# mux8_rr_scheduler_flat

Fig. 1: mux8_rr_scheduler_flat, PDN straps and rails
(4 px per µm) Pins as bars on the die edge.
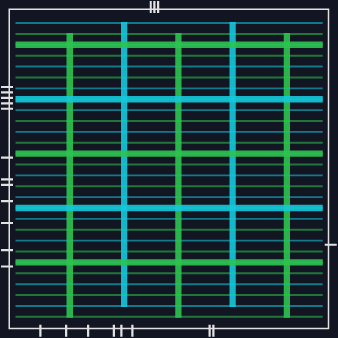

### src/rtl/mux8_rr_scheduler_pkg.sv
// Shared types and helpers for the 8-way round-robin mux scheduler.
package mux8_sched_pkg;

    localparam int N_REQ = 8;
    localparam int SEL_W = 3;
    localparam int CNT_W = 4;

    typedef enum logic [0:0] {
        S_IDLE  = 1'b0,
        S_GRANT = 1'b1
    } state_t;

    // Pointer to the requester after sel; the 3-bit add wraps 7 -> 0.
    function automatic logic [SEL_W-1:0] next_ptr(input logic [SEL_W-1:0] sel);
        return sel + 3'd1;
    endfunction

endpackage

### src/rtl/mux8_rr_scheduler_if.sv
// Request/grant/handshake bundle between the scheduler and its requesters plus consumer.
interface mux8_rr_scheduler_if;
    import mux8_sched_pkg::*;

    logic [N_REQ-1:0] req;
    logic             out_ready;
    logic [SEL_W-1:0] s;
    logic [N_REQ-1:0] gnt;
    logic             out_valid;
    logic             timeout_err;

    modport master (
        input  req, out_ready,
        output s, gnt, out_valid, timeout_err
    );

    modport slave (
        output req, out_ready,
        input  s, gnt, out_valid, timeout_err
    );
endinterface

### src/rtl/mux8_rr_scheduler_pick.sv
// Combinational rotating-priority encoder: first set req at or after ptr, wrapping.
module rr_pick8
    import mux8_sched_pkg::*;
(
    input  logic [N_REQ-1:0] req,
    input  logic [SEL_W-1:0] ptr,
    output logic             any,
    output logic [SEL_W-1:0] win
);

    logic             found;
    logic [SEL_W-1:0] idx;

    always_comb begin
        any   = |req;
        win   = ptr;
        found = 1'b0;
        idx   = ptr;
        for (int k = 0; k < N_REQ; k++) begin
            idx = ptr + SEL_W'(k);
            if (!found && req[idx]) begin
                win   = idx;
                found = 1'b1;
            end
        end
    end

endmodule

### src/rtl/mux8_rr_scheduler.sv
// Round-robin scheduler sharing one 8:1 mux among 8 requesters with bounded bursts.
// Optional stall timeout enabled by defining MUX8_SCHED_TIMEOUT_EN.
module mux8_rr_scheduler
    import mux8_sched_pkg::*;
#(
    parameter int BURST   = 4,
    parameter int TIMEOUT = 16
) (
    input  logic                  clk,
    input  logic                  rst,
    mux8_rr_scheduler_if.master   bus
);

    if (BURST < 1 || BURST > 15) begin : g_bad_burst
        $error("BURST out of range");
    end
    if (TIMEOUT < 2 || TIMEOUT > 255) begin : g_bad_timeout
        $error("TIMEOUT out of range");
    end

    state_t           state;
    logic [SEL_W-1:0] ptr;
    logic [CNT_W-1:0] beat_cnt;
    logic [SEL_W-1:0] pick_ptr;
    logic             pick_any;
    logic [SEL_W-1:0] pick_win;
    logic             beat;
    logic             end_burst;
    logic             req_drop;
    logic             tmo_hit;
    logic             release_gnt;

    // While granted, the next owner is searched from just past the current one.
    assign pick_ptr    = (state == S_GRANT) ? next_ptr(bus.s) : ptr;
    assign beat        = bus.out_valid & bus.out_ready;
    assign end_burst   = beat && (beat_cnt == CNT_W'(BURST - 1));
    assign req_drop    = !bus.req[bus.s];
    assign release_gnt = (state == S_GRANT) && (end_burst || req_drop || tmo_hit);

    rr_pick8 u_pick (
        .req (bus.req),
        .ptr (pick_ptr),
        .any (pick_any),
        .win (pick_win)
    );

`ifdef MUX8_SCHED_TIMEOUT_EN
    logic [7:0] stall_cnt;

    assign tmo_hit = (state == S_GRANT) && !bus.out_ready
                     && (stall_cnt == 8'(TIMEOUT - 1));

    always_ff @(posedge clk or posedge rst) begin
        if (rst) begin
            stall_cnt       <= 8'd0;
            bus.timeout_err <= 1'b0;
        end else begin
            bus.timeout_err <= tmo_hit;
            if (state != S_GRANT || bus.out_ready || release_gnt)
                stall_cnt <= 8'd0;
            else
                stall_cnt <= stall_cnt + 8'd1;
        end
    end
`else
    assign tmo_hit         = 1'b0;
    assign bus.timeout_err = 1'b0;
`endif

    always_ff @(posedge clk or posedge rst) begin
        if (rst) begin
            state         <= S_IDLE;
            ptr           <= '0;
            beat_cnt      <= '0;
            bus.s         <= '0;
            bus.gnt       <= '0;
            bus.out_valid <= 1'b0;
        end else begin
            case (state)
                S_IDLE: begin
                    if (pick_any) begin
                        state         <= S_GRANT;
                        bus.s         <= pick_win;
                        bus.gnt       <= N_REQ'(1) << pick_win;
                        bus.out_valid <= 1'b1;
                        beat_cnt      <= '0;
                    end
                end
                S_GRANT: begin
                    if (release_gnt) begin
                        ptr      <= next_ptr(bus.s);
                        beat_cnt <= '0;
                        // Hand over at the same edge so the next owner sees no bubble.
                        if (pick_any) begin
                            bus.s   <= pick_win;
                            bus.gnt <= N_REQ'(1) << pick_win;
                        end else begin
                            state         <= S_IDLE;
                            bus.gnt       <= '0;
                            bus.out_valid <= 1'b0;
                        end
                    end else if (beat) begin
                        beat_cnt <= beat_cnt + CNT_W'(1);
                    end
                end
                default: state <= S_IDLE;
            endcase
        end
    end

endmodule

### src/flat_wrapper.sv
// flat-port wrapper written by rule: the top's interface ports become plain ports
module mux8_rr_scheduler_flat import mux8_sched_pkg::*;
#(
    parameter int BURST   = 4,
    parameter int TIMEOUT = 16
)
  (clk, rst, bus_req, bus_out_ready, bus_s, bus_gnt, bus_out_valid, bus_timeout_err);
  mux8_rr_scheduler_if bus_i ();
  input  logic clk;
  input  logic rst;
  input wire logic [$bits(bus_i.req)-1:0] bus_req;
  input wire logic [$bits(bus_i.out_ready)-1:0] bus_out_ready;
  output wire logic [$bits(bus_i.s)-1:0] bus_s;
  output wire logic [$bits(bus_i.gnt)-1:0] bus_gnt;
  output wire logic [$bits(bus_i.out_valid)-1:0] bus_out_valid;
  output wire logic [$bits(bus_i.timeout_err)-1:0] bus_timeout_err;
  assign bus_i.req = bus_req;
  assign bus_i.out_ready = bus_out_ready;
  assign bus_s = bus_i.s;
  assign bus_gnt = bus_i.gnt;
  assign bus_out_valid = bus_i.out_valid;
  assign bus_timeout_err = bus_i.timeout_err;
  mux8_rr_scheduler #(.BURST(BURST), .TIMEOUT(TIMEOUT)) u_core (.clk(clk), .rst(rst), .bus(bus_i));
endmodule
### config.mk
export PLATFORM = sky130hd
export DESIGN_NAME = mux8_rr_scheduler_flat
export DESIGN_NICKNAME = d
export VERILOG_FILES = /design/src/rtl/mux8_rr_scheduler_pkg.sv /design/src/rtl/mux8_rr_scheduler_if.sv /design/src/rtl/mux8_rr_scheduler_pick.sv /design/src/rtl/mux8_rr_scheduler.sv /design/src/flat_wrapper.sv
export SDC_FILE = /design/constraint.sdc
export NUM_CORES = 1
export LEC_CHECK = 0
export CORE_UTILIZATION = 34
export CTS_BUF_LIST = sky130_fd_sc_hd__clkbuf_16
export DETAILED_ROUTE_END_ITERATION = 8
export GPL_TIMING_DRIVEN = 0
export PLACE_DENSITY = 0.52
export SLEW_MARGIN = 10
export SYNTH_ARGS = -nofsm -noshare
export SYNTH_HDL_FRONTEND = slang
export SYNTH_HIERARCHICAL = 1
export SYNTH_SLANG_ARGS = --single-unit
### constraint.sdc
create_clock -name clk -period 3.7 [get_ports clk]
set_input_delay 0.925 -clock clk [delete_from_list [all_inputs] [get_ports clk]]
set_output_delay 0.925 -clock clk [all_outputs]
set_load 0.01 [all_outputs]
# regfile_sb_flat

## config.mk

```make
export PLATFORM = sky130hd
export DESIGN_NAME = regfile_sb_flat
export DESIGN_NICKNAME = d
export VERILOG_FILES = /design/src/rtl/regfile_sb_if.sv /design/src/rtl/regfile_sb.sv /design/src/flat_wrapper.sv
export SDC_FILE = /design/constraint.sdc
export NUM_CORES = 1
export LEC_CHECK = 0
export ABC_AREA = 1
export CORE_MARGIN = 2
export CORE_UTILIZATION = 42
export CTS_CLUSTER_SIZE = 20
export DETAILED_ROUTE_END_ITERATION = 8
export SLEW_MARGIN = 10
export SYNTH_ARGS = -nofsm -noshare
export SYNTH_HDL_FRONTEND = slang
export SYNTH_SLANG_ARGS = --single-unit
```

## constraint.sdc

```tcl
create_clock -name sysclk -period 1.6 [get_ports sysclk]
set_input_delay 0.24 -clock sysclk [delete_from_list [all_inputs] [get_ports sysclk]]
set_output_delay 0.24 -clock sysclk [all_outputs]
set_load 0.05 [all_outputs]
```

## src/rtl/regfile_sb_if.sv

```systemverilog
// rtl/regfile_sb_if.sv - operand-read / writeback / issue bundle for regfile_sb
//
// Purpose: groups every pipeline-facing signal of the register file so that
// decode, writeback and the file itself share one typed connection.
//
// Signals:
//   rd_en, rsel0, rsel1       operand read request and the two register indices
//   read0, read1, rd_valid    registered operand data and its valid flag
//   stall                     combinational refusal of the current read request
//   we, wsel, w               writeback strobe, index and data
//   iss_en, iss_sel           issue strobe and destination index
//   busy                      one pending bit per register
//
// Modports: master = pipeline side, slave = register file side.

interface regfile_sb_if #(
  parameter int WIDTH = 8,
  parameter int DEPTH = 4
);
  localparam int AW = $clog2(DEPTH);

  logic             rd_en;
  logic [AW-1:0]    rsel0;
  logic [AW-1:0]    rsel1;
  logic [WIDTH-1:0] read0;
  logic [WIDTH-1:0] read1;
  logic             rd_valid;
  logic             stall;
  logic             we;
  logic [AW-1:0]    wsel;
  logic [WIDTH-1:0] w;
  logic             iss_en;
  logic [AW-1:0]    iss_sel;
  logic [DEPTH-1:0] busy;

  modport master (
    output rd_en, rsel0, rsel1, we, wsel, w, iss_en, iss_sel,
    input  read0, read1, rd_valid, stall, busy
  );

  modport slave (
    input  rd_en, rsel0, rsel1, we, wsel, w, iss_en, iss_sel,
    output read0, read1, rd_valid, stall, busy
  );
endinterface

```

## src/rtl/regfile_sb.sv

```systemverilog
// rtl/regfile_sb.sv - register file with dual registered read ports and pending-bit scoreboard
//
// Purpose: DEPTH x WIDTH register file for a five-stage pipeline. Decode reads
// two operands (1-cycle registered latency) and issues a destination, which
// marks it pending; writeback stores the result and clears the pending bit.
// Reads of pending registers raise stall instead of returning stale data.
//
// Ports:
//   sysclk   single clock, rising edge
//   rst      synchronous active-high reset (clears storage, scoreboard, outputs)
//   bus      regfile_sb_if.slave: read request/data, writeback, issue, busy
//
// Build option: REGFILE_BYPASS_EN forwards a same-cycle writeback to the read
// ports and suppresses that register's hazard. Undefined: reads see pre-write
// contents and a pending register stalls through its writeback cycle.

module regfile_sb #(
  parameter int WIDTH = 8,
  parameter int DEPTH = 4,
  parameter int AW    = $clog2(DEPTH)
) (
  input logic         sysclk,
  input logic         rst,
  regfile_sb_if.slave bus
);

  logic [WIDTH-1:0] regs [DEPTH];
  logic [DEPTH-1:0] busy_q;
  logic [DEPTH-1:0] busy_next;
  logic [WIDTH-1:0] read0_q;
  logic [WIDTH-1:0] read1_q;
  logic             rd_valid_q;

  // Select range checks; only a non-power-of-two depth has unused indices.
  logic ok_rs0, ok_rs1, ok_w, ok_iss;

  generate
    if (DEPTH == (1 << AW)) begin : g_full
      assign ok_rs0 = 1'b1;
      assign ok_rs1 = 1'b1;
      assign ok_w   = 1'b1;
      assign ok_iss = 1'b1;
    end else begin : g_partial
      assign ok_rs0 = {{(32-AW){1'b0}}, bus.rsel0}   < 32'(DEPTH);
      assign ok_rs1 = {{(32-AW){1'b0}}, bus.rsel1}   < 32'(DEPTH);
      assign ok_w   = {{(32-AW){1'b0}}, bus.wsel}    < 32'(DEPTH);
      assign ok_iss = {{(32-AW){1'b0}}, bus.iss_sel} < 32'(DEPTH);
    end
  endgenerate

  logic [WIDTH-1:0] rd0_data, rd1_data;
  logic             busy_rs0, busy_rs1;

  // Out-of-range reads return zero and are never considered pending.
  assign rd0_data = ok_rs0 ? regs[bus.rsel0] : '0;
  assign rd1_data = ok_rs1 ? regs[bus.rsel1] : '0;
  assign busy_rs0 = ok_rs0 & busy_q[bus.rsel0];
  assign busy_rs1 = ok_rs1 & busy_q[bus.rsel1];

  logic [WIDTH-1:0] src0, src1;
  logic             hz0, hz1;

`ifdef REGFILE_BYPASS_EN
  logic fwd0, fwd1;
  assign fwd0 = bus.we & ok_w & (bus.wsel == bus.rsel0);
  assign fwd1 = bus.we & ok_w & (bus.wsel == bus.rsel1);
  assign src0 = fwd0 ? bus.w : rd0_data;
  assign src1 = fwd1 ? bus.w : rd1_data;
  // The writeback arriving this cycle resolves the hazard it would raise.
  assign hz0  = busy_rs0 & ~fwd0;
  assign hz1  = busy_rs1 & ~fwd1;
`else
  assign src0 = rd0_data;
  assign src1 = rd1_data;
  assign hz0  = busy_rs0;
  assign hz1  = busy_rs1;
`endif

  logic stall, accept;
  // Uses busy before this cycle's issue: a read of the issuing destination
  // precedes that instruction in program order.
  assign stall  = bus.rd_en & (hz0 | hz1);
  assign accept = bus.rd_en & ~stall;

  // Clear first, then set, so a same-index writeback and issue leaves it pending.
  always_comb begin
    busy_next = busy_q;
    if (bus.we && ok_w)
      busy_next[bus.wsel] = 1'b0;
    if (bus.iss_en && ok_iss)
      busy_next[bus.iss_sel] = 1'b1;
  end

  always_ff @(posedge sysclk) begin
    if (rst) begin
      for (int i = 0; i < DEPTH; i++)
        regs[i] <= '0;
      busy_q     <= '0;
      read0_q    <= '0;
      read1_q    <= '0;
      rd_valid_q <= 1'b0;
    end else begin
      if (bus.we && ok_w)
        regs[bus.wsel] <= bus.w;
      busy_q <= busy_next;
      if (accept) begin
        read0_q <= src0;
        read1_q <= src1;
      end
      rd_valid_q <= accept;
    end
  end

  assign bus.read0    = read0_q;
  assign bus.read1    = read1_q;
  assign bus.rd_valid = rd_valid_q;
  assign bus.stall    = stall;
  assign bus.busy     = busy_q;

endmodule

```

## src/flat_wrapper.sv

```systemverilog
// flat-port wrapper written by rule: the top's interface ports become plain ports
module regfile_sb_flat 
#(
  parameter int WIDTH = 8,
  parameter int DEPTH = 4,
  parameter int AW    = $clog2(DEPTH)
)
  (sysclk, rst, bus_rd_en, bus_rsel0, bus_rsel1, bus_we, bus_wsel, bus_w, bus_iss_en, bus_iss_sel, bus_read0, bus_read1, bus_rd_valid, bus_stall, bus_busy);
  regfile_sb_if #(.WIDTH(WIDTH), .DEPTH(DEPTH)) bus_i ();
  input logic sysclk;
  input logic rst;
  input wire logic [$bits(bus_i.rd_en)-1:0] bus_rd_en;
  input wire logic [$bits(bus_i.rsel0)-1:0] bus_rsel0;
  input wire logic [$bits(bus_i.rsel1)-1:0] bus_rsel1;
  input wire logic [$bits(bus_i.we)-1:0] bus_we;
  input wire logic [$bits(bus_i.wsel)-1:0] bus_wsel;
  input wire logic [$bits(bus_i.w)-1:0] bus_w;
  input wire logic [$bits(bus_i.iss_en)-1:0] bus_iss_en;
  input wire logic [$bits(bus_i.iss_sel)-1:0] bus_iss_sel;
  output wire logic [$bits(bus_i.read0)-1:0] bus_read0;
  output wire logic [$bits(bus_i.read1)-1:0] bus_read1;
  output wire logic [$bits(bus_i.rd_valid)-1:0] bus_rd_valid;
  output wire logic [$bits(bus_i.stall)-1:0] bus_stall;
  output wire logic [$bits(bus_i.busy)-1:0] bus_busy;
  assign bus_i.rd_en = bus_rd_en;
  assign bus_i.rsel0 = bus_rsel0;
  assign bus_i.rsel1 = bus_rsel1;
  assign bus_i.we = bus_we;
  assign bus_i.wsel = bus_wsel;
  assign bus_i.w = bus_w;
  assign bus_i.iss_en = bus_iss_en;
  assign bus_i.iss_sel = bus_iss_sel;
  assign bus_read0 = bus_i.read0;
  assign bus_read1 = bus_i.read1;
  assign bus_rd_valid = bus_i.rd_valid;
  assign bus_stall = bus_i.stall;
  assign bus_busy = bus_i.busy;
  regfile_sb #(.WIDTH(WIDTH), .DEPTH(DEPTH), .AW(AW)) u_core (.sysclk(sysclk), .rst(rst), .bus(bus_i));
endmodule
```

# dmem_arbiter

<file path="config.mk">
export PLATFORM = sky130hd
export DESIGN_NAME = dmem_arbiter
export DESIGN_NICKNAME = d
export VERILOG_FILES = /design/src/rtl/dmem_arbiter.sv
export SDC_FILE = /design/constraint.sdc
export NUM_CORES = 1
export LEC_CHECK = 0
export CORE_AREA = 2 2 179 111
export CTS_CLUSTER_DIAMETER = 40
export CTS_CLUSTER_SIZE = 25
export DETAILED_ROUTE_END_ITERATION = 12
export DIE_AREA = 0 0 181 113
export PLACE_DENSITY = 0.66
export SYNTH_ARGS = -nofsm -noshare
export SYNTH_HDL_FRONTEND = slang
export SYNTH_SLANG_ARGS = --single-unit
</file>
<file path="constraint.sdc">
create_clock -name CLOCK_50 -period 3.8 [get_ports CLOCK_50]
set_input_delay 1.14 -clock CLOCK_50 [delete_from_list [all_inputs] [get_ports CLOCK_50]]
set_output_delay 1.14 -clock CLOCK_50 [all_outputs]
set_load 0.05 [all_outputs]
</file>
<file path="src/rtl/dmem_arbiter.sv">
// Shares the single-port data RAM between the CPU core and the host loader; CPU wins by default, host is starvation-guarded.
// Read data returns 2 cycles after the accepting edge; a loser sees gnt low and simply holds its request.
module dmem_arbiter #(
  parameter int ADDR_W       = 32,
  parameter int DATA_W       = 32,
  parameter int STARVE_LIMIT = 4
) (
  input  logic              CLOCK_50,
  input  logic              rst,

  input  logic              cpu_req,
  input  logic              cpu_we,
  input  logic [ADDR_W-1:0] cpu_addr,
  input  logic [DATA_W-1:0] cpu_wdata,
  output logic              cpu_gnt,
  output logic              cpu_rvalid,
  output logic [DATA_W-1:0] cpu_rdata,

  input  logic              host_req,
  input  logic              host_we,
  input  logic [ADDR_W-1:0] host_addr,
  input  logic [DATA_W-1:0] host_wdata,
  output logic              host_gnt,
  output logic              host_rvalid,
  output logic [DATA_W-1:0] host_rdata,
  input  logic              host_lock,

  output logic              mem_wr_en,
  output logic [ADDR_W-1:0] mem_index,
  output logic [DATA_W-1:0] mem_entry,
  input  logic [DATA_W-1:0] mem_rdata,

  output logic [31:0]       cpu_stall_cnt
);

  typedef enum logic {
    PRI_CPU  = 1'b0,
    PRI_HOST = 1'b1
  } pri_t;

  localparam logic [7:0] STARVE_LIM8 = 8'(STARVE_LIMIT);

  pri_t       pri;
  logic [7:0] host_wait;
  logic [7:0] host_wait_nxt;
  logic       cpu_win_cpu_pri;

  // Return-owner pipeline: stage 1 tracks the RAM issue cycle, stage 2 the data cycle.
  logic s1_vld, s1_cpu, s1_rd;
  logic s2_vld, s2_cpu, s2_rd;

  assign cpu_win_cpu_pri = cpu_req & ~host_lock;

  always_comb begin
    cpu_gnt  = 1'b0;
    host_gnt = 1'b0;
    if (!rst) begin
      if (pri == PRI_CPU) begin
        cpu_gnt  = cpu_win_cpu_pri;
        host_gnt = host_req & ~cpu_win_cpu_pri;
      end else begin
        host_gnt = host_req;
        cpu_gnt  = cpu_req & ~host_req & ~host_lock;
      end
    end
  end

  always_comb begin
    host_wait_nxt = host_wait;
    if (host_gnt || !host_req)
      host_wait_nxt = 8'd0;
    else if (host_wait != 8'hFF)
      host_wait_nxt = host_wait + 8'd1;
  end

  always_ff @(posedge CLOCK_50) begin
    if (rst) begin
      pri           <= PRI_CPU;
      host_wait     <= 8'd0;
      mem_wr_en     <= 1'b0;
      mem_index     <= '0;
      mem_entry     <= '0;
      s1_vld        <= 1'b0;
      s1_cpu        <= 1'b0;
      s1_rd         <= 1'b0;
      s2_vld        <= 1'b0;
      s2_cpu        <= 1'b0;
      s2_rd         <= 1'b0;
      cpu_stall_cnt <= 32'd0;
    end else begin
      host_wait <= host_wait_nxt;

      // Switching on the next wait value lets the host win on the cycle right after the limit is hit.
      if (pri == PRI_CPU) begin
        if (host_wait_nxt >= STARVE_LIM8)
          pri <= PRI_HOST;
      end else if (host_gnt || !host_req) begin
        pri <= PRI_CPU;
      end

      mem_wr_en <= 1'b0;
      if (cpu_gnt) begin
        mem_wr_en <= cpu_we;
        mem_index <= cpu_addr;
        mem_entry <= cpu_wdata;
      end else if (host_gnt) begin
        mem_wr_en <= host_we;
        mem_index <= host_addr;
        mem_entry <= host_wdata;
      end

      s1_vld <= cpu_gnt | host_gnt;
      s1_cpu <= cpu_gnt;
      s1_rd  <= cpu_gnt ? ~cpu_we : ~host_we;
      s2_vld <= s1_vld;
      s2_cpu <= s1_cpu;
      s2_rd  <= s1_rd;

      if (cpu_req && !cpu_gnt && cpu_stall_cnt != 32'hFFFF_FFFF)
        cpu_stall_cnt <= cpu_stall_cnt + 32'd1;
    end
  end

  assign cpu_rvalid  = s2_vld &  s2_cpu & s2_rd;
  assign host_rvalid = s2_vld & ~s2_cpu & s2_rd;
  assign cpu_rdata   = mem_rdata;
  assign host_rdata  = mem_rdata;

endmodule

</file>
Fig. 2: dmem_arbiter, routed clock nets over the placement
(4 px per µm)
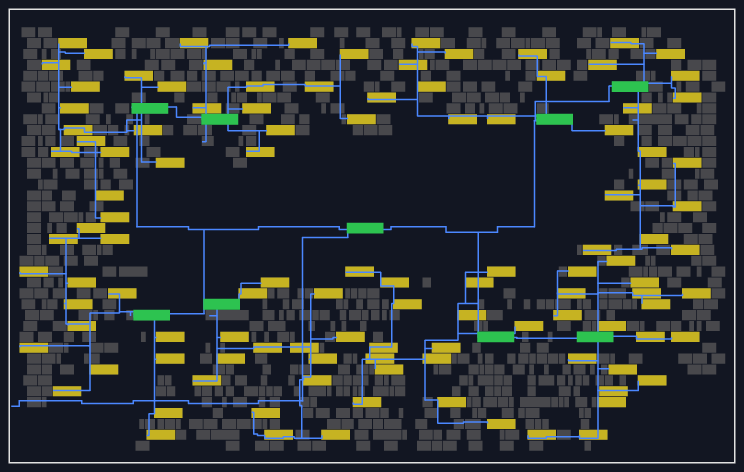
Key: clock wires = blue [length 1610 µm]; flip-flops = yellow [count 112]; clock drivers = green [count 9]
Position of the flops: spread over the die. There are 10 routed clock nets.
Final Skew: 0.00803 ns
clk ins delay skew pair: 0.35 ns

==> results.txt, dmem_arbiter <==
Results of the implementation run.

For reference, full adder, half adder and majority cells occupy 0.451% of the area reported after synthesis. The count of inserted antenna diode cells is 0. The synthesized netlist cell count is 620. Traced cell by cell, the critical path runs through clkdlybuf4s50_1 -> nand2b_1 -> nor2_1 -> nand2_4 -> inv_1 -> buf_12. The quantity of hold-fixing buffers added after cts is 0.

Among logic cells in the layout, the one with the most instances is sky130_fd_sc_hd__clkdlybuf4s50_1. The post-route cell area came out at 8020 µm². TritonRoute output was used to compute an average wire per cell of 15.5 µm. The run finished with clean final reports.

The total count of max-transition violations in the final report came out at 0. Setup repair after global routing left no endpoint under its margin. The met2 routing resource usage after global routing came out at 21.4%. The ratio of routed vias to standard cells came out at 4.83.

The setup check on the worst reg-to-reg path leaves a slack of 1.20 ns. The count of synthesis-stage warnings from yosys is 0. The met1 usage is 21.6%. The source of the worst hold timing path is s1_vld$_SDFF_PP0_.

The capture point of the critical path was reported as cpu_gnt. TritonCTS built the clock tree. The final sum of negative setup slack is 0 ns.
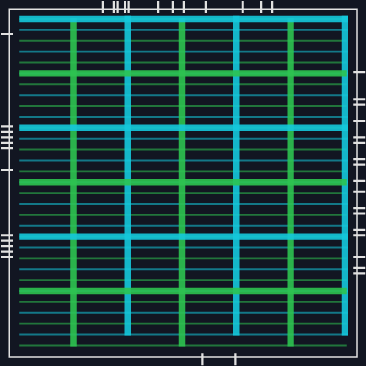
Fig. 3. PDN straps and rails (regfile_sb_flat).
(4 px per µm) Pins as bars on the die edge.
Key: VSS = green; VDD = cyan
43 signal pins sit on the boundary. 6 straps on met4. 31 met1 rails follow the rows. The core has 30 rows. 6 straps on met5.

==> results.txt, regfile_sb_flat <==
Results of the implementation run.

The number of tap cells inserted is 80. The quantity of hold-fixing buffers added after cts is 0. The detailed router reported a total wirelength of 5980 µm.

The biggest area contributor in the post-synthesis netlist is sky130_fd_sc_hd__edfxtp_1. The least setup slack across all paths after layout came out at 0.0672 ns. The floorplan core area came out at 6680 µm². The dominant combinational cell family by area after synthesis is simple AND/OR/NAND/NOR gates. The number of setup buffers added after CTS is 2. TritonCTS built the clock tree.

The placement report lists the number of port buffers as 42. The slew at the pin closest to its max-slew limit came out at 0.242 ns. The post-route core utilization came out at 53.4%. The flow ran to the end, and the final reports show no timing, DRC or antenna violations. Clock tree synthesis selected as its root buffer the cell sky130_fd_sc_hd__clkbuf_8.

The top metal layer carrying routed signals is met4. The routed design shows a via density per instance of 4.62. The count of placed standard cells including taps is 516. Summing all multi-input logic gate instances after layout gives 1080 µm². Checking max transition, the worst relative margin is 83.9%. The count of synthesis-stage warnings from yosys is 0.

The endpoint identified for the worst register-to-register timing path is u_core.bus.read0[3]$_SDFFE_PP0P_.

The share of the cycle needed by the critical path after routing is 95.8%. The wire length per cell after detailed routing came out at 11.4 µm. The number of flip-flops under the largest register name came out at 32.
Fig. 4: mux8_rr_scheduler_flat, signal wires by layer
(4 px per µm) Two of the layers only.
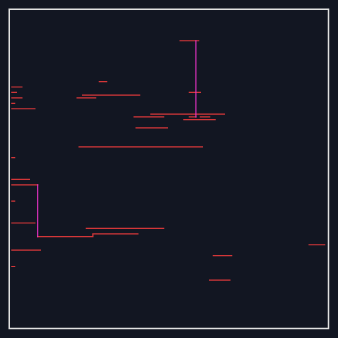
Key: metal 3 = red [wire length 201 µm]; metal 4 = magenta [wire length 32.0 µm]
total via count after detailed routing: 1841
global-route usage over all layers: 19.0%
wire length per cell: 17.4 µm
WL final: 5660 µm

About Fig. 1:
Key: VDD = cyan; VSS = green
5 straps on met4. The core has 27 rows. 28 met1 rails follow the rows.

==> results.txt, mux8_rr_scheduler_flat <==
Results of the implementation run.

The signed area change from the synthesized netlist to the final layout came out at 40.5%. The achievable clock frequency is 276 MHz. The run finished with clean final reports. After synthesis the netlist holds a flip-flop and latch count of 20. The die span in y came out at 79.4 µm.

The last weighted congestion value of the routability-driven placer is 0.881. Setup repair after global routing could not meet its margin everywhere. The number of warnings the tools reported is 28. The total of endpoints with negative setup slack in the final report is 0.

The simple-gate area share of the yosys netlist is 16.6%. The number of buffers between clock root and the deepest sink came out at 2. The insertion delay of the later-clocked pin in the worst-skew pair is 0.25 ns. By instance count after routing, the leading logic cell type is sky130_fd_sc_hd__buf_4. The via count of the first global-routing pass is 1747.

The final hold slack came out at 0.494 ns. The clock distribution area overhead in the final layout came out at 3.67%. The highest metal layer carrying signal wires in the routed design is met4.

The synthesis report lists the most area-consuming cells as sky130_fd_sc_hd__dfrtp_1 25%, sky130_fd_sc_hd__mux2i_1 7.9%, sky130_fd_sc_hd__mux2_2 7.2%. Once iteration 0 of detailed routing completed, the report listed 189 DRC markers. Per the timing report, the biggest fanout along the worst path comes to 7. The final sum of negative setup slack came out at 0 ns. The reg-to-reg setup timing slack is 0.08 ns.

The pre-CTS worst setup slack is -0.702 ns. The chip footprint came out at 6310 µm². The worst setup path is captured at a flop.

The count of different cell masters after synthesis is 55. The met3 routing resource usage after global routing is 2.86%. The post-route core utilization is 50.7%. The count of synthesis-stage warnings from yosys is 6.

The clock-pin slew on the worst setup and hold paths came out at 0.06 ns. The post-detailed-placement cell area is 2390 µm². met1 is the most crowded layer.

The ratio of routed vias to standard cells came out at 5.66. Counting instances, the worst hold path has a depth of 1.

# alu_req_arbiter

## src/rtl/alu_req_arbiter.sv

```systemverilog
// -----------------------------------------------------------------------------
// alu_req_arbiter
//
// Shared ALU service block. Two requesters present (op, A, B) transactions
// over valid/ready. One is granted, the operation runs on the single ALU
// datapath, and a tagged 2W-bit result is returned over valid/ready. At most
// one transaction is in flight at a time.
//
// Operations (operands zero-extended to 2W bits):
//   000 ADD  A+B          100 XOR  A^B
//   001 SUB  A-B (wraps)  101 CAT  {A,B}
//   010 AND  A&B          110 MUL  A*B, shift-add, W cycles
//   011 OR   A|B          111 reserved, result 0
//
// Ports:
//   clk, rst_n                    clock (rising edge), async active-low reset
//   reqN_valid/op/a/b (N=0,1)     requester transaction
//   reqN_ready                    combinational accept strobe (IDLE only)
//   rsp_valid/rsp_id/rsp_result   registered response, held until rsp_ready
//   rsp_ready                     consumer accepts the response
//   busy                          registered, high whenever state != IDLE
//
// Build option:
//   ALU_ARB_FIXED_PRIO_EN  defined   -> req0 always wins a tie
//                          undefined -> round-robin on ties (req0 wins first)
// -----------------------------------------------------------------------------
module alu_req_arbiter #(
    parameter int W = 4
) (
    input  logic             clk,
    input  logic             rst_n,
    input  logic             req0_valid,
    output logic             req0_ready,
    input  logic [2:0]       req0_op,
    input  logic [W-1:0]     req0_a,
    input  logic [W-1:0]     req0_b,
    input  logic             req1_valid,
    output logic             req1_ready,
    input  logic [2:0]       req1_op,
    input  logic [W-1:0]     req1_a,
    input  logic [W-1:0]     req1_b,
    output logic             rsp_valid,
    input  logic             rsp_ready,
    output logic             rsp_id,
    output logic [2*W-1:0]   rsp_result,
    output logic             busy
);

    localparam int RW = 2 * W;
    localparam int CW = (W > 1) ? $clog2(W) : 1;
    localparam logic [CW-1:0] CNT_LAST = CW'(W - 1);
    localparam logic [CW-1:0] CNT_ONE  = CW'(1);
    localparam logic [CW-1:0] CNT_ZERO = CW'(0);

    localparam logic [2:0] OP_ADD = 3'd0;
    localparam logic [2:0] OP_SUB = 3'd1;
    localparam logic [2:0] OP_AND = 3'd2;
    localparam logic [2:0] OP_OR  = 3'd3;
    localparam logic [2:0] OP_XOR = 3'd4;
    localparam logic [2:0] OP_CAT = 3'd5;
    localparam logic [2:0] OP_MUL = 3'd6;

    typedef enum logic [1:0] {
        ST_IDLE = 2'd0,
        ST_EXEC = 2'd1,
        ST_RESP = 2'd2
    } state_t;

    // Single-cycle operations. MUL is handled by the iterative path and the
    // reserved opcode yields zero, so both fall into the default arm.
    function automatic logic [RW-1:0] alu_single(
        input logic [2:0]   op,
        input logic [W-1:0] a,
        input logic [W-1:0] b
    );
        logic [RW-1:0] ax;
        logic [RW-1:0] bx;
        ax = {{W{1'b0}}, a};
        bx = {{W{1'b0}}, b};
        case (op)
            OP_ADD:  alu_single = ax + bx;
            OP_SUB:  alu_single = ax - bx;
            OP_AND:  alu_single = ax & bx;
            OP_OR:   alu_single = ax | bx;
            OP_XOR:  alu_single = ax ^ bx;
            OP_CAT:  alu_single = {a, b};
            default: alu_single = {RW{1'b0}};
        endcase
    endfunction

    state_t          state_q, state_d;
    logic [2:0]      op_q, op_d;
    logic [W-1:0]    a_q, a_d;
    logic [W-1:0]    b_q, b_d;
    logic            id_q, id_d;
    logic            last_grant_q, last_grant_d;
    logic [CW-1:0]   cnt_q, cnt_d;
    logic [RW-1:0]   acc_q, acc_d;
    logic            rsp_valid_q, rsp_valid_d;
    logic            rsp_id_q, rsp_id_d;
    logic [RW-1:0]   rsp_result_q, rsp_result_d;
    logic            busy_q, busy_d;

    logic            any_valid_s;
    logic            grant_id_s;
    logic            accept_s;
    logic [2:0]      sel_op_s;
    logic [W-1:0]    sel_a_s;
    logic [W-1:0]    sel_b_s;
    logic [RW-1:0]   partial_s;
    logic [RW-1:0]   mul_sum_s;

    // Arbitration: a lone request always wins; a tie is settled by priority.
    always_comb begin
        any_valid_s = req0_valid | req1_valid;
        grant_id_s  = 1'b0;
        if (req0_valid && req1_valid) begin
`ifdef ALU_ARB_FIXED_PRIO_EN
            grant_id_s = 1'b0;
`else
            grant_id_s = ~last_grant_q;
`endif
        end else if (req1_valid) begin
            grant_id_s = 1'b1;
        end else begin
            grant_id_s = 1'b0;
        end
    end

    // Accept strobes: only in IDLE and only toward the granted requester.
    always_comb begin
        accept_s   = (state_q == ST_IDLE) && any_valid_s;
        req0_ready = accept_s && !grant_id_s;
        req1_ready = accept_s && grant_id_s;
    end

    // Payload of the granted requester, sampled only on the accept edge.
    always_comb begin
        if (grant_id_s) begin
            sel_op_s = req1_op;
            sel_a_s  = req1_a;
            sel_b_s  = req1_b;
        end else begin
            sel_op_s = req0_op;
            sel_a_s  = req0_a;
            sel_b_s  = req0_b;
        end
    end

    // Shift-add step: add A<<cnt when bit cnt of B is set.
    always_comb begin
        if (b_q[cnt_q]) begin
            partial_s = {{W{1'b0}}, a_q} << cnt_q;
        end else begin
            partial_s = {RW{1'b0}};
        end
        mul_sum_s = acc_q + partial_s;
    end

    // Next-state and datapath update for the IDLE -> EXEC -> RESP sequence.
    always_comb begin
        state_d      = state_q;
        op_d         = op_q;
        a_d          = a_q;
        b_d          = b_q;
        id_d         = id_q;
        last_grant_d = last_grant_q;
        cnt_d        = cnt_q;
        acc_d        = acc_q;
        rsp_valid_d  = rsp_valid_q;
        rsp_id_d     = rsp_id_q;
        rsp_result_d = rsp_result_q;

        case (state_q)
            ST_IDLE: begin
                if (any_valid_s) begin
                    op_d         = sel_op_s;
                    a_d          = sel_a_s;
                    b_d          = sel_b_s;
                    id_d         = grant_id_s;
                    last_grant_d = grant_id_s;
                    cnt_d        = CNT_ZERO;
                    acc_d        = {RW{1'b0}};
                    state_d      = ST_EXEC;
                end else begin
                    state_d = ST_IDLE;
                end
            end

            ST_EXEC: begin
                if (op_q == OP_MUL) begin
                    // The last partial product goes straight into the result
                    // register so the response appears W edges after accept.
                    if (cnt_q == CNT_LAST) begin
                        rsp_result_d = mul_sum_s;
                        rsp_id_d     = id_q;
                        rsp_valid_d  = 1'b1;
                        state_d      = ST_RESP;
                    end else begin
                        acc_d   = mul_sum_s;
                        cnt_d   = cnt_q + CNT_ONE;
                        state_d = ST_EXEC;
                    end
                end else begin
                    rsp_result_d = alu_single(op_q, a_q, b_q);
                    rsp_id_d     = id_q;
                    rsp_valid_d  = 1'b1;
                    state_d      = ST_RESP;
                end
            end

            ST_RESP: begin
                // New requests wait for IDLE, so a handshake cycle never
                // overlaps an accept.
                if (rsp_ready) begin
                    rsp_valid_d = 1'b0;
                    state_d     = ST_IDLE;
                end else begin
                    state_d = ST_RESP;
                end
            end

            default: begin
                rsp_valid_d = 1'b0;
                state_d     = ST_IDLE;
            end
        endcase

        busy_d = (state_d != ST_IDLE);
    end

    // State, operand and response registers.
    always_ff @(posedge clk or negedge rst_n) begin
        if (!rst_n) begin
            state_q      <= ST_IDLE;
            op_q         <= 3'd0;
            a_q          <= {W{1'b0}};
            b_q          <= {W{1'b0}};
            id_q         <= 1'b0;
            last_grant_q <= 1'b1;
            cnt_q        <= CNT_ZERO;
            acc_q        <= {RW{1'b0}};
            rsp_valid_q  <= 1'b0;
            rsp_id_q     <= 1'b0;
            rsp_result_q <= {RW{1'b0}};
            busy_q       <= 1'b0;
        end else begin
            state_q      <= state_d;
            op_q         <= op_d;
            a_q          <= a_d;
            b_q          <= b_d;
            id_q         <= id_d;
            last_grant_q <= last_grant_d;
            cnt_q        <= cnt_d;
            acc_q        <= acc_d;
            rsp_valid_q  <= rsp_valid_d;
            rsp_id_q     <= rsp_id_d;
            rsp_result_q <= rsp_result_d;
            busy_q       <= busy_d;
        end
    end

    assign rsp_valid  = rsp_valid_q;
    assign rsp_id     = rsp_id_q;
    assign rsp_result = rsp_result_q;
    assign busy       = busy_q;

endmodule

```

## config.mk

```make
export PLATFORM = sky130hd
export DESIGN_NAME = alu_req_arbiter
export DESIGN_NICKNAME = d
export VERILOG_FILES = /design/src/rtl/alu_req_arbiter.sv
export SDC_FILE = /design/constraint.sdc
export NUM_CORES = 1
export LEC_CHECK = 0
export CAP_MARGIN = 20
export CELL_PAD_IN_SITES_DETAIL_PLACEMENT = 0
export CELL_PAD_IN_SITES_GLOBAL_PLACEMENT = 1
export CORE_MARGIN = 5
export CORE_UTILIZATION = 41
export CTS_CLUSTER_SIZE = 8
export DETAILED_ROUTE_END_ITERATION = 12
export PLACE_DENSITY_LB_ADDON = 0.1
export SYNTH_ARGS = -nofsm -noshare
export SYNTH_HDL_FRONTEND = slang
export SYNTH_SLANG_ARGS = --single-unit
```

## constraint.sdc

```tcl
create_clock -name clk -period 2.6 [get_ports clk]
set_input_delay 0.26 -clock clk [delete_from_list [all_inputs] [get_ports clk]]
set_output_delay 0.26 -clock clk [all_outputs]
set_load 0.02 [all_outputs]
```

# ram_access_arbiter

File: src/rtl/ram_access_arbiter.sv
// Weighted arbiter sharing one single-port RAM between the decoder core and the
// input loader, with read-data steering and a contiguous "loaded" watermark.
module ram_access_arbiter #(
  parameter int ADDR_W      = 10,
  parameter int DATA_W      = 64,
  parameter int CORE_WEIGHT = 3
) (
  input  logic              clk,
  input  logic              resetB,
  input  logic              ld_req,
  input  logic              ld_we,
  input  logic [ADDR_W-1:0] ld_addr,
  input  logic [DATA_W-1:0] ld_wdata,
  input  logic              ld_clear,
  output logic              ld_gnt,
  output logic              ld_rvalid,
  output logic [DATA_W-1:0] ld_rdata,
  input  logic              core_req,
  input  logic              core_we,
  input  logic [ADDR_W-1:0] core_addr,
  input  logic [DATA_W-1:0] core_wdata,
  output logic              core_gnt,
  output logic              core_pause,
  output logic              core_rvalid,
  output logic [DATA_W-1:0] core_rdata,
  output logic              ram_ceb,
  output logic              ram_web,
  output logic [ADDR_W-1:0] ram_addr,
  output logic [DATA_W-1:0] ram_wdata,
  input  logic [DATA_W-1:0] ram_rdata,
  output logic [ADDR_W:0]   good_addr,
  output logic              load_done
);

  localparam logic [2:0]      WEIGHT     = 3'(CORE_WEIGHT);
  localparam logic [ADDR_W:0] FULL_COUNT = {1'b1, {ADDR_W{1'b0}}};
  localparam logic [ADDR_W:0] ONE_COUNT  = {{ADDR_W{1'b0}}, 1'b1};

  logic              core_elig_s;
  logic              ld_elig_s;
  logic              ld_gnt_s;
  logic              core_gnt_s;
  logic              any_gnt_s;
  logic              cmd_we_s;
  logic [ADDR_W-1:0] cmd_addr_s;
  logic [DATA_W-1:0] cmd_wdata_s;
  logic              wm_advance_s;
  logic [ADDR_W:0]   good_next_s;

  logic [2:0]        wcnt_r;
  logic [1:0]        tag_v_r;
  logic [1:0]        tag_core_r;

  // Eligibility and single-winner grant; core reads above the watermark are held off.
  always_comb begin
    core_elig_s = core_req & (core_we | ({1'b0, core_addr} < good_addr));
    ld_elig_s   = ld_req;
    ld_gnt_s    = 1'b0;
    core_gnt_s  = 1'b0;
    if (!resetB) begin
      ld_gnt_s   = 1'b0;
      core_gnt_s = 1'b0;
    end else if (core_elig_s && ld_elig_s) begin
      if (wcnt_r < WEIGHT) begin
        core_gnt_s = 1'b1;
      end else begin
        ld_gnt_s = 1'b1;
      end
    end else if (core_elig_s) begin
      core_gnt_s = 1'b1;
    end else if (ld_elig_s) begin
      ld_gnt_s = 1'b1;
    end else begin
      ld_gnt_s   = 1'b0;
      core_gnt_s = 1'b0;
    end
    any_gnt_s = ld_gnt_s | core_gnt_s;
  end

  assign ld_gnt     = ld_gnt_s;
  assign core_gnt   = core_gnt_s;
  assign core_pause = resetB & core_req & ~core_gnt_s;

  // Command source select for the winning requester.
  always_comb begin
    cmd_we_s    = 1'b0;
    cmd_addr_s  = {ADDR_W{1'b0}};
    cmd_wdata_s = {DATA_W{1'b0}};
    if (core_gnt_s) begin
      cmd_we_s    = core_we;
      cmd_addr_s  = core_addr;
      cmd_wdata_s = core_we ? core_wdata : {DATA_W{1'b0}};
    end else if (ld_gnt_s) begin
      cmd_we_s    = ld_we;
      cmd_addr_s  = ld_addr;
      cmd_wdata_s = ld_we ? ld_wdata : {DATA_W{1'b0}};
    end else begin
      cmd_we_s    = 1'b0;
      cmd_addr_s  = ram_addr;
      cmd_wdata_s = ram_wdata;
    end
  end

  // Watermark advances only on an in-order loader write while not yet full.
  always_comb begin
    wm_advance_s = ld_gnt_s & ld_we & ~load_done & (ld_addr == good_addr[ADDR_W-1:0]);
    good_next_s  = good_addr + ONE_COUNT;
  end

  // Registered RAM command; addr/wdata hold while idle.
  always_ff @(posedge clk) begin
    if (!resetB) begin
      ram_ceb   <= 1'b1;
      ram_web   <= 1'b1;
      ram_addr  <= {ADDR_W{1'b0}};
      ram_wdata <= {DATA_W{1'b0}};
    end else if (any_gnt_s) begin
      ram_ceb   <= 1'b0;
      ram_web   <= ~cmd_we_s;
      ram_addr  <= cmd_addr_s;
      ram_wdata <= cmd_wdata_s;
    end else begin
      ram_ceb   <= 1'b1;
      ram_web   <= 1'b1;
      ram_addr  <= cmd_addr_s;
      ram_wdata <= cmd_wdata_s;
    end
  end

  // Weight counter: saturating on core grants, cleared when the loader gets its slot.
  always_ff @(posedge clk) begin
    if (!resetB) begin
      wcnt_r <= 3'd0;
    end else if (core_gnt_s) begin
      if (wcnt_r < WEIGHT) begin
        wcnt_r <= wcnt_r + 3'd1;
      end else begin
        wcnt_r <= wcnt_r;
      end
    end else if (ld_gnt_s) begin
      wcnt_r <= 3'd0;
    end else begin
      wcnt_r <= wcnt_r;
    end
  end

  // Read tag pipe {valid, owner}; the output registers form its last stage.
  always_ff @(posedge clk) begin
    if (!resetB) begin
      tag_v_r     <= 2'b00;
      tag_core_r  <= 2'b00;
      ld_rvalid   <= 1'b0;
      core_rvalid <= 1'b0;
      ld_rdata    <= {DATA_W{1'b0}};
      core_rdata  <= {DATA_W{1'b0}};
    end else begin
      tag_v_r[0]    <= any_gnt_s & ~cmd_we_s;
      tag_core_r[0] <= core_gnt_s;
      tag_v_r[1]    <= tag_v_r[0];
      tag_core_r[1] <= tag_core_r[0];
      ld_rvalid     <= tag_v_r[1] & ~tag_core_r[1];
      core_rvalid   <= tag_v_r[1] & tag_core_r[1];
      if (tag_v_r[1] && !tag_core_r[1]) begin
        ld_rdata <= ram_rdata;
      end else begin
        ld_rdata <= ld_rdata;
      end
      if (tag_v_r[1] && tag_core_r[1]) begin
        core_rdata <= ram_rdata;
      end else begin
        core_rdata <= core_rdata;
      end
    end
  end

  // Contiguous-load watermark; a clear overrides a same-cycle advance.
  always_ff @(posedge clk) begin
    if (!resetB) begin
      good_addr <= {(ADDR_W+1){1'b0}};
      load_done <= 1'b0;
    end else if (ld_clear) begin
      good_addr <= {(ADDR_W+1){1'b0}};
      load_done <= 1'b0;
    end else if (wm_advance_s) begin
      good_addr <= good_next_s;
      load_done <= (good_next_s == FULL_COUNT);
    end else begin
      good_addr <= good_addr;
      load_done <= load_done;
    end
  end

endmodule

File: config.mk
export PLATFORM = sky130hd
export DESIGN_NAME = ram_access_arbiter
export DESIGN_NICKNAME = d
export VERILOG_FILES = /design/src/rtl/ram_access_arbiter.sv
export SDC_FILE = /design/constraint.sdc
export NUM_CORES = 1
export LEC_CHECK = 0
export ABC_CLOCK_PERIOD_IN_PS = 3600
export CAP_MARGIN = 20
export CORE_AREA = 3 3 172 174
export CTS_CLUSTER_DIAMETER = 40
export DETAILED_ROUTE_END_ITERATION = 10
export DIE_AREA = 0 0 175 177
export HOLD_SLACK_MARGIN = 0.12
export PLACE_DENSITY = 0.64
export REMOVE_ABC_BUFFERS = 1
export SYNTH_ARGS = -nofsm -noshare
export SYNTH_HDL_FRONTEND = slang
export SYNTH_SLANG_ARGS = --single-unit
export TNS_END_PERCENT = 20
File: constraint.sdc
create_clock -name clk -period 3.6 [get_ports clk]
set_input_delay 0.9 -clock clk [delete_from_list [all_inputs] [get_ports clk]]
set_output_delay 0.9 -clock clk [all_outputs]
set_load 0.01 [all_outputs]
# fifo_word_packer

==> src/rtl/fifo_word_packer.sv <==
// Read-side consumer of an async FIFO: drains bytes and packs them little-endian
// into BYTES-wide words on a valid/ready output, with flush and idle-timeout support.
module fifo_word_packer #(
    parameter int DATA_W  = 8,
    parameter int BYTES   = 4,
    parameter int IDLE_TO = 32
) (
    input  logic                      r_clk,
    input  logic                      rst,
    input  logic                      empty,
    input  logic [DATA_W-1:0]         d_out,
    output logic                      rd_en,
    input  logic                      flush,
    output logic [DATA_W*BYTES-1:0]   m_data,
    output logic [BYTES-1:0]          m_keep,
    output logic                      m_valid,
    input  logic                      m_ready,
    output logic [15:0]               word_cnt
);

    localparam int OUT_W = DATA_W * BYTES;
    localparam int CW    = $clog2(BYTES + 1);
    localparam int IW    = $clog2(IDLE_TO + 2);

    logic [OUT_W-1:0] acc_r;
    logic [CW-1:0]    cnt_r;
    logic             rd_pend_r;
    logic             flush_req_r;
    logic [IW-1:0]    idle_r;

    logic             out_free_s;
    logic             full_s;
    logic             idle_inc_s;
    logic             idle_hit_s;
    logic             req_s;
    logic             emit_s;
    logic             req_done_s;
    logic [CW-1:0]    cnt_eff_s;
    logic [CW-1:0]    cnt_nxt_s;
    logic [OUT_W-1:0] acc_nxt_s;
    logic [BYTES-1:0] keep_s;

    // Emission and flush-request control; an emitting cycle frees the accumulator immediately.
    always_comb begin
        out_free_s = !m_valid | m_ready;
        full_s     = (cnt_r == CW'(BYTES));
        idle_inc_s = (cnt_r != {CW{1'b0}}) & !rd_pend_r;
        if (IDLE_TO != 0) begin
            idle_hit_s = idle_inc_s & (idle_r == IW'(IDLE_TO - 1));
        end else begin
            idle_hit_s = 1'b0;
        end
        req_s      = flush_req_r | idle_hit_s;
        req_done_s = req_s & !rd_pend_r & out_free_s;
        emit_s     = out_free_s & (full_s | (req_s & !rd_pend_r & (cnt_r != {CW{1'b0}})));
        if (emit_s) begin
            cnt_eff_s = {CW{1'b0}};
        end else begin
            cnt_eff_s = cnt_r;
        end
    end

    // FIFO read strobe: never overcommit the accumulator, counting the read in flight.
    always_comb begin
        rd_en = !rst & !empty & !req_s &
                (({1'b0, cnt_eff_s} + {{CW{1'b0}}, rd_pend_r}) < (CW + 1)'(BYTES));
    end

    // Accumulator update: a captured byte lands in lane cnt_eff (lane 0 after an emit).
    always_comb begin
        if (emit_s) begin
            acc_nxt_s = {OUT_W{1'b0}};
        end else begin
            acc_nxt_s = acc_r;
        end
        if (rd_pend_r) begin
            acc_nxt_s[DATA_W*cnt_eff_s +: DATA_W] = d_out;
            cnt_nxt_s = cnt_eff_s + CW'(1);
        end else begin
            cnt_nxt_s = cnt_eff_s;
        end
    end

    // Valid-lane mask for the word being emitted.
    always_comb begin
        keep_s = {BYTES{1'b0}};
        for (int k = 0; k < BYTES; k++) begin
            if (CW'(k) < cnt_r) begin
                keep_s[k] = 1'b1;
            end else begin
                keep_s[k] = 1'b0;
            end
        end
    end

    // State registers: accumulator, output register, flush request, idle timer, word count.
    always_ff @(posedge r_clk or posedge rst) begin
        if (rst) begin
            acc_r       <= {OUT_W{1'b0}};
            cnt_r       <= {CW{1'b0}};
            rd_pend_r   <= 1'b0;
            flush_req_r <= 1'b0;
            idle_r      <= {IW{1'b0}};
            m_data      <= {OUT_W{1'b0}};
            m_keep      <= {BYTES{1'b0}};
            m_valid     <= 1'b0;
            word_cnt    <= 16'd0;
        end else begin
            rd_pend_r <= rd_en;
            acc_r     <= acc_nxt_s;
            cnt_r     <= cnt_nxt_s;
            word_cnt  <= word_cnt + {15'd0, m_valid & m_ready};

            if (emit_s) begin
                m_data  <= acc_r;
                m_keep  <= keep_s;
                m_valid <= 1'b1;
            end else if (m_ready) begin
                m_valid <= 1'b0;
            end else begin
                m_valid <= m_valid;
            end

            if (req_done_s) begin
                flush_req_r <= flush;
            end else if (flush | idle_hit_s) begin
                flush_req_r <= 1'b1;
            end else begin
                flush_req_r <= flush_req_r;
            end

            if (rd_pend_r | emit_s | (cnt_r == {CW{1'b0}})) begin
                idle_r <= {IW{1'b0}};
            end else if ((IDLE_TO != 0) && idle_inc_s && (idle_r != IW'(IDLE_TO))) begin
                idle_r <= idle_r + IW'(1);
            end else begin
                idle_r <= idle_r;
            end
        end
    end

endmodule
==> config.mk <==
export PLATFORM = sky130hd
export DESIGN_NAME = fifo_word_packer
export DESIGN_NICKNAME = d
export VERILOG_FILES = /design/src/rtl/fifo_word_packer.sv
export SDC_FILE = /design/constraint.sdc
export NUM_CORES = 1
export LEC_CHECK = 0
export CORE_MARGIN = 2
export CORE_UTILIZATION = 48
export CTS_CLUSTER_DIAMETER = 120
export DETAILED_ROUTE_END_ITERATION = 10
export GPL_ROUTABILITY_DRIVEN = 0
export PLACE_DENSITY = 0.82
export SYNTH_ARGS = -nofsm -noshare
export SYNTH_HDL_FRONTEND = slang
export SYNTH_SLANG_ARGS = --single-unit
==> constraint.sdc <==
create_clock -name r_clk -period 4 [get_ports r_clk]
set_clock_uncertainty 0.15 [all_clocks]
set_input_delay 0.8 -clock r_clk [delete_from_list [all_inputs] [get_ports r_clk]]
set_output_delay 0.8 -clock r_clk [all_outputs]
set_load 0.005 [all_outputs]

==> notes/layouts.md <==
Pictures saved along the way, in no particular order.

Routed clock nets over the placement.
(a)
(6 px per µm)
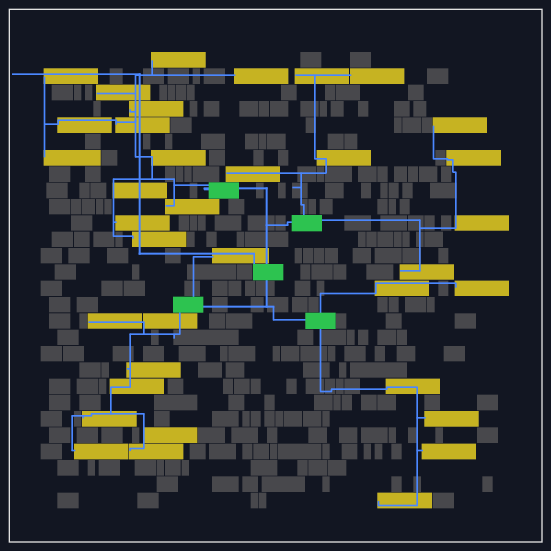
(b)
(3 px per µm)
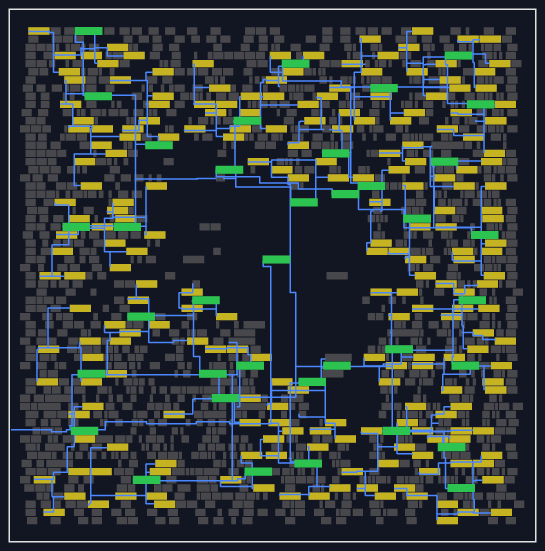
(c)
(6 px per µm)
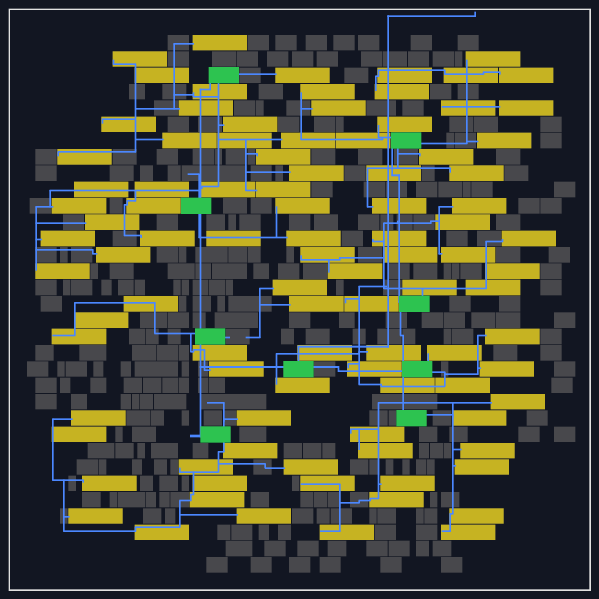
| picture | from |
|---|---|
| (a) | alu_req_arbiter |
| (c) | fifo_word_packer |
| (b) | ram_access_arbiter |
Of these, smallest die: (a)
Of these, largest die: (b)

Fig. 5: alu_req_arbiter, signal wires by layer
(4 px per µm) Two of the layers only.
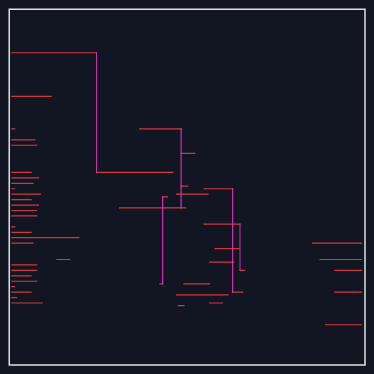
Key: metal 4 = magenta [wire length 109 µm]; metal 3 = red [wire length 322 µm]

==> results.txt, alu_req_arbiter <==
Results of the implementation run.

The flow ran to the end, and the final reports show no timing, DRC or antenna violations. According to the floorplan report, the total die area is 7840 µm². Walking the worst path, the cells encountered are mux4_2 -> and2_1 -> ha_1 -> buf_4 -> xnor2_1 -> a211o_1 -> o211ai_1 -> o21ai_0 -> o21ai_0. The floorplan core area came out at 5960 µm². Data arrives at the worst endpoint at 2.64 ns. The global routing report lists met2 layer usage as 29.1%. In the final layout, the fill cell count is 573. The reported leakage power came out at 0.00151 µW. The total nets after synthesis is 327. The share of async-settable or async-resettable flops after synthesis is 100%. Setup repair after global routing left no endpoint under its margin.

The data required time at the worst endpoint came out at 2.81 ns. Across the placement rows, the number of tap cells is 75. The flow reports power dissipated in the clock network as 516 µW.

In the layout the commonest cells are 38 x sky130_fd_sc_hd__clkdlybuf4s50_1, 34 x sky130_fd_sc_hd__dfrtp_1, 27 x sky130_fd_sc_hd__inv_1. The share of the synthesized netlist area taken by xor and xnor gates came out at 3.46%. The signed area change from the synthesized netlist to the final layout is 25.6%. The final clock skew came out at 0.00812 ns. Detailed routing inserted a total of 2162 vias.

The achievable clock frequency came out at 412 MHz. The final hold slack came out at 0.0629 ns. The die outline width came out at 88.6 µm. Clock tree buffers and inverters occupy 3.62% of the routed design's cell area. The flop count came out at 36.

The cell resize tally after clock tree synthesis came out at 0. The area recorded from the Yosys report for this design is 2530 µm². The fraction of power spent switching nets came out at 44.3%.

The area fraction in full adders, half adders and majority gates came out at 12.8%. The main area contributors are sky130_fd_sc_hd__dfrtp_1 35%, sky130_fd_sc_hd__ha_1 10%, sky130_fd_sc_hd__o21ai_0 4.5%. The total I/O pin count is 40.
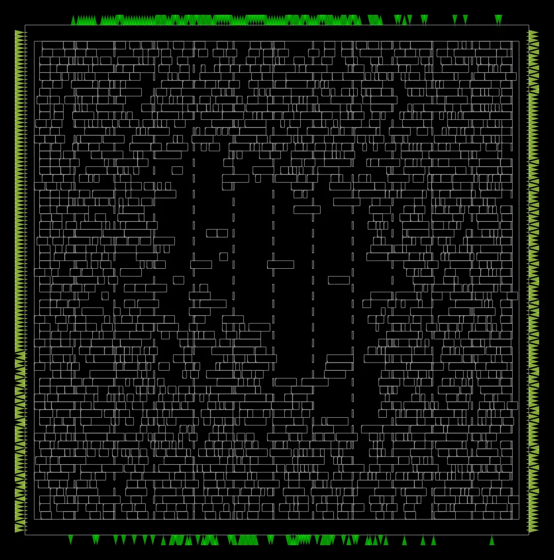
Fig. 6. Cell placement (ram_access_arbiter).
fill count: 2610
Core Box Area: 27900 µm²
sequential cell count: 225
tap cell count: 378

==> results.txt, ram_access_arbiter <==
Results of the implementation run.

STA reports the tightest min-delay check as being of type reg -> reg. The worst hold path begins at tag_v_r[0]$_SDFF_PN0_. In this run, synthesis produced a sequential element count of 225. The run finished, with violations left. The capture point of the critical path was reported as ld_gnt. The normalized max-slew margin came out at 41.3%.

The worst-path maximum fanout came out at 6. The largest cell class by area is non-clock buffers. Per the cell usage report, the commonest logic cells after layout are 434 x sky130_fd_sc_hd__clkdlybuf4s50_1, 279 x sky130_fd_sc_hd__nand2_1, 225 x sky130_fd_sc_hd__dfxtp_1. The final design was reported to hold multi-input combinational gates totalling 728. The least setup slack across all paths after layout is -0.00200 ns. The synthesized netlist cell count came out at 1047. The peak supply drop is 0.000319 V. The post-route core utilization is 55.0%.

In the synthesized netlist the dominant register cell turns out to be sky130_fd_sc_hd__dfxtp_1. The total setup buffers inserted after CTS is 0. After global routing, the most crowded layer is met2. The final reports fail on setup timing. The count of buffers inserted at the top-level ports is 439.

In this run, the combinational gates consume 14.8% of the power. The mux share of post-synthesis cell area came out at 1.00%. The pre-CTS worst setup slack came out at -0.486 ns. The clock distribution area overhead in the final layout came out at 7.98%. The total of endpoints with negative setup slack in the final report came out at 1. The clock net in this run drives a total of 225 sinks. The count of placed standard cells including taps is 1824. STA classifies the critical path startpoint as a primary input. According to the floorplan log, the row count is 61.

The sequential cell area share is 29.3%. The largest share of the power goes to the clock network. Per STA, the highest per-stage delay on the worst path measures 0.46 ns. The last weighted congestion value of the routability-driven placer is 0.851. The arrival time at the worst endpoint came out at 2.70 ns. After detailed routing, the number of remaining DRC violations is 0. The post-route cell area is 15400 µm². Per the final report, the share of cell area in non-clock buffers is 31.1%.

In this run, CTS created clock tree buffers numbering 37.
Fig. 7: fifo_word_packer, cell placement
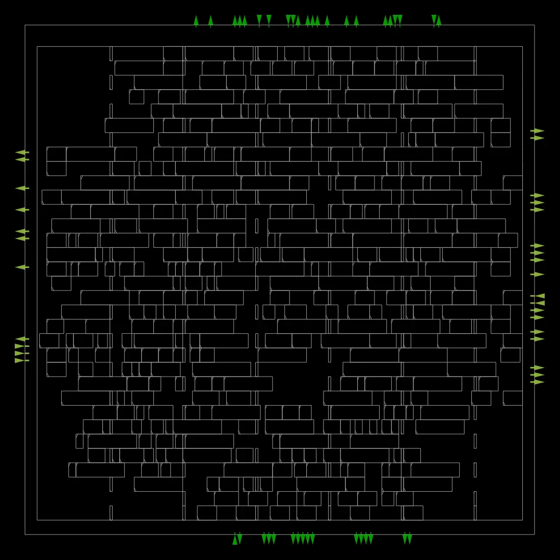
sequential cell count: 96
fill count: 655
tap cell count: 105
Core Box Area: 8260 µm²
Cell Rows: 33

==> results.txt, fifo_word_packer <==
Results of the implementation run.

The run finished with clean final reports. The power per cell area is 536 nW/µm². The detail route stage leaves a number of antenna-violating nets equal to 0.

The total of endpoints with negative setup slack in the final report is 0. The max-capacitance violation count came out at 0. The worst pin sits at a relative slew slack of 45.7%. The total count of max-transition violations in the final report is 0. The via count of the first global-routing pass was 2686. The terminating pin of the worst hold path is word_cnt[15]$_DFF_PP0_. The sequential cells in the finished layout cover a total of 2400 µm². The count of buffering cells on the critical path with inverters included came out at 3. The CTS H-tree depth came out at 3. The share of the cycle needed by the critical path after routing is 96.4%. For this design, the slowest cell found on the critical path is sky130_fd_sc_hd__clkdlybuf4s50_1. The area fraction in full adders, half adders and majority gates came out at 2.13%.

The portion of the post-synthesis area used by sequential elements is 58.4%. The least setup slack across all paths after layout came out at 0.145 ns. The count of inserted antenna diode cells is 0. The post-detailed-placement cell area is 4920 µm². The count of inverters other than clock inverters in the layout came out at 6. The count of placed standard cells including taps came out at 484. In this run the top signal layer used is met4. The critical path is of the in -> out type.

The residual overflow from global routing came out at 0. The delay of the slowest critical-path stage is 0.50 ns. The commonest register cell is sky130_fd_sc_hd__dfrtp_1. The count of different cell masters after synthesis is 42. The number of warnings the tools reported is 28. The worst-case reg-to-reg path depth came out at 12. The cell count after synthesis came out at 315. The largest part of the power goes to sequential cells. The post-route cell area is 5170 µm². The total I/O pin count came out at 67.

The synthesized area came out at 4110 µm². The met1 usage is 25.3%. The peak supply drop came out at 0.000382 V.

At the floorplan stage, the core utilization is reported as 49.8%. The iteration-0 DRC count of the detailed router came out at 103. The source of the worst hold timing path is word_cnt[15]$_DFF_PP0_. The CTS tree is yes. The number of standard cells reported by yosys came out at 315.

# hazard_scoreboard_flat

Fig. 8: hazard_scoreboard_flat, cell classes on the final placement
(4 px per µm) Fill, decap, tap and diode cells in grey.
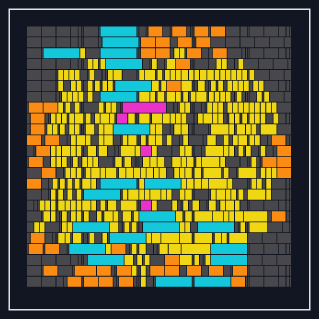

### src/rtl/hazard_scoreboard_if.sv
// Decode/writeback-side signal bundle for the load hazard scoreboard.
// The pipeline drives through master; the scoreboard sits on slave.
interface hazard_scoreboard_if #(
    parameter int NREG = 16
);
    localparam int RW = $clog2(NREG);

    logic            IDvalid;
    logic [RW-1:0]   IDreadReg1;
    logic [RW-1:0]   IDreadReg2;
    logic            IDuses1;
    logic            IDuses2;
    logic            IDRegWrite;
    logic [RW-1:0]   IDwriteReg;
    logic            IDisLoad;
    logic            WBvalid;
    logic [RW-1:0]   WBwriteReg;
    logic            WBisLoad;
    logic            flush;
    logic            stall;
    logic            issue;
    logic [NREG-1:0] pendingMask;
    logic [2:0]      loadCount;
    logic            draining;
    logic            wbError;

    modport master (
        output IDvalid, IDreadReg1, IDreadReg2, IDuses1, IDuses2,
               IDRegWrite, IDwriteReg, IDisLoad,
               WBvalid, WBwriteReg, WBisLoad, flush,
        input  stall, issue, pendingMask, loadCount, draining, wbError
    );

    modport slave (
        input  IDvalid, IDreadReg1, IDreadReg2, IDuses1, IDuses2,
               IDRegWrite, IDwriteReg, IDisLoad,
               WBvalid, WBwriteReg, WBisLoad, flush,
        output stall, issue, pendingMask, loadCount, draining, wbError
    );
endinterface

### src/rtl/hazard_scoreboard.sv
// Tracks outstanding long-latency register writes from issue to writeback,
// stalling decode on RAW/WAW hazards, a full load window, and during flush drain.
module hazard_scoreboard #(
    parameter int NREG      = 16,
    parameter int MAX_LOADS = 4
) (
    input logic                clk,
    input logic                rst_n,
    hazard_scoreboard_if.slave sb
);
    typedef enum logic [1:0] {IDLE, BUSY, DRAIN} state_t;

    state_t          state_q;
    logic [NREG-1:0] mask_q, mask_d;
    logic [2:0]      cnt_q, cnt_d;
    logic            draining_q;
    logic            wb_err_q;

    logic [NREG-1:0] eff_mask, clr_vec, set_vec;
    logic [2:0]      eff_cnt;
    logic            wb_act, wb_bad, wb_ok, wb_dec;
    logic            raw1, raw2, waw, lfull, stall, issue, do_set;

    always_comb begin
        wb_act  = sb.WBvalid && (sb.WBwriteReg != '0);
        // A completion for a write that is not outstanding is rejected whole.
        wb_bad  = wb_act && (!mask_q[sb.WBwriteReg] || (sb.WBisLoad && cnt_q == 3'd0));
        wb_ok   = wb_act && !wb_bad;
        wb_dec  = wb_ok && sb.WBisLoad;

        clr_vec = '0;
        if (wb_ok) clr_vec[sb.WBwriteReg] = 1'b1;
        // Register file writes before decode reads, so completions release now.
        eff_mask = mask_q & ~clr_vec;
        eff_cnt  = cnt_q - {2'b00, wb_dec};

        raw1  = sb.IDvalid && sb.IDuses1 && (sb.IDreadReg1 != '0) && eff_mask[sb.IDreadReg1];
        raw2  = sb.IDvalid && sb.IDuses2 && (sb.IDreadReg2 != '0) && eff_mask[sb.IDreadReg2];
        waw   = sb.IDvalid && sb.IDRegWrite && (sb.IDwriteReg != '0) && eff_mask[sb.IDwriteReg];
        lfull = sb.IDvalid && sb.IDisLoad && sb.IDRegWrite && (eff_cnt == 3'(MAX_LOADS));

        stall = draining_q || sb.flush || raw1 || raw2 || waw || lfull;
        issue = sb.IDvalid && !stall;

        do_set  = issue && sb.IDRegWrite && sb.IDisLoad && (sb.IDwriteReg != '0);
        set_vec = '0;
        if (do_set) set_vec[sb.IDwriteReg] = 1'b1;

        // Set after clear: a same-register set/clear leaves the bit pending.
        mask_d = eff_mask | set_vec;
        cnt_d  = cnt_q + {2'b00, do_set} - {2'b00, wb_dec};
    end

    always_ff @(posedge clk or negedge rst_n) begin
        if (!rst_n) begin
            state_q    <= IDLE;
            mask_q     <= '0;
            cnt_q      <= 3'd0;
            draining_q <= 1'b0;
            wb_err_q   <= 1'b0;
        end else begin
            mask_q   <= mask_d;
            cnt_q    <= cnt_d;
            wb_err_q <= wb_bad;
            case (state_q)
                IDLE, BUSY: begin
                    if (sb.flush) begin
                        state_q    <= DRAIN;
                        draining_q <= 1'b1;
                    end else begin
                        state_q    <= (mask_d != '0) ? BUSY : IDLE;
                        draining_q <= 1'b0;
                    end
                end
                DRAIN: begin
                    // Leave once every outstanding write has landed.
                    if (!sb.flush && mask_d == '0 && cnt_d == 3'd0) begin
                        state_q    <= IDLE;
                        draining_q <= 1'b0;
                    end
                end
                default: begin
                    state_q    <= IDLE;
                    draining_q <= 1'b0;
                end
            endcase
        end
    end

    assign sb.stall       = stall;
    assign sb.issue       = issue;
    assign sb.pendingMask = mask_q;
    assign sb.loadCount   = cnt_q;
    assign sb.draining    = draining_q;
    assign sb.wbError     = wb_err_q;
endmodule

### src/flat_wrapper.sv
// flat-port wrapper written by rule: the top's interface ports become plain ports
module hazard_scoreboard_flat 
#(
    parameter int NREG      = 16,
    parameter int MAX_LOADS = 4
)
  (clk, rst_n, sb_IDvalid, sb_IDreadReg1, sb_IDreadReg2, sb_IDuses1, sb_IDuses2, sb_IDRegWrite, sb_IDwriteReg, sb_IDisLoad, sb_WBvalid, sb_WBwriteReg, sb_WBisLoad, sb_flush, sb_stall, sb_issue, sb_pendingMask, sb_loadCount, sb_draining, sb_wbError);
  hazard_scoreboard_if #(.NREG(NREG)) sb_i ();
  input logic clk;
  input logic rst_n;
  input wire logic [$bits(sb_i.IDvalid)-1:0] sb_IDvalid;
  input wire logic [$bits(sb_i.IDreadReg1)-1:0] sb_IDreadReg1;
  input wire logic [$bits(sb_i.IDreadReg2)-1:0] sb_IDreadReg2;
  input wire logic [$bits(sb_i.IDuses1)-1:0] sb_IDuses1;
  input wire logic [$bits(sb_i.IDuses2)-1:0] sb_IDuses2;
  input wire logic [$bits(sb_i.IDRegWrite)-1:0] sb_IDRegWrite;
  input wire logic [$bits(sb_i.IDwriteReg)-1:0] sb_IDwriteReg;
  input wire logic [$bits(sb_i.IDisLoad)-1:0] sb_IDisLoad;
  input wire logic [$bits(sb_i.WBvalid)-1:0] sb_WBvalid;
  input wire logic [$bits(sb_i.WBwriteReg)-1:0] sb_WBwriteReg;
  input wire logic [$bits(sb_i.WBisLoad)-1:0] sb_WBisLoad;
  input wire logic [$bits(sb_i.flush)-1:0] sb_flush;
  output wire logic [$bits(sb_i.stall)-1:0] sb_stall;
  output wire logic [$bits(sb_i.issue)-1:0] sb_issue;
  output wire logic [$bits(sb_i.pendingMask)-1:0] sb_pendingMask;
  output wire logic [$bits(sb_i.loadCount)-1:0] sb_loadCount;
  output wire logic [$bits(sb_i.draining)-1:0] sb_draining;
  output wire logic [$bits(sb_i.wbError)-1:0] sb_wbError;
  assign sb_i.IDvalid = sb_IDvalid;
  assign sb_i.IDreadReg1 = sb_IDreadReg1;
  assign sb_i.IDreadReg2 = sb_IDreadReg2;
  assign sb_i.IDuses1 = sb_IDuses1;
  assign sb_i.IDuses2 = sb_IDuses2;
  assign sb_i.IDRegWrite = sb_IDRegWrite;
  assign sb_i.IDwriteReg = sb_IDwriteReg;
  assign sb_i.IDisLoad = sb_IDisLoad;
  assign sb_i.WBvalid = sb_WBvalid;
  assign sb_i.WBwriteReg = sb_WBwriteReg;
  assign sb_i.WBisLoad = sb_WBisLoad;
  assign sb_i.flush = sb_flush;
  assign sb_stall = sb_i.stall;
  assign sb_issue = sb_i.issue;
  assign sb_pendingMask = sb_i.pendingMask;
  assign sb_loadCount = sb_i.loadCount;
  assign sb_draining = sb_i.draining;
  assign sb_wbError = sb_i.wbError;
  hazard_scoreboard #(.NREG(NREG), .MAX_LOADS(MAX_LOADS)) u_core (.clk(clk), .rst_n(rst_n), .sb(sb_i));
endmodule
### config.mk
export PLATFORM = sky130hd
export DESIGN_NAME = hazard_scoreboard_flat
export DESIGN_NICKNAME = d
export VERILOG_FILES = /design/src/rtl/hazard_scoreboard_if.sv /design/src/rtl/hazard_scoreboard.sv /design/src/flat_wrapper.sv
export SDC_FILE = /design/constraint.sdc
export NUM_CORES = 1
export LEC_CHECK = 0
export ABC_AREA = 1
export ABC_CLOCK_PERIOD_IN_PS = 13200
export CAP_MARGIN = 20
export CORE_MARGIN = 4
export CORE_UTILIZATION = 50
export CTS_BUF_LIST = sky130_fd_sc_hd__clkbuf_4
export DETAILED_ROUTE_END_ITERATION = 12
export PLACE_DENSITY = 0.88
export SYNTH_ARGS = -nofsm -noshare
export SYNTH_HDL_FRONTEND = slang
export SYNTH_SLANG_ARGS = --single-unit
### constraint.sdc
create_clock -name clk -period 13.2 [get_ports clk]
set_clock_uncertainty 0.1 [all_clocks]
set_input_delay 3.96 -clock clk [delete_from_list [all_inputs] [get_ports clk]]
set_output_delay 3.96 -clock clk [all_outputs]
set_load 0.02 [all_outputs]
# handshake_receiver_flat

--- config.mk ---
export PLATFORM = sky130hd
export DESIGN_NAME = handshake_receiver_flat
export DESIGN_NICKNAME = d
export VERILOG_FILES = /design/src/rtl/handshake_receiver_if.sv /design/src/rtl/handshake_receiver.sv /design/src/flat_wrapper.sv
export SDC_FILE = /design/constraint.sdc
export NUM_CORES = 1
export LEC_CHECK = 0
export CELL_PAD_IN_SITES_DETAIL_PLACEMENT = 1
export CELL_PAD_IN_SITES_GLOBAL_PLACEMENT = 1
export CORE_MARGIN = 5
export CORE_UTILIZATION = 39
export DETAILED_ROUTE_END_ITERATION = 16
export PLACE_DENSITY = 0.83
export SYNTH_ARGS = -nofsm -noshare
export SYNTH_HDL_FRONTEND = slang
export SYNTH_SLANG_ARGS = --single-unit
--- constraint.sdc ---
create_clock -name clk -period 2.8 [get_ports clk]
set_clock_uncertainty 0.2 [all_clocks]
set_input_delay 0.56 -clock clk [delete_from_list [all_inputs] [get_ports clk]]
set_output_delay 0.56 -clock clk [all_outputs]
set_load 0.01 [all_outputs]
--- src/rtl/handshake_receiver_if.sv ---
// Board-edge link between the sender board and handshake_receiver.
// 4-phase REQ/ACK chunk bus plus the reassembled datagram outputs.
interface handshake_receiver_if #(
   parameter int N       = 16,
   parameter int CHUNK_W = 6
);
   logic               wire_req;
   logic [CHUNK_W-1:0] wire_data_deliver;
   logic               reg_ack;
   logic [N-1:0]       wire_data_out;
   logic               reg_valid;
   logic               frame_err;
   logic               busy;

   modport master (
      output wire_req, wire_data_deliver,
      input  reg_ack, wire_data_out, reg_valid, frame_err, busy
   );

   modport slave (
      input  wire_req, wire_data_deliver,
      output reg_ack, wire_data_out, reg_valid, frame_err, busy
   );
endinterface

--- src/rtl/handshake_receiver.sv ---
// Receive side of the 4-phase REQ/ACK link: reassembles LS-chunk-first
// chunks into an n-bit datagram, dropping stalled partial frames.
module handshake_receiver #(
   parameter int n       = 16,
   parameter int CHUNK_W = 6,
   parameter int TIMEOUT = 1023
) (
   input logic                 clk,
   input logic                 rst,
   handshake_receiver_if.slave link
);
   localparam int NCHUNK = (n + CHUNK_W - 1) / CHUNK_W;
   localparam int IDX_W  = (NCHUNK > 1) ? $clog2(NCHUNK) : 1;
   localparam int CNT_W  = (TIMEOUT > 1) ? $clog2(TIMEOUT + 1) : 1;
   localparam logic [IDX_W-1:0] LAST    = IDX_W'(NCHUNK - 1);
   localparam logic [CNT_W-1:0] CNT_TOP = CNT_W'(TIMEOUT - 1);

   typedef enum logic {WAIT_REQ, WAIT_REL} state_t;

   state_t           state, state_nxt;
   logic             req_m, req_s;
   logic [IDX_W-1:0] idx, idx_nxt;
   logic [CNT_W-1:0] cnt, cnt_nxt;
   logic [n-1:0]     shadow, shadow_nxt, cap;
   logic [n-1:0]     dout, dout_nxt;
   logic             ack, ack_nxt;
   logic             valid, valid_nxt;
   logic             ferr, ferr_nxt;
   logic             busy, busy_nxt;

   always_ff @(posedge clk or posedge rst) begin
      if (rst) begin
         req_m  <= 1'b0;
         req_s  <= 1'b0;
         state  <= WAIT_REQ;
         idx    <= '0;
         cnt    <= '0;
         shadow <= '0;
         dout   <= '0;
         ack    <= 1'b0;
         valid  <= 1'b0;
         ferr   <= 1'b0;
         busy   <= 1'b0;
      end else begin
         req_m  <= link.wire_req;
         req_s  <= req_m;
         state  <= state_nxt;
         idx    <= idx_nxt;
         cnt    <= cnt_nxt;
         shadow <= shadow_nxt;
         dout   <= dout_nxt;
         ack    <= ack_nxt;
         valid  <= valid_nxt;
         ferr   <= ferr_nxt;
         busy   <= busy_nxt;
      end
   end

   // Bits beyond n in the last chunk simply have no destination.
   always_comb begin
      cap = shadow;
      for (int b = 0; b < n; b++) begin
         if (b / CHUNK_W == int'(idx))
            cap[b] = link.wire_data_deliver[b % CHUNK_W];
      end
   end

   always_comb begin
      state_nxt  = state;
      idx_nxt    = idx;
      cnt_nxt    = cnt;
      shadow_nxt = shadow;
      dout_nxt   = dout;
      ack_nxt    = ack;
      valid_nxt  = 1'b0;
      ferr_nxt   = 1'b0;
      unique case (state)
         WAIT_REQ: begin
            if (req_s) begin
               shadow_nxt = cap;
               ack_nxt    = 1'b1;
               cnt_nxt    = '0;
               state_nxt  = WAIT_REL;
               if (idx == LAST) begin
                  dout_nxt  = cap;
                  valid_nxt = 1'b1;
                  idx_nxt   = '0;
               end else begin
                  idx_nxt = idx + 1'b1;
               end
            end else if (idx != '0) begin
               if (cnt == CNT_TOP) begin
                  idx_nxt  = '0;
                  cnt_nxt  = '0;
                  ferr_nxt = 1'b1;
               end else begin
                  cnt_nxt = cnt + 1'b1;
               end
            end
         end
         WAIT_REL: begin
            if (!req_s) begin
               ack_nxt   = 1'b0;
               state_nxt = WAIT_REQ;
            end
         end
         default: state_nxt = WAIT_REQ;
      endcase
      busy_nxt = (idx_nxt != '0);
   end

   assign link.reg_ack       = ack;
   assign link.wire_data_out = dout;
   assign link.reg_valid     = valid;
   assign link.frame_err     = ferr;
   assign link.busy          = busy;
endmodule

--- src/flat_wrapper.sv ---
// flat-port wrapper written by rule: the top's interface ports become plain ports
module handshake_receiver_flat 
#(
   parameter int n       = 16,
   parameter int CHUNK_W = 6,
   parameter int TIMEOUT = 1023
)
  (clk, rst, link_wire_req, link_wire_data_deliver, link_reg_ack, link_wire_data_out, link_reg_valid, link_frame_err, link_busy);
  handshake_receiver_if #(.N((16)), .CHUNK_W(CHUNK_W)) link_i ();
  input logic clk;
  input logic rst;
  input wire logic [$bits(link_i.wire_req)-1:0] link_wire_req;
  input wire logic [$bits(link_i.wire_data_deliver)-1:0] link_wire_data_deliver;
  output wire logic [$bits(link_i.reg_ack)-1:0] link_reg_ack;
  output wire logic [$bits(link_i.wire_data_out)-1:0] link_wire_data_out;
  output wire logic [$bits(link_i.reg_valid)-1:0] link_reg_valid;
  output wire logic [$bits(link_i.frame_err)-1:0] link_frame_err;
  output wire logic [$bits(link_i.busy)-1:0] link_busy;
  assign link_i.wire_req = link_wire_req;
  assign link_i.wire_data_deliver = link_wire_data_deliver;
  assign link_reg_ack = link_i.reg_ack;
  assign link_wire_data_out = link_i.wire_data_out;
  assign link_reg_valid = link_i.reg_valid;
  assign link_frame_err = link_i.frame_err;
  assign link_busy = link_i.busy;
  handshake_receiver #(.n(n), .CHUNK_W(CHUNK_W), .TIMEOUT(TIMEOUT)) u_core (.clk(clk), .rst(rst), .link(link_i));
endmodule
# psum_accum_requant

## src/rtl/psum_accum_requant_pkg.sv

```systemverilog
// Shared widths, types and arithmetic helpers for the partial-sum accumulate/requantise block.
package psum_accum_requant_pkg;

  localparam int unsigned SUM_W      = 22;
  localparam int unsigned TREE_LAT   = 5;
  localparam int unsigned ACC_W      = 32;
  localparam int unsigned SCALE_W    = 16;
  localparam int unsigned SHIFT_W    = 5;
  localparam int unsigned OUT_W      = 8;
  localparam int unsigned FIFO_DEPTH = 4;

  localparam int unsigned PROD_W  = ACC_W + SCALE_W + 1;
  // Common arithmetic width for clamp/round; must cover PROD_W plus rounding headroom.
  localparam int unsigned WIDE_W  = 64;
  localparam int unsigned FIFO_AW = $clog2(FIFO_DEPTH);
  localparam int unsigned CNT_W   = FIFO_AW + 1;
  localparam int unsigned PEND_W  = $clog2(FIFO_DEPTH + TREE_LAT + 4);

  typedef enum logic {
    GRP_FIRST = 1'b0,
    GRP_ACCUM = 1'b1
  } grp_state_e;

  typedef struct packed {
    logic                    sat;
    logic signed [OUT_W-1:0] data;
  } out_entry_t;

  // Clamp value to the signed range of 'width' bits; result stays sign-extended to WIDE_W.
  function automatic logic signed [WIDE_W-1:0] sat_signed(input logic signed [WIDE_W-1:0] value,
                                                          input int unsigned width);
    logic signed [WIDE_W-1:0] max_v;
    logic signed [WIDE_W-1:0] min_v;
    logic signed [WIDE_W-1:0] res;
    max_v = $signed((WIDE_W'(1) << (width - 1)) - WIDE_W'(1));
    min_v = ~max_v;
    res   = value;
    if (value > max_v) begin
      res = max_v;
    end else if (value < min_v) begin
      res = min_v;
    end
    return res;
  endfunction

  // Round half up, then arithmetic right shift.
  function automatic logic signed [WIDE_W-1:0] round_shift(input logic signed [WIDE_W-1:0] value,
                                                           input int unsigned shift);
    logic signed [WIDE_W-1:0] v;
    v = value;
    if (shift != 0) begin
      v = v + $signed(WIDE_W'(1) << (shift - 1));
    end
    return v >>> shift;
  endfunction

endpackage

```

## src/rtl/psum_out_fifo.sv

```systemverilog
// First-word-fall-through result FIFO; exposes its fill count for the credit logic.
module psum_out_fifo
  import psum_accum_requant_pkg::*;
(
  input  logic             clk,
  input  logic             rst_n,
  input  logic             push,
  input  out_entry_t       push_data,
  input  logic             pop,
  output out_entry_t       head,
  output logic             valid,
  output logic [CNT_W-1:0] count
);

  out_entry_t         mem [FIFO_DEPTH];
  logic [FIFO_AW-1:0] wr_ptr;
  logic [FIFO_AW-1:0] rd_ptr;
  logic [CNT_W-1:0]   count_q;
  logic               do_pop;

  assign do_pop = pop & (count_q != '0);

  always_ff @(posedge clk or negedge rst_n) begin
    if (!rst_n) begin
      for (int i = 0; i < int'(FIFO_DEPTH); i++) begin
        mem[i] <= '0;
      end
      wr_ptr  <= '0;
      rd_ptr  <= '0;
      count_q <= '0;
    end else begin
      if (push) begin
        mem[wr_ptr] <= push_data;
        wr_ptr      <= wr_ptr + FIFO_AW'(1);
      end
      if (do_pop) begin
        rd_ptr <= rd_ptr + FIFO_AW'(1);
      end
      case ({push, do_pop})
        2'b10:   count_q <= count_q + CNT_W'(1);
        2'b01:   count_q <= count_q - CNT_W'(1);
        default: count_q <= count_q;
      endcase
    end
  end

  assign head  = mem[rd_ptr];
  assign valid = (count_q != '0);
  assign count = count_q;

endmodule

```

## src/rtl/psum_accum_requant.sv

```systemverilog
// Accumulates adder-tree sums over a group, then scales, rounds, ReLUs and saturates
// the group total into a valid/ready result FIFO under a credit scheme.
module psum_accum_requant
  import psum_accum_requant_pkg::*;
(
  input  logic                      clk,
  input  logic                      rst_n,
  input  logic                      in_valid,
  input  logic                      in_last,
  output logic                      in_ready,
  input  logic signed [SUM_W-1:0]   tree_sum,
  input  logic        [SCALE_W-1:0] scale,
  input  logic        [SHIFT_W-1:0] shift,
  input  logic                      relu_en,
  output logic                      out_valid,
  input  logic                      out_ready,
  output logic signed [OUT_W-1:0]   out_data,
  output logic                      out_sat,
  output logic                      busy
);

  logic [TREE_LAT-1:0] dl_valid;
  logic [TREE_LAT-1:0] dl_last;
  logic                d_valid;
  logic                d_last;

  grp_state_e               state_q, state_d;
  logic signed [ACC_W-1:0]  acc_q, acc_d, acc_base, acc_new;
  logic signed [WIDE_W-1:0] acc_sum;
  logic                     acc_sat;
  logic                     grp_sat_q, grp_sat_d;
  logic                     close_grp;
  logic                     close_sat;

  logic                     m_valid;
  logic signed [ACC_W-1:0]  m_acc;
  logic                     m_sat;

  logic                     r_valid;
  logic signed [PROD_W-1:0] r_prod;
  logic                     r_sat;
  logic signed [WIDE_W-1:0] r_round;
  logic signed [WIDE_W-1:0] r_relu;
  out_entry_t               push_entry;

  out_entry_t               fifo_head;
  logic [CNT_W-1:0]         fifo_count;
  logic [PEND_W-1:0]        pending;

  // Valid/last ride alongside the tree so they line up with tree_sum.
  always_ff @(posedge clk or negedge rst_n) begin
    if (!rst_n) begin
      dl_valid <= '0;
      dl_last  <= '0;
    end else begin
      dl_valid <= {dl_valid[TREE_LAT-2:0], in_valid};
      dl_last  <= {dl_last[TREE_LAT-2:0], in_valid & in_last};
    end
  end

  assign d_valid = dl_valid[TREE_LAT-1];
  assign d_last  = dl_last[TREE_LAT-1];

  always_ff @(posedge clk or negedge rst_n) begin
    if (!rst_n) begin
      state_q <= GRP_FIRST;
    end else begin
      state_q <= state_d;
    end
  end

  // Group FSM plus accumulator update; the first beat of a group starts from zero.
  always_comb begin
    state_d   = state_q;
    acc_d     = acc_q;
    grp_sat_d = grp_sat_q;
    close_grp = 1'b0;
    acc_base  = acc_q;
    if (state_q == GRP_FIRST) begin
      acc_base = '0;
    end
    acc_sum   = WIDE_W'(acc_base) + WIDE_W'(tree_sum);
    acc_new   = ACC_W'(sat_signed(acc_sum, ACC_W));
    acc_sat   = (sat_signed(acc_sum, ACC_W) != acc_sum);
    close_sat = grp_sat_q | acc_sat;
    if (d_valid) begin
      if (d_last) begin
        state_d   = GRP_FIRST;
        acc_d     = '0;
        grp_sat_d = 1'b0;
        close_grp = 1'b1;
      end else begin
        state_d   = GRP_ACCUM;
        acc_d     = acc_new;
        grp_sat_d = close_sat;
      end
    end
  end

  always_ff @(posedge clk or negedge rst_n) begin
    if (!rst_n) begin
      acc_q     <= '0;
      grp_sat_q <= 1'b0;
    end else begin
      acc_q     <= acc_d;
      grp_sat_q <= grp_sat_d;
    end
  end

  // Stage M captures the closed group; stage R holds the scaled product.
  always_ff @(posedge clk or negedge rst_n) begin
    if (!rst_n) begin
      m_valid <= 1'b0;
      m_acc   <= '0;
      m_sat   <= 1'b0;
      r_valid <= 1'b0;
      r_prod  <= '0;
      r_sat   <= 1'b0;
    end else begin
      m_valid <= close_grp;
      if (close_grp) begin
        m_acc <= acc_new;
        m_sat <= close_sat;
      end
      r_valid <= m_valid;
      if (m_valid) begin
        r_prod <= PROD_W'(m_acc) * PROD_W'($signed({1'b0, scale}));
        r_sat  <= m_sat;
      end
    end
  end

  always_comb begin
    r_round = round_shift(WIDE_W'(r_prod), 32'(shift));
    r_relu  = r_round;
    if (relu_en && r_round[WIDE_W-1]) begin
      r_relu = '0;
    end
    push_entry.data = OUT_W'(sat_signed(r_relu, OUT_W));
    push_entry.sat  = r_sat | (sat_signed(r_relu, OUT_W) != r_relu);
  end

  psum_out_fifo u_fifo (
    .clk       (clk),
    .rst_n     (rst_n),
    .push      (r_valid),
    .push_data (push_entry),
    .pop       (out_ready),
    .head      (fifo_head),
    .valid     (out_valid),
    .count     (fifo_count)
  );

  assign out_data = fifo_head.data;
  assign out_sat  = fifo_head.sat;

  // Every closing beat already issued owns a future FIFO slot, including this cycle's.
  always_comb begin
    pending = PEND_W'(fifo_count) + PEND_W'(m_valid) + PEND_W'(r_valid)
            + PEND_W'(in_valid & in_last);
    for (int i = 0; i < int'(TREE_LAT); i++) begin
      pending = pending + PEND_W'(dl_last[i]);
    end
  end

  always_ff @(posedge clk or negedge rst_n) begin
    if (!rst_n) begin
      in_ready <= 1'b1;
      busy     <= 1'b0;
    end else begin
      in_ready <= (pending < PEND_W'(FIFO_DEPTH));
      busy     <= in_valid | (|dl_valid) | (state_q == GRP_ACCUM) | m_valid | r_valid
                | (fifo_count != '0);
    end
  end

endmodule
```

## config.mk

```make
export PLATFORM = sky130hd
export DESIGN_NAME = psum_accum_requant
export DESIGN_NICKNAME = d
export VERILOG_FILES = /design/src/rtl/psum_accum_requant_pkg.sv /design/src/rtl/psum_out_fifo.sv /design/src/rtl/psum_accum_requant.sv
export SDC_FILE = /design/constraint.sdc
export NUM_CORES = 2
export LEC_CHECK = 0
export CORE_MARGIN = 3
export CORE_UTILIZATION = 55
export CTS_CLUSTER_DIAMETER = 40
export DETAILED_ROUTE_END_ITERATION = 12
export PLACE_DENSITY_LB_ADDON = 0.15
export SKIP_CTS_REPAIR_TIMING = 1
export SYNTH_ARGS = -nofsm -noshare
export SYNTH_HDL_FRONTEND = slang
export SYNTH_SLANG_ARGS = --single-unit
```

## constraint.sdc

```tcl
create_clock -name clk -period 10.7 [get_ports clk]
set_input_delay 2.14 -clock clk [delete_from_list [all_inputs] [get_ports clk]]
set_output_delay 2.14 -clock clk [all_outputs]
set_load 0.03 [all_outputs]
```

Fig. 9: handshake_receiver_flat, PDN straps and rails
(4 px per µm) Pins as bars on the die edge.
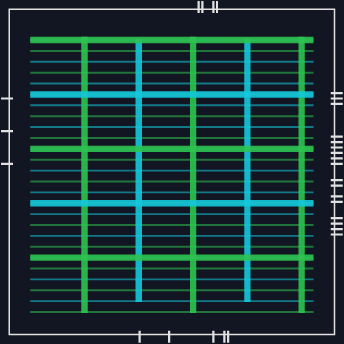
Key: VSS = green; VDD = cyan
5 straps on met4. 29 signal pins sit on the boundary. 26 met1 rails follow the rows. 5 straps on met5. The core has 25 rows.

Fig. 10: handshake_receiver_flat, cell classes on the final placement
(3 px per µm) Fill, decap, tap and diode cells in grey.
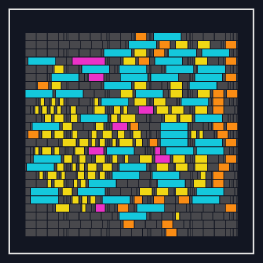
Key: flops = cyan [cells 47]; clock drivers and dummy loads = magenta [cells 8]; combinational and other logic = yellow [cells 96]; other buffers and delay cells = orange [cells 31]

==> results.txt, handshake_receiver_flat <==
Results of the implementation run.

The worst hold path belongs to the class reg -> reg. The die span in y came out at 81.0 µm. The cell with the most instances after synthesis is sky130_fd_sc_hd__dfrtp_1.

The pin count of the biggest net entering global routing is 27. The layout has 31 buffers outside the clock class. The post-synth tally of flip-flops with integrated enable came out at 0. The final sum of negative setup slack is 0 ns. The logs give a warning total of 27. The mux share of post-synthesis cell area is 15.5%.

The kind of capture point of the worst setup path is a flop. After layout the clock buffers and inverters come to 4.66% of cell area. The share of the cycle needed by the critical path after routing is 72.4%. Routability-driven placement finished with a final weighted congestion of 0.870. The endpoint of the worst hold path is reported as u_core.req_s$_DFF_PP0_. The total of endpoints with negative setup slack in the final report is 0. The chip footprint is 6550 µm².

The simple-gate area share of the yosys netlist is 12.0%. For the pin with the worst max-slew slack, the measured transition is 0.864 ns. The met1 usage is 17.1%. In the post-synthesis netlist, the biggest area contributors are sky130_fd_sc_hd__dfrtp_1 60%, sky130_fd_sc_hd__mux2_2 15%, sky130_fd_sc_hd__xnor2_1 3.1%. For this run, the share of the core covered by cells in the final layout is 50.2%. The run finished with clean final reports.

The sequential cell area share is 48.6%. The detailed-routing wirelength on met1 came out at 1750 µm.
Fig. 11: psum_accum_requant, signal wires by layer
(1.5 px per µm) Two of the layers only.
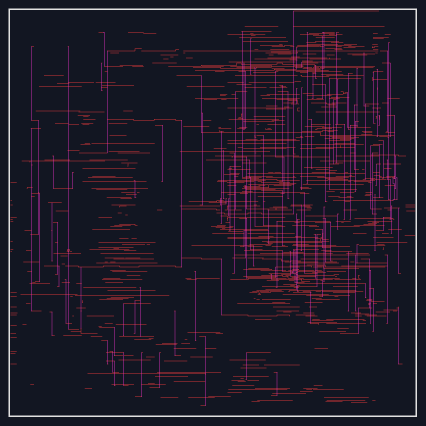
Key: metal 3 = red [wire length 10300 µm]; metal 4 = magenta [wire length 5320 µm]

==> results.txt, psum_accum_requant <==
Results of the implementation run.

The residual overflow from global routing is 0. The global routing stage identified its most utilized layer as met2. The first-pass GRT wire length is 207000 µm. The mean instance size in the synthesized netlist is 8.05 µm². The combinational gate area came out at 30900 µm². Along the critical path, the tally of buffer and inverter instances is 6. The cell class with the largest area share is logic gates.

CTS reports a maximum clock tree buffer depth of 2. STA classifies the critical path startpoint as a primary input. The run finished with clean final reports. For this run, the leading register cell type out of synthesis is sky130_fd_sc_hd__dfrtp_1. Buffers inserted during clock tree synthesis total 17. TritonCTS built the clock tree. Detailed-route iteration 0 reported a violation count of 3481. The number of nets in the layout is 5544. The share of the synthesized netlist area taken by xor and xnor gates came out at 2.39%. By count the netlist is led by 667 x sky130_fd_sc_hd__nand2_1, 613 x sky130_fd_sc_hd__inv_1, 495 x sky130_fd_sc_hd__fa_1. The last weighted congestion value of the routability-driven placer came out at 1.02. After floorplanning, the core was sized to cover 68900 µm². The reg-to-reg setup timing slack came out at 2.41 ns. The layout has 6452 filler cells. The synthesized netlist cell count came out at 4775. The synthesized design contains 174 register bits. The die outline width came out at 270 µm. The count of different cell masters after synthesis is 105. The arrival time of data at the worst endpoint is listed as 10.34 ns.
Fig. 12: hazard_scoreboard_flat, signal wires by layer
(4 px per µm) Two of the layers only.
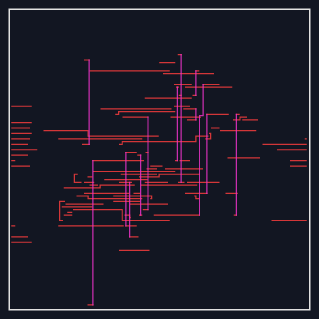
Key: metal 3 = red [wire length 631 µm]; metal 4 = magenta [wire length 265 µm]

Fig. 13: hazard_scoreboard_flat, PDN straps and rails
(4 px per µm) Pins as bars on the die edge.
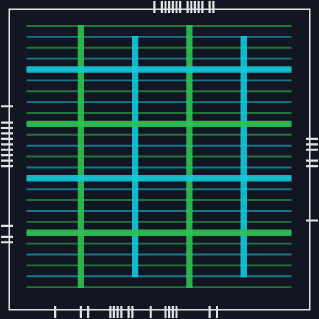
Key: VSS = green; VDD = cyan
The core has 24 rows. 4 straps on met4. 25 met1 rails follow the rows. 4 straps on met5. 49 signal pins sit on the boundary.
Core Box Area: 4320 µm²

About Fig. 8:
Key: combinational and other logic = yellow [cells 333]; flops = cyan [cells 22]; other buffers and delay cells = orange [cells 49]; clock drivers and dummy loads = magenta [cells 4]
core utilization of the finished layout: 63.6%
fin area: 2750 µm²
Cell Rows: 24
fraction of standard cell area that is sequential: 20.0%

==> results.txt, hazard_scoreboard_flat <==
Results of the implementation run.

The final-layout fill cell count came out at 391. The pin count of the biggest net entering global routing came out at 23. The share of the core area taken by cells at floorplan is 51.5%. The number of antenna diodes in the final layout is 0. The number of antenna violations at the first check in global routing is 0. The worst-case reg-to-reg path depth is 26.

The count of placed standard cells including taps came out at 455. Yosys instantiated no cell more often than sky130_fd_sc_hd__nand2_1. The synthesized netlist cell count came out at 366. The share of synthesized area in the top cell type comes to 24.7%. The normalized max-slew margin is 41.3%. The quantity of hold-fixing buffers added after cts came out at 0. The sum of net half-perimeters after detailed placement came out at 5530 µm. The number of clock buffer instances in the layout is 3. The number of routed nets with antenna violations came out at 0. The overall track demand over capacity in global routing came out at 26.2%. The count of synthesis-stage warnings from yosys is 0. The flow ran to the end, and the final reports show no timing, DRC or antenna violations.

In this run, the synthesized area fraction spent on xor and xnor cells is recorded as 1.18%.

# seq_restoring_divider_flat

**config.mk**
```make
export PLATFORM = sky130hd
export DESIGN_NAME = seq_restoring_divider_flat
export DESIGN_NICKNAME = d
export VERILOG_FILES = /design/src/rtl/div_pkg.sv /design/src/rtl/seq_restoring_divider_if.sv /design/src/rtl/div_step.sv /design/src/rtl/seq_restoring_divider.sv /design/src/flat_wrapper.sv
export SDC_FILE = /design/constraint.sdc
export NUM_CORES = 1
export LEC_CHECK = 0
export CELL_PAD_IN_SITES_DETAIL_PLACEMENT = 0
export CELL_PAD_IN_SITES_GLOBAL_PLACEMENT = 1
export CORE_ASPECT_RATIO = 1.2
export CORE_MARGIN = 2
export CORE_UTILIZATION = 40
export DETAILED_ROUTE_END_ITERATION = 8
export GPL_TIMING_DRIVEN = 0
export PLACE_DENSITY_LB_ADDON = 0.1
export SLEW_MARGIN = 25
export SYNTH_ARGS = -nofsm -noshare
export SYNTH_HDL_FRONTEND = slang
export SYNTH_HIERARCHICAL = 1
export SYNTH_SLANG_ARGS = --single-unit
```
**constraint.sdc**
```tcl
create_clock -name clk -period 2.1 [get_ports clk]
set_input_delay 0.42 -clock clk [delete_from_list [all_inputs] [get_ports clk]]
set_output_delay 0.42 -clock clk [all_outputs]
set_load 0.1 [all_outputs]
```
**src/rtl/div_pkg.sv**
```systemverilog
// Shared types and constants for the sequential restoring divider.
//   state_e     : FSM encoding (StIdle, StCalc, StFinish)
//   cnt_width() : iteration-counter width for a given operand width
//   DivZeroQuot : all-ones pattern, sliced to WIDTH for the divide-by-zero quotient
package div_pkg;

    typedef enum logic [1:0] {
        StIdle   = 2'd0,
        StCalc   = 2'd1,
        StFinish = 2'd2
    } state_e;

    // Counter must be able to hold 0..WIDTH-1; one extra value keeps WIDTH=2^n safe.
    function automatic int unsigned cnt_width(input int unsigned width);
        return $clog2(width + 1);
    endfunction

    localparam logic [63:0] DivZeroQuot = '1;

endpackage

```
**src/rtl/seq_restoring_divider_if.sv**
```systemverilog
// Start/done handshake and operand/result bus of the sequential divider.
//   start, a, b                             : controller -> divider
//   ready, done, quotient, remainder, div_zero : divider -> controller
// Modports: master (controller side), slave (divider side).
interface seq_restoring_divider_if #(
    parameter int unsigned WIDTH = 4
);
    logic             start;
    logic [WIDTH-1:0] a;
    logic [WIDTH-1:0] b;
    logic             ready;
    logic             done;
    logic [WIDTH-1:0] quotient;
    logic [WIDTH-1:0] remainder;
    logic             div_zero;

    modport master (
        output start, a, b,
        input  ready, done, quotient, remainder, div_zero
    );

    modport slave (
        input  start, a, b,
        output ready, done, quotient, remainder, div_zero
    );
endinterface

```
**src/rtl/div_step.sv**
```systemverilog
// One combinational restoring-division iteration.
//   r       : partial remainder (WIDTH+1 bits) before this iteration
//   dvd_msb : dividend bit shifted into the partial remainder
//   dvs     : divisor
//   r_next  : partial remainder after trial subtract and restore select
//   q_bit   : quotient bit produced (1 = subtract kept)
module div_step #(
    parameter int unsigned WIDTH = 4
) (
    input  logic [WIDTH:0]   r,
    input  logic             dvd_msb,
    input  logic [WIDTH-1:0] dvs,
    output logic [WIDTH:0]   r_next,
    output logic             q_bit
);
    logic [WIDTH:0] r_sh;
    logic [WIDTH:0] diff;
    logic           carry;
    logic           unused_r_msb;

    // Top bit of r is always shifted out; kept in the port for a uniform R width.
    assign unused_r_msb = r[WIDTH];

    always_comb begin
        r_sh = {r[WIDTH-1:0], dvd_msb};
        // r_sh - {0,dvs} done as add of inverted divisor with carry-in 1;
        // carry out set means the difference is non-negative.
        {carry, diff} = {1'b0, r_sh} + {1'b0, 1'b1, ~dvs} + (WIDTH + 2)'(1);
        r_next = carry ? diff : r_sh;
        q_bit  = carry;
    end
endmodule

```
**src/rtl/seq_restoring_divider.sv**
```systemverilog
// Multi-cycle restoring divider: one quotient bit per clock, start/done handshake.
//   clk : rising-edge clock
//   rst : synchronous active-high reset
//   bus : seq_restoring_divider_if.slave (start/a/b in, ready/done/results out)
// Optional: define DIV_SIGNED_EN for two's-complement truncating division;
// undefined gives a purely unsigned divider.
module seq_restoring_divider
    import div_pkg::*;
#(
    parameter int unsigned WIDTH = 4
) (
    input logic                    clk,
    input logic                    rst,
    seq_restoring_divider_if.slave bus
);
    localparam int unsigned CntW = cnt_width(WIDTH);

    state_e           state;
    logic [WIDTH-1:0] dvd_q;     // dividend, shifted left; refills with quotient bits
    logic [WIDTH-1:0] dvs_q;
    logic [WIDTH:0]   r_q;
    logic [CntW-1:0]  cnt_q;
    logic             ready_q;
    logic             done_q;
    logic [WIDTH-1:0] quot_q;
    logic [WIDTH-1:0] rem_q;
    logic             dz_q;

    logic [WIDTH:0]   r_next;
    logic             q_bit;
    logic [WIDTH-1:0] a_mag;
    logic [WIDTH-1:0] b_mag;
    logic [WIDTH-1:0] quot_fin;
    logic [WIDTH-1:0] rem_fin;

    div_step #(
        .WIDTH (WIDTH)
    ) u_step (
        .r       (r_q),
        .dvd_msb (dvd_q[WIDTH-1]),
        .dvs     (dvs_q),
        .r_next  (r_next),
        .q_bit   (q_bit)
    );

`ifdef DIV_SIGNED_EN
    logic neg_quot_q;
    logic neg_rem_q;

    always_comb begin
        a_mag = bus.a[WIDTH-1] ? (~bus.a + WIDTH'(1)) : bus.a;
        b_mag = bus.b[WIDTH-1] ? (~bus.b + WIDTH'(1)) : bus.b;
        // Sign fix-up folded into the FINISH load; most-negative / -1 wraps naturally.
        quot_fin = {dvd_q[WIDTH-2:0], q_bit};
        rem_fin  = r_next[WIDTH-1:0];
        if (neg_quot_q) quot_fin = ~quot_fin + WIDTH'(1);
        if (neg_rem_q)  rem_fin  = ~rem_fin + WIDTH'(1);
    end

    always_ff @(posedge clk) begin
        if (rst) begin
            neg_quot_q <= 1'b0;
            neg_rem_q  <= 1'b0;
        end else if (state == StIdle && bus.start) begin
            neg_quot_q <= bus.a[WIDTH-1] ^ bus.b[WIDTH-1];
            neg_rem_q  <= bus.a[WIDTH-1];
        end
    end
`else
    always_comb begin
        a_mag    = bus.a;
        b_mag    = bus.b;
        quot_fin = {dvd_q[WIDTH-2:0], q_bit};
        rem_fin  = r_next[WIDTH-1:0];
    end
`endif

    always_ff @(posedge clk) begin
        if (rst) begin
            state   <= StIdle;
            dvd_q   <= '0;
            dvs_q   <= '0;
            r_q     <= '0;
            cnt_q   <= '0;
            ready_q <= 1'b1;
            done_q  <= 1'b0;
            quot_q  <= '0;
            rem_q   <= '0;
            dz_q    <= 1'b0;
        end else begin
            unique case (state)
                StIdle: begin
                    if (bus.start) begin
                        dvd_q   <= a_mag;
                        dvs_q   <= b_mag;
                        r_q     <= '0;
                        cnt_q   <= '0;
                        ready_q <= 1'b0;
                        dz_q    <= 1'b0;
                        if (bus.b == '0) begin
                            // No iterations: results are known at the accept edge.
                            state  <= StFinish;
                            quot_q <= DivZeroQuot[WIDTH-1:0];
                            rem_q  <= bus.a;
                            dz_q   <= 1'b1;
                            done_q <= 1'b1;
                        end else begin
                            state <= StCalc;
                        end
                    end
                end
                StCalc: begin
                    r_q   <= r_next;
                    dvd_q <= {dvd_q[WIDTH-2:0], q_bit};
                    cnt_q <= cnt_q + CntW'(1);
                    if (cnt_q == CntW'(WIDTH - 1)) begin
                        state  <= StFinish;
                        quot_q <= quot_fin;
                        rem_q  <= rem_fin;
                        done_q <= 1'b1;
                    end
                end
                StFinish: begin
                    state   <= StIdle;
                    done_q  <= 1'b0;
                    ready_q <= 1'b1;
                end
                default: begin
                    state   <= StIdle;
                    done_q  <= 1'b0;
                    ready_q <= 1'b1;
                end
            endcase
        end
    end

    assign bus.ready     = ready_q;
    assign bus.done      = done_q;
    assign bus.quotient  = quot_q;
    assign bus.remainder = rem_q;
    assign bus.div_zero  = dz_q;
endmodule

```
**src/flat_wrapper.sv**
```systemverilog
// flat-port wrapper written by rule: the top's interface ports become plain ports
module seq_restoring_divider_flat import div_pkg::*;
#(
    parameter int unsigned WIDTH = 4
)
  (clk, rst, bus_start, bus_a, bus_b, bus_ready, bus_done, bus_quotient, bus_remainder, bus_div_zero);
  seq_restoring_divider_if #(.WIDTH(WIDTH)) bus_i ();
  input logic clk;
  input logic rst;
  input wire logic [$bits(bus_i.start)-1:0] bus_start;
  input wire logic [$bits(bus_i.a)-1:0] bus_a;
  input wire logic [$bits(bus_i.b)-1:0] bus_b;
  output wire logic [$bits(bus_i.ready)-1:0] bus_ready;
  output wire logic [$bits(bus_i.done)-1:0] bus_done;
  output wire logic [$bits(bus_i.quotient)-1:0] bus_quotient;
  output wire logic [$bits(bus_i.remainder)-1:0] bus_remainder;
  output wire logic [$bits(bus_i.div_zero)-1:0] bus_div_zero;
  assign bus_i.start = bus_start;
  assign bus_i.a = bus_a;
  assign bus_i.b = bus_b;
  assign bus_ready = bus_i.ready;
  assign bus_done = bus_i.done;
  assign bus_quotient = bus_i.quotient;
  assign bus_remainder = bus_i.remainder;
  assign bus_div_zero = bus_i.div_zero;
  seq_restoring_divider #(.WIDTH(WIDTH)) u_core (.clk(clk), .rst(rst), .bus(bus_i));
endmodule
```
# msg_sched_gen

$ cat src/rtl/msg_sched_gen.sv
// Message schedule generator for SHA-256 / SHA-512.
// Accepts one 16-word message block, then streams schedule words W[0..ROUNDS-1]
// over a valid/ready handshake using a sliding 16-word window.
//
//   state | meaning
//   IDLE  | waiting for a message block (blk_ready=1)
//   RUN   | streaming schedule words (w_valid=1, busy=1)
module msg_sched_gen #(
  parameter int SHA512 = 0,
  localparam int W = (SHA512 != 0) ? 64 : 32,
  localparam int ROUNDS = (SHA512 != 0) ? 80 : 64
) (
  input  logic            clk,
  input  logic            rst,
  input  logic            abort,
  input  logic            blk_valid,
  output logic            blk_ready,
  input  logic [16*W-1:0] blk,
  output logic            w_valid,
  input  logic            w_ready,
  output logic [W-1:0]    w_data,
  output logic [6:0]      w_idx,
  output logic            w_last,
  output logic            busy
);

  typedef enum logic {IDLE = 1'b0, RUN = 1'b1} state_t;

  localparam logic [6:0] T_LAST = 7'(ROUNDS - 1);

  state_t         state;
  state_t         state_nxt;
  logic [W-1:0]   m [16];
  logic [6:0]     t;
  logic [W-1:0]   w_new;
  logic           xfer;

  function automatic logic [W-1:0] rotr(input logic [W-1:0] x, input int n);
    return (x >> n) | (x << (W - n));
  endfunction

  function automatic logic [W-1:0] sig0(input logic [W-1:0] x);
    if (SHA512 != 0) return rotr(x, 1) ^ rotr(x, 8) ^ (x >> 7);
    else             return rotr(x, 7) ^ rotr(x, 18) ^ (x >> 3);
  endfunction

  function automatic logic [W-1:0] sig1(input logic [W-1:0] x);
    if (SHA512 != 0) return rotr(x, 19) ^ rotr(x, 61) ^ (x >> 6);
    else             return rotr(x, 17) ^ rotr(x, 19) ^ (x >> 10);
  endfunction

  assign xfer      = (state == RUN) && w_ready;
  assign w_new     = m[0] + sig0(m[1]) + m[9] + sig1(m[14]);
  assign blk_ready = (state == IDLE);
  assign w_valid   = (state == RUN);
  assign busy      = (state == RUN);
  assign w_data    = m[0];
  assign w_idx     = t;
  assign w_last    = (state == RUN) && (t == T_LAST);

  // State register.
  always_ff @(posedge clk) begin
    if (rst) state <= IDLE;
    else     state <= state_nxt;
  end

  // Next-state logic; abort wins over load and transfer.
  always_comb begin
    state_nxt = state;
    if (abort) begin
      state_nxt = IDLE;
    end else begin
      case (state)
        IDLE:    if (blk_valid) state_nxt = RUN;
        RUN:     if (w_ready && (t == T_LAST)) state_nxt = IDLE;
        default: state_nxt = IDLE;
      endcase
    end
  end

  // Window and round index: load on accept, shift and extend on each transfer.
  always_ff @(posedge clk) begin
    if (rst) begin
      t <= '0;
      for (int k = 0; k < 16; k++) m[k] <= '0;
    end else if (abort) begin
      t <= '0;
    end else if (state == IDLE) begin
      if (blk_valid) begin
        t <= '0;
        for (int k = 0; k < 16; k++) m[k] <= blk[16*W-1-k*W -: W];
      end
    end else if (xfer) begin
      for (int k = 0; k < 15; k++) m[k] <= m[k+1];
      m[15] <= w_new;
      t     <= (t == T_LAST) ? '0 : t + 7'd1;
    end
  end

endmodule

$ cat config.mk
export PLATFORM = sky130hd
export DESIGN_NAME = msg_sched_gen
export DESIGN_NICKNAME = d
export VERILOG_FILES = /design/src/rtl/msg_sched_gen.sv
export SDC_FILE = /design/constraint.sdc
export NUM_CORES = 1
export LEC_CHECK = 0
export CAP_MARGIN = 20
export CORE_MARGIN = 1.5
export CORE_UTILIZATION = 47
export CTS_CLUSTER_SIZE = 40
export DETAILED_ROUTE_END_ITERATION = 7
export PLACE_DENSITY = 0.75
export SETUP_SLACK_MARGIN = 0.05
export SYNTH_ARGS = -nofsm -noshare
export SYNTH_HDL_FRONTEND = slang
export SYNTH_SLANG_ARGS = --single-unit
$ cat constraint.sdc
create_clock -name clk -period 14.55 [get_ports clk]
set_clock_uncertainty 0.1 [all_clocks]
set_input_delay 3.6375 -clock clk [delete_from_list [all_inputs] [get_ports clk]]
set_output_delay 3.6375 -clock clk [all_outputs]
set_load 0.02 [all_outputs]
Fig. 14: msg_sched_gen, signal wires by layer
(1.5 px per µm) Two of the layers only.
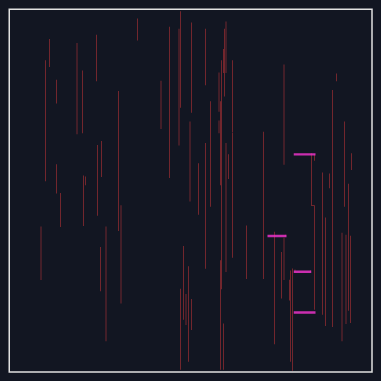
Key: metal 4 = red [wire length 3470 µm]; metal 5 = magenta [wire length 46.9 µm]

Fig. 15: msg_sched_gen, routed clock nets over the placement
(2 px per µm)
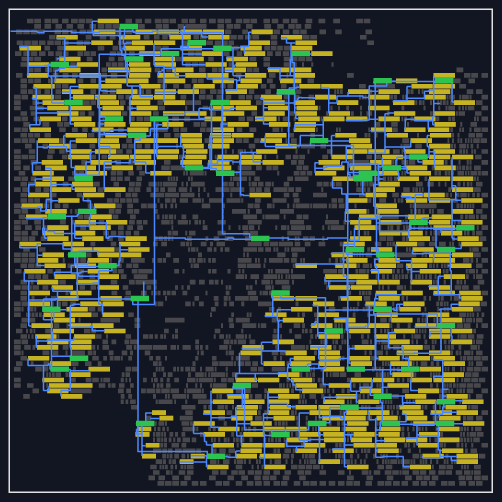
Key: clock drivers = green [count 54]; flip-flops = yellow [count 520]; clock wires = blue [length 6160 µm]
There are 55 routed clock nets. Position of the flops: spread over the die.
clock-net power: 1400 µW
clock network fraction of total power: 28.9%
clk ins delay skew pair: 0.62 ns

==> results.txt, msg_sched_gen <==
Results of the implementation run.

The run finished with clean final reports. The stage logs contain a warning count of 42. The number of tap cells inserted came out at 748. The via count of the first global-routing pass came out at 19569.

TritonCTS created 54 clock buffers. The number of detailed-routing iterations run before antenna repair is 7. The final route contains 20434 vias. The kind of launch point of the worst setup path is a primary input. The H-tree was split into 2 levels.

The critical path starts at abort. The synthesized design spends more area on one cell type than any other, namely sky130_fd_sc_hd__edfxtp_1. The arrival time at the worst endpoint came out at 7.56 ns. The number of buffers between clock root and the deepest sink is 3.

The share of the core filled by cells before placement is 47.9%. The overall power after layout is 4840 µW. Summed over all nets, the switching power comes to 1650 µW. The core region is 55500 µm². The worst setup path is captured at a flop. The amount of wire on met2 after detailed routing came out at 45400 µm.

The most numerous cell type found on the critical path is sky130_fd_sc_hd__buf_4. The count of inserted antenna diode cells is 15. TritonCTS built the clock tree. The total nets after synthesis is 2936. In this run the post-CTS setup repair buffer count came out at 0. The power share of the combinational group is 32.6%. The non-clock buffer total of the final layout came out at 576. The ratio of routed vias to standard cells is 5.70. The hold violation total from the final report is 0. The share of the synthesized netlist area taken by xor and xnor gates is 4.52%.
Fig. 16: seq_restoring_divider_flat, cell placement
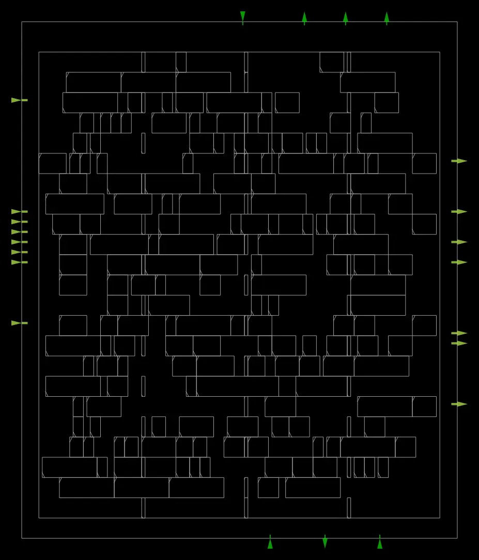
number of standard cells in the final layout excluding fillers: 215
tap cell count: 37
Cell Rows: 23
sequential cell count: 28

==> results.txt, seq_restoring_divider_flat <==
Results of the implementation run.

The pre-CTS worst setup slack came out at 0.0737 ns. The slew at the pin closest to its max-slew limit came out at 0.955 ns. According to the floorplan report, the placeable core area is 3370 µm². The met3 routing resource usage after global routing came out at 2.43%. The timing report shows that the slowest cell on the worst path is sky130_fd_sc_hd__dfxtp_1.

For the worst-skew pair, the clock arrives at the later sink with an insertion delay of 0.27 ns. The cell resize tally after clock tree synthesis is 11. Detailed-route iteration 0 reported a violation count of 23. After layout the clock buffers and inverters come to 4.13% of cell area. The startpoint identified for the worst register-to-register timing path is u_core/dvs_q[1]$_SDFFE_PP0P_. The run finished with clean final reports.

The share of the cycle needed by the critical path after routing came out at 92.1%. In the routed layout, each cell is associated on average with a via count of 5.42. On the critical path the largest part of the delay comes from multiplexers.

The final sum of negative setup slack came out at 0 ns. The post-route cell area came out at 1730 µm². The achievable clock frequency came out at 517 MHz.

The met1 usage came out at 21.7%. Compared with the post-synthesis result, the final layout area differs by 21.4%. Per the final report, the share of cell area in non-clock buffers is 14.5%. The kind of launch point of the worst setup path is a flop. The wire length on met3 is 90 µm. Per report_power, the sequential group accounts for 44.8% of the total. For reference, the critical path cell chain is inv_1 -> ha_1 -> nor2b_4 -> o31ai_4 -> nand2_4 -> mux2_4 -> mux2i_1 -> a211oi_1.

The overall track demand over capacity in global routing came out at 16.7%. The arrival time at the worst endpoint is 2.08 ns. The number of routed nets with antenna violations is 0. Sequential cells consume a total of 578 µW. The critical path crosses 8 cells after its start point. The count of inverters other than clock inverters in the layout is 7. Setup repair after global routing left no endpoint under its margin.

The chip footprint is 4050 µm². The power share of the combinational group is 22.4%. The combinational gate area is 773 µm². The least setup slack across all paths after layout is 0.165 ns. The quantity of hold-fixing buffers added after cts is 0. The synthesized netlist cell count is 154. The fraction of cell area in multi-input combinational cells is reported as 44.8%.

==> gallery <==
Cell classes on the final placement.
picture 1
(4 px per µm) Fill, decap, tap and diode cells in grey.
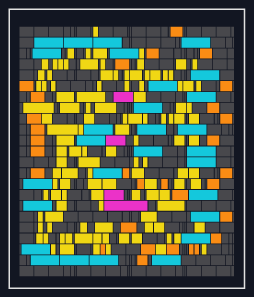
picture 2
(1 px per µm) Fill, decap, tap and diode cells in grey.
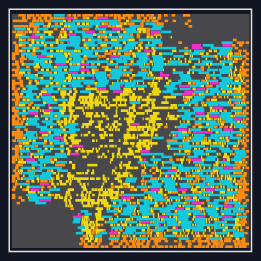
Picture 1 comes from seq_restoring_divider_flat.
Picture 2 comes from msg_sched_gen.
The one with the most cells is picture 2.
The one with the most sequential cells is picture 2.

Key to picture 1:
Key: other buffers and delay cells = orange [cells 30]; flops = cyan [cells 28]; clock drivers and dummy loads = magenta [cells 4]; combinational and other logic = yellow [cells 116]



==> layout pictures side by side <==
Cell placement.
panel A
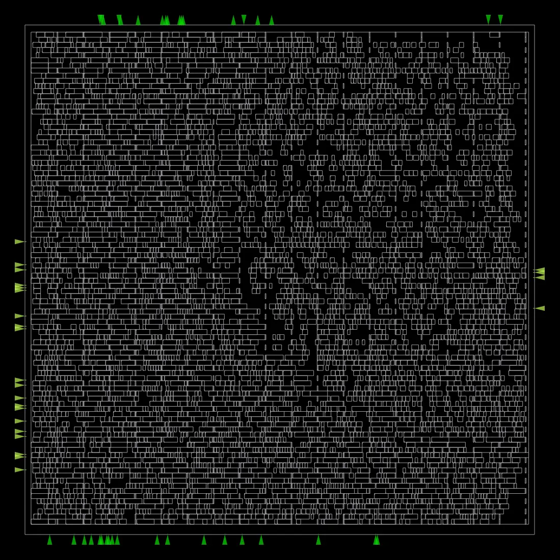
panel B
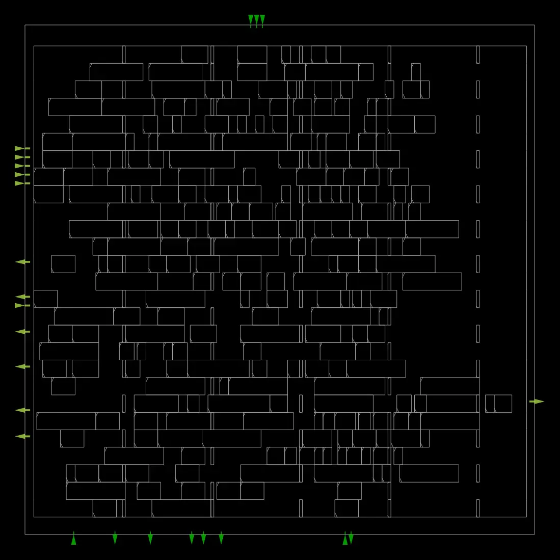
panel C
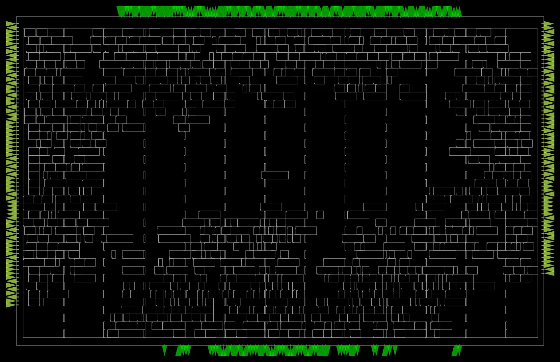
panel D
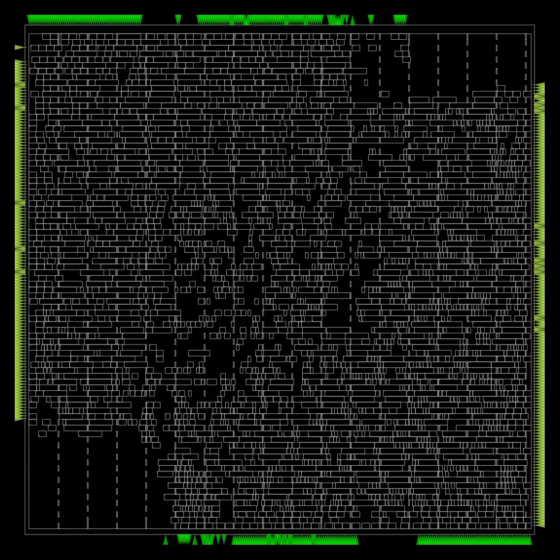
panel E
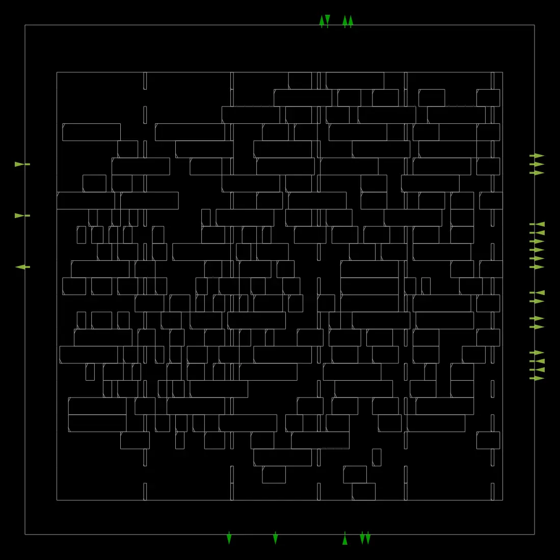
panel F
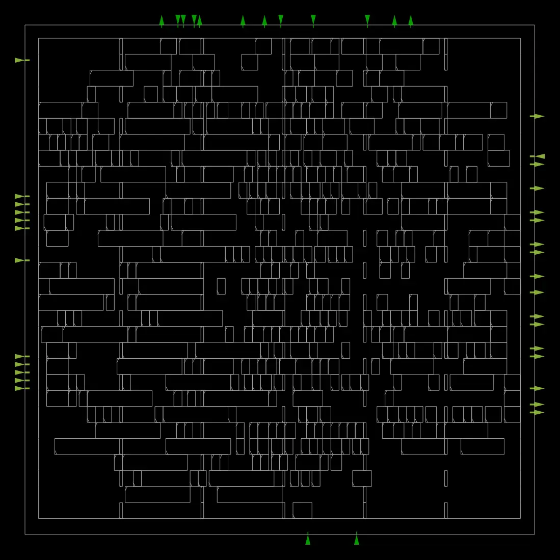
dmem_arbiter: panel C
regfile_sb_flat: panel F
msg_sched_gen: panel D
handshake_receiver_flat: panel E
mux8_rr_scheduler_flat: panel B
psum_accum_requant: panel A
The one with the most cells is panel A.
The one with the fewest cells is panel E.


==> layout pictures side by side <==
Cell classes on the final placement.
image #1
(1 px per µm) Fill, decap, tap and diode cells in grey.
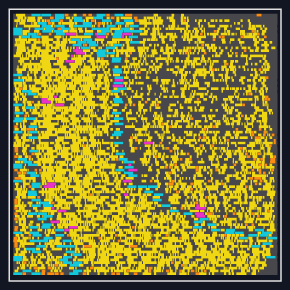
image #2
(2 px per µm) Fill, decap, tap and diode cells in grey.
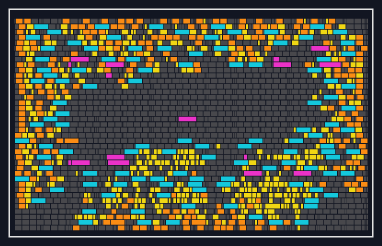
image #3
(1.5 px per µm) Fill, decap, tap and diode cells in grey.
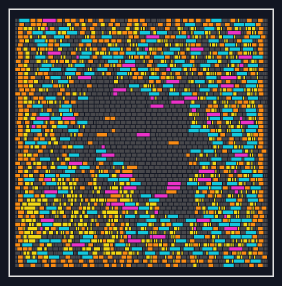
image #4
(3 px per µm) Fill, decap, tap and diode cells in grey.
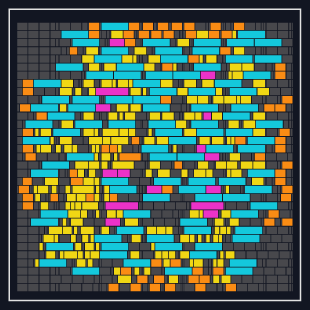
image #5
(3 px per µm) Fill, decap, tap and diode cells in grey.
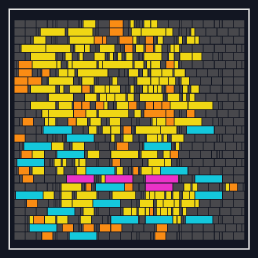
image #6
(3 px per µm) Fill, decap, tap and diode cells in grey.
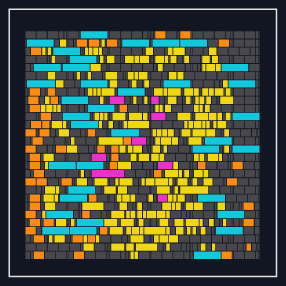
- most sequential cells: image #3
- smallest die: image #5
image #4 -> fifo_word_packer
image #5 -> mux8_rr_scheduler_flat
image #6 -> alu_req_arbiter
image #1 -> psum_accum_requant
image #2 -> dmem_arbiter
image #3 -> ram_access_arbiter

No activity file was given, so power comes from the tool's default toggle rates.
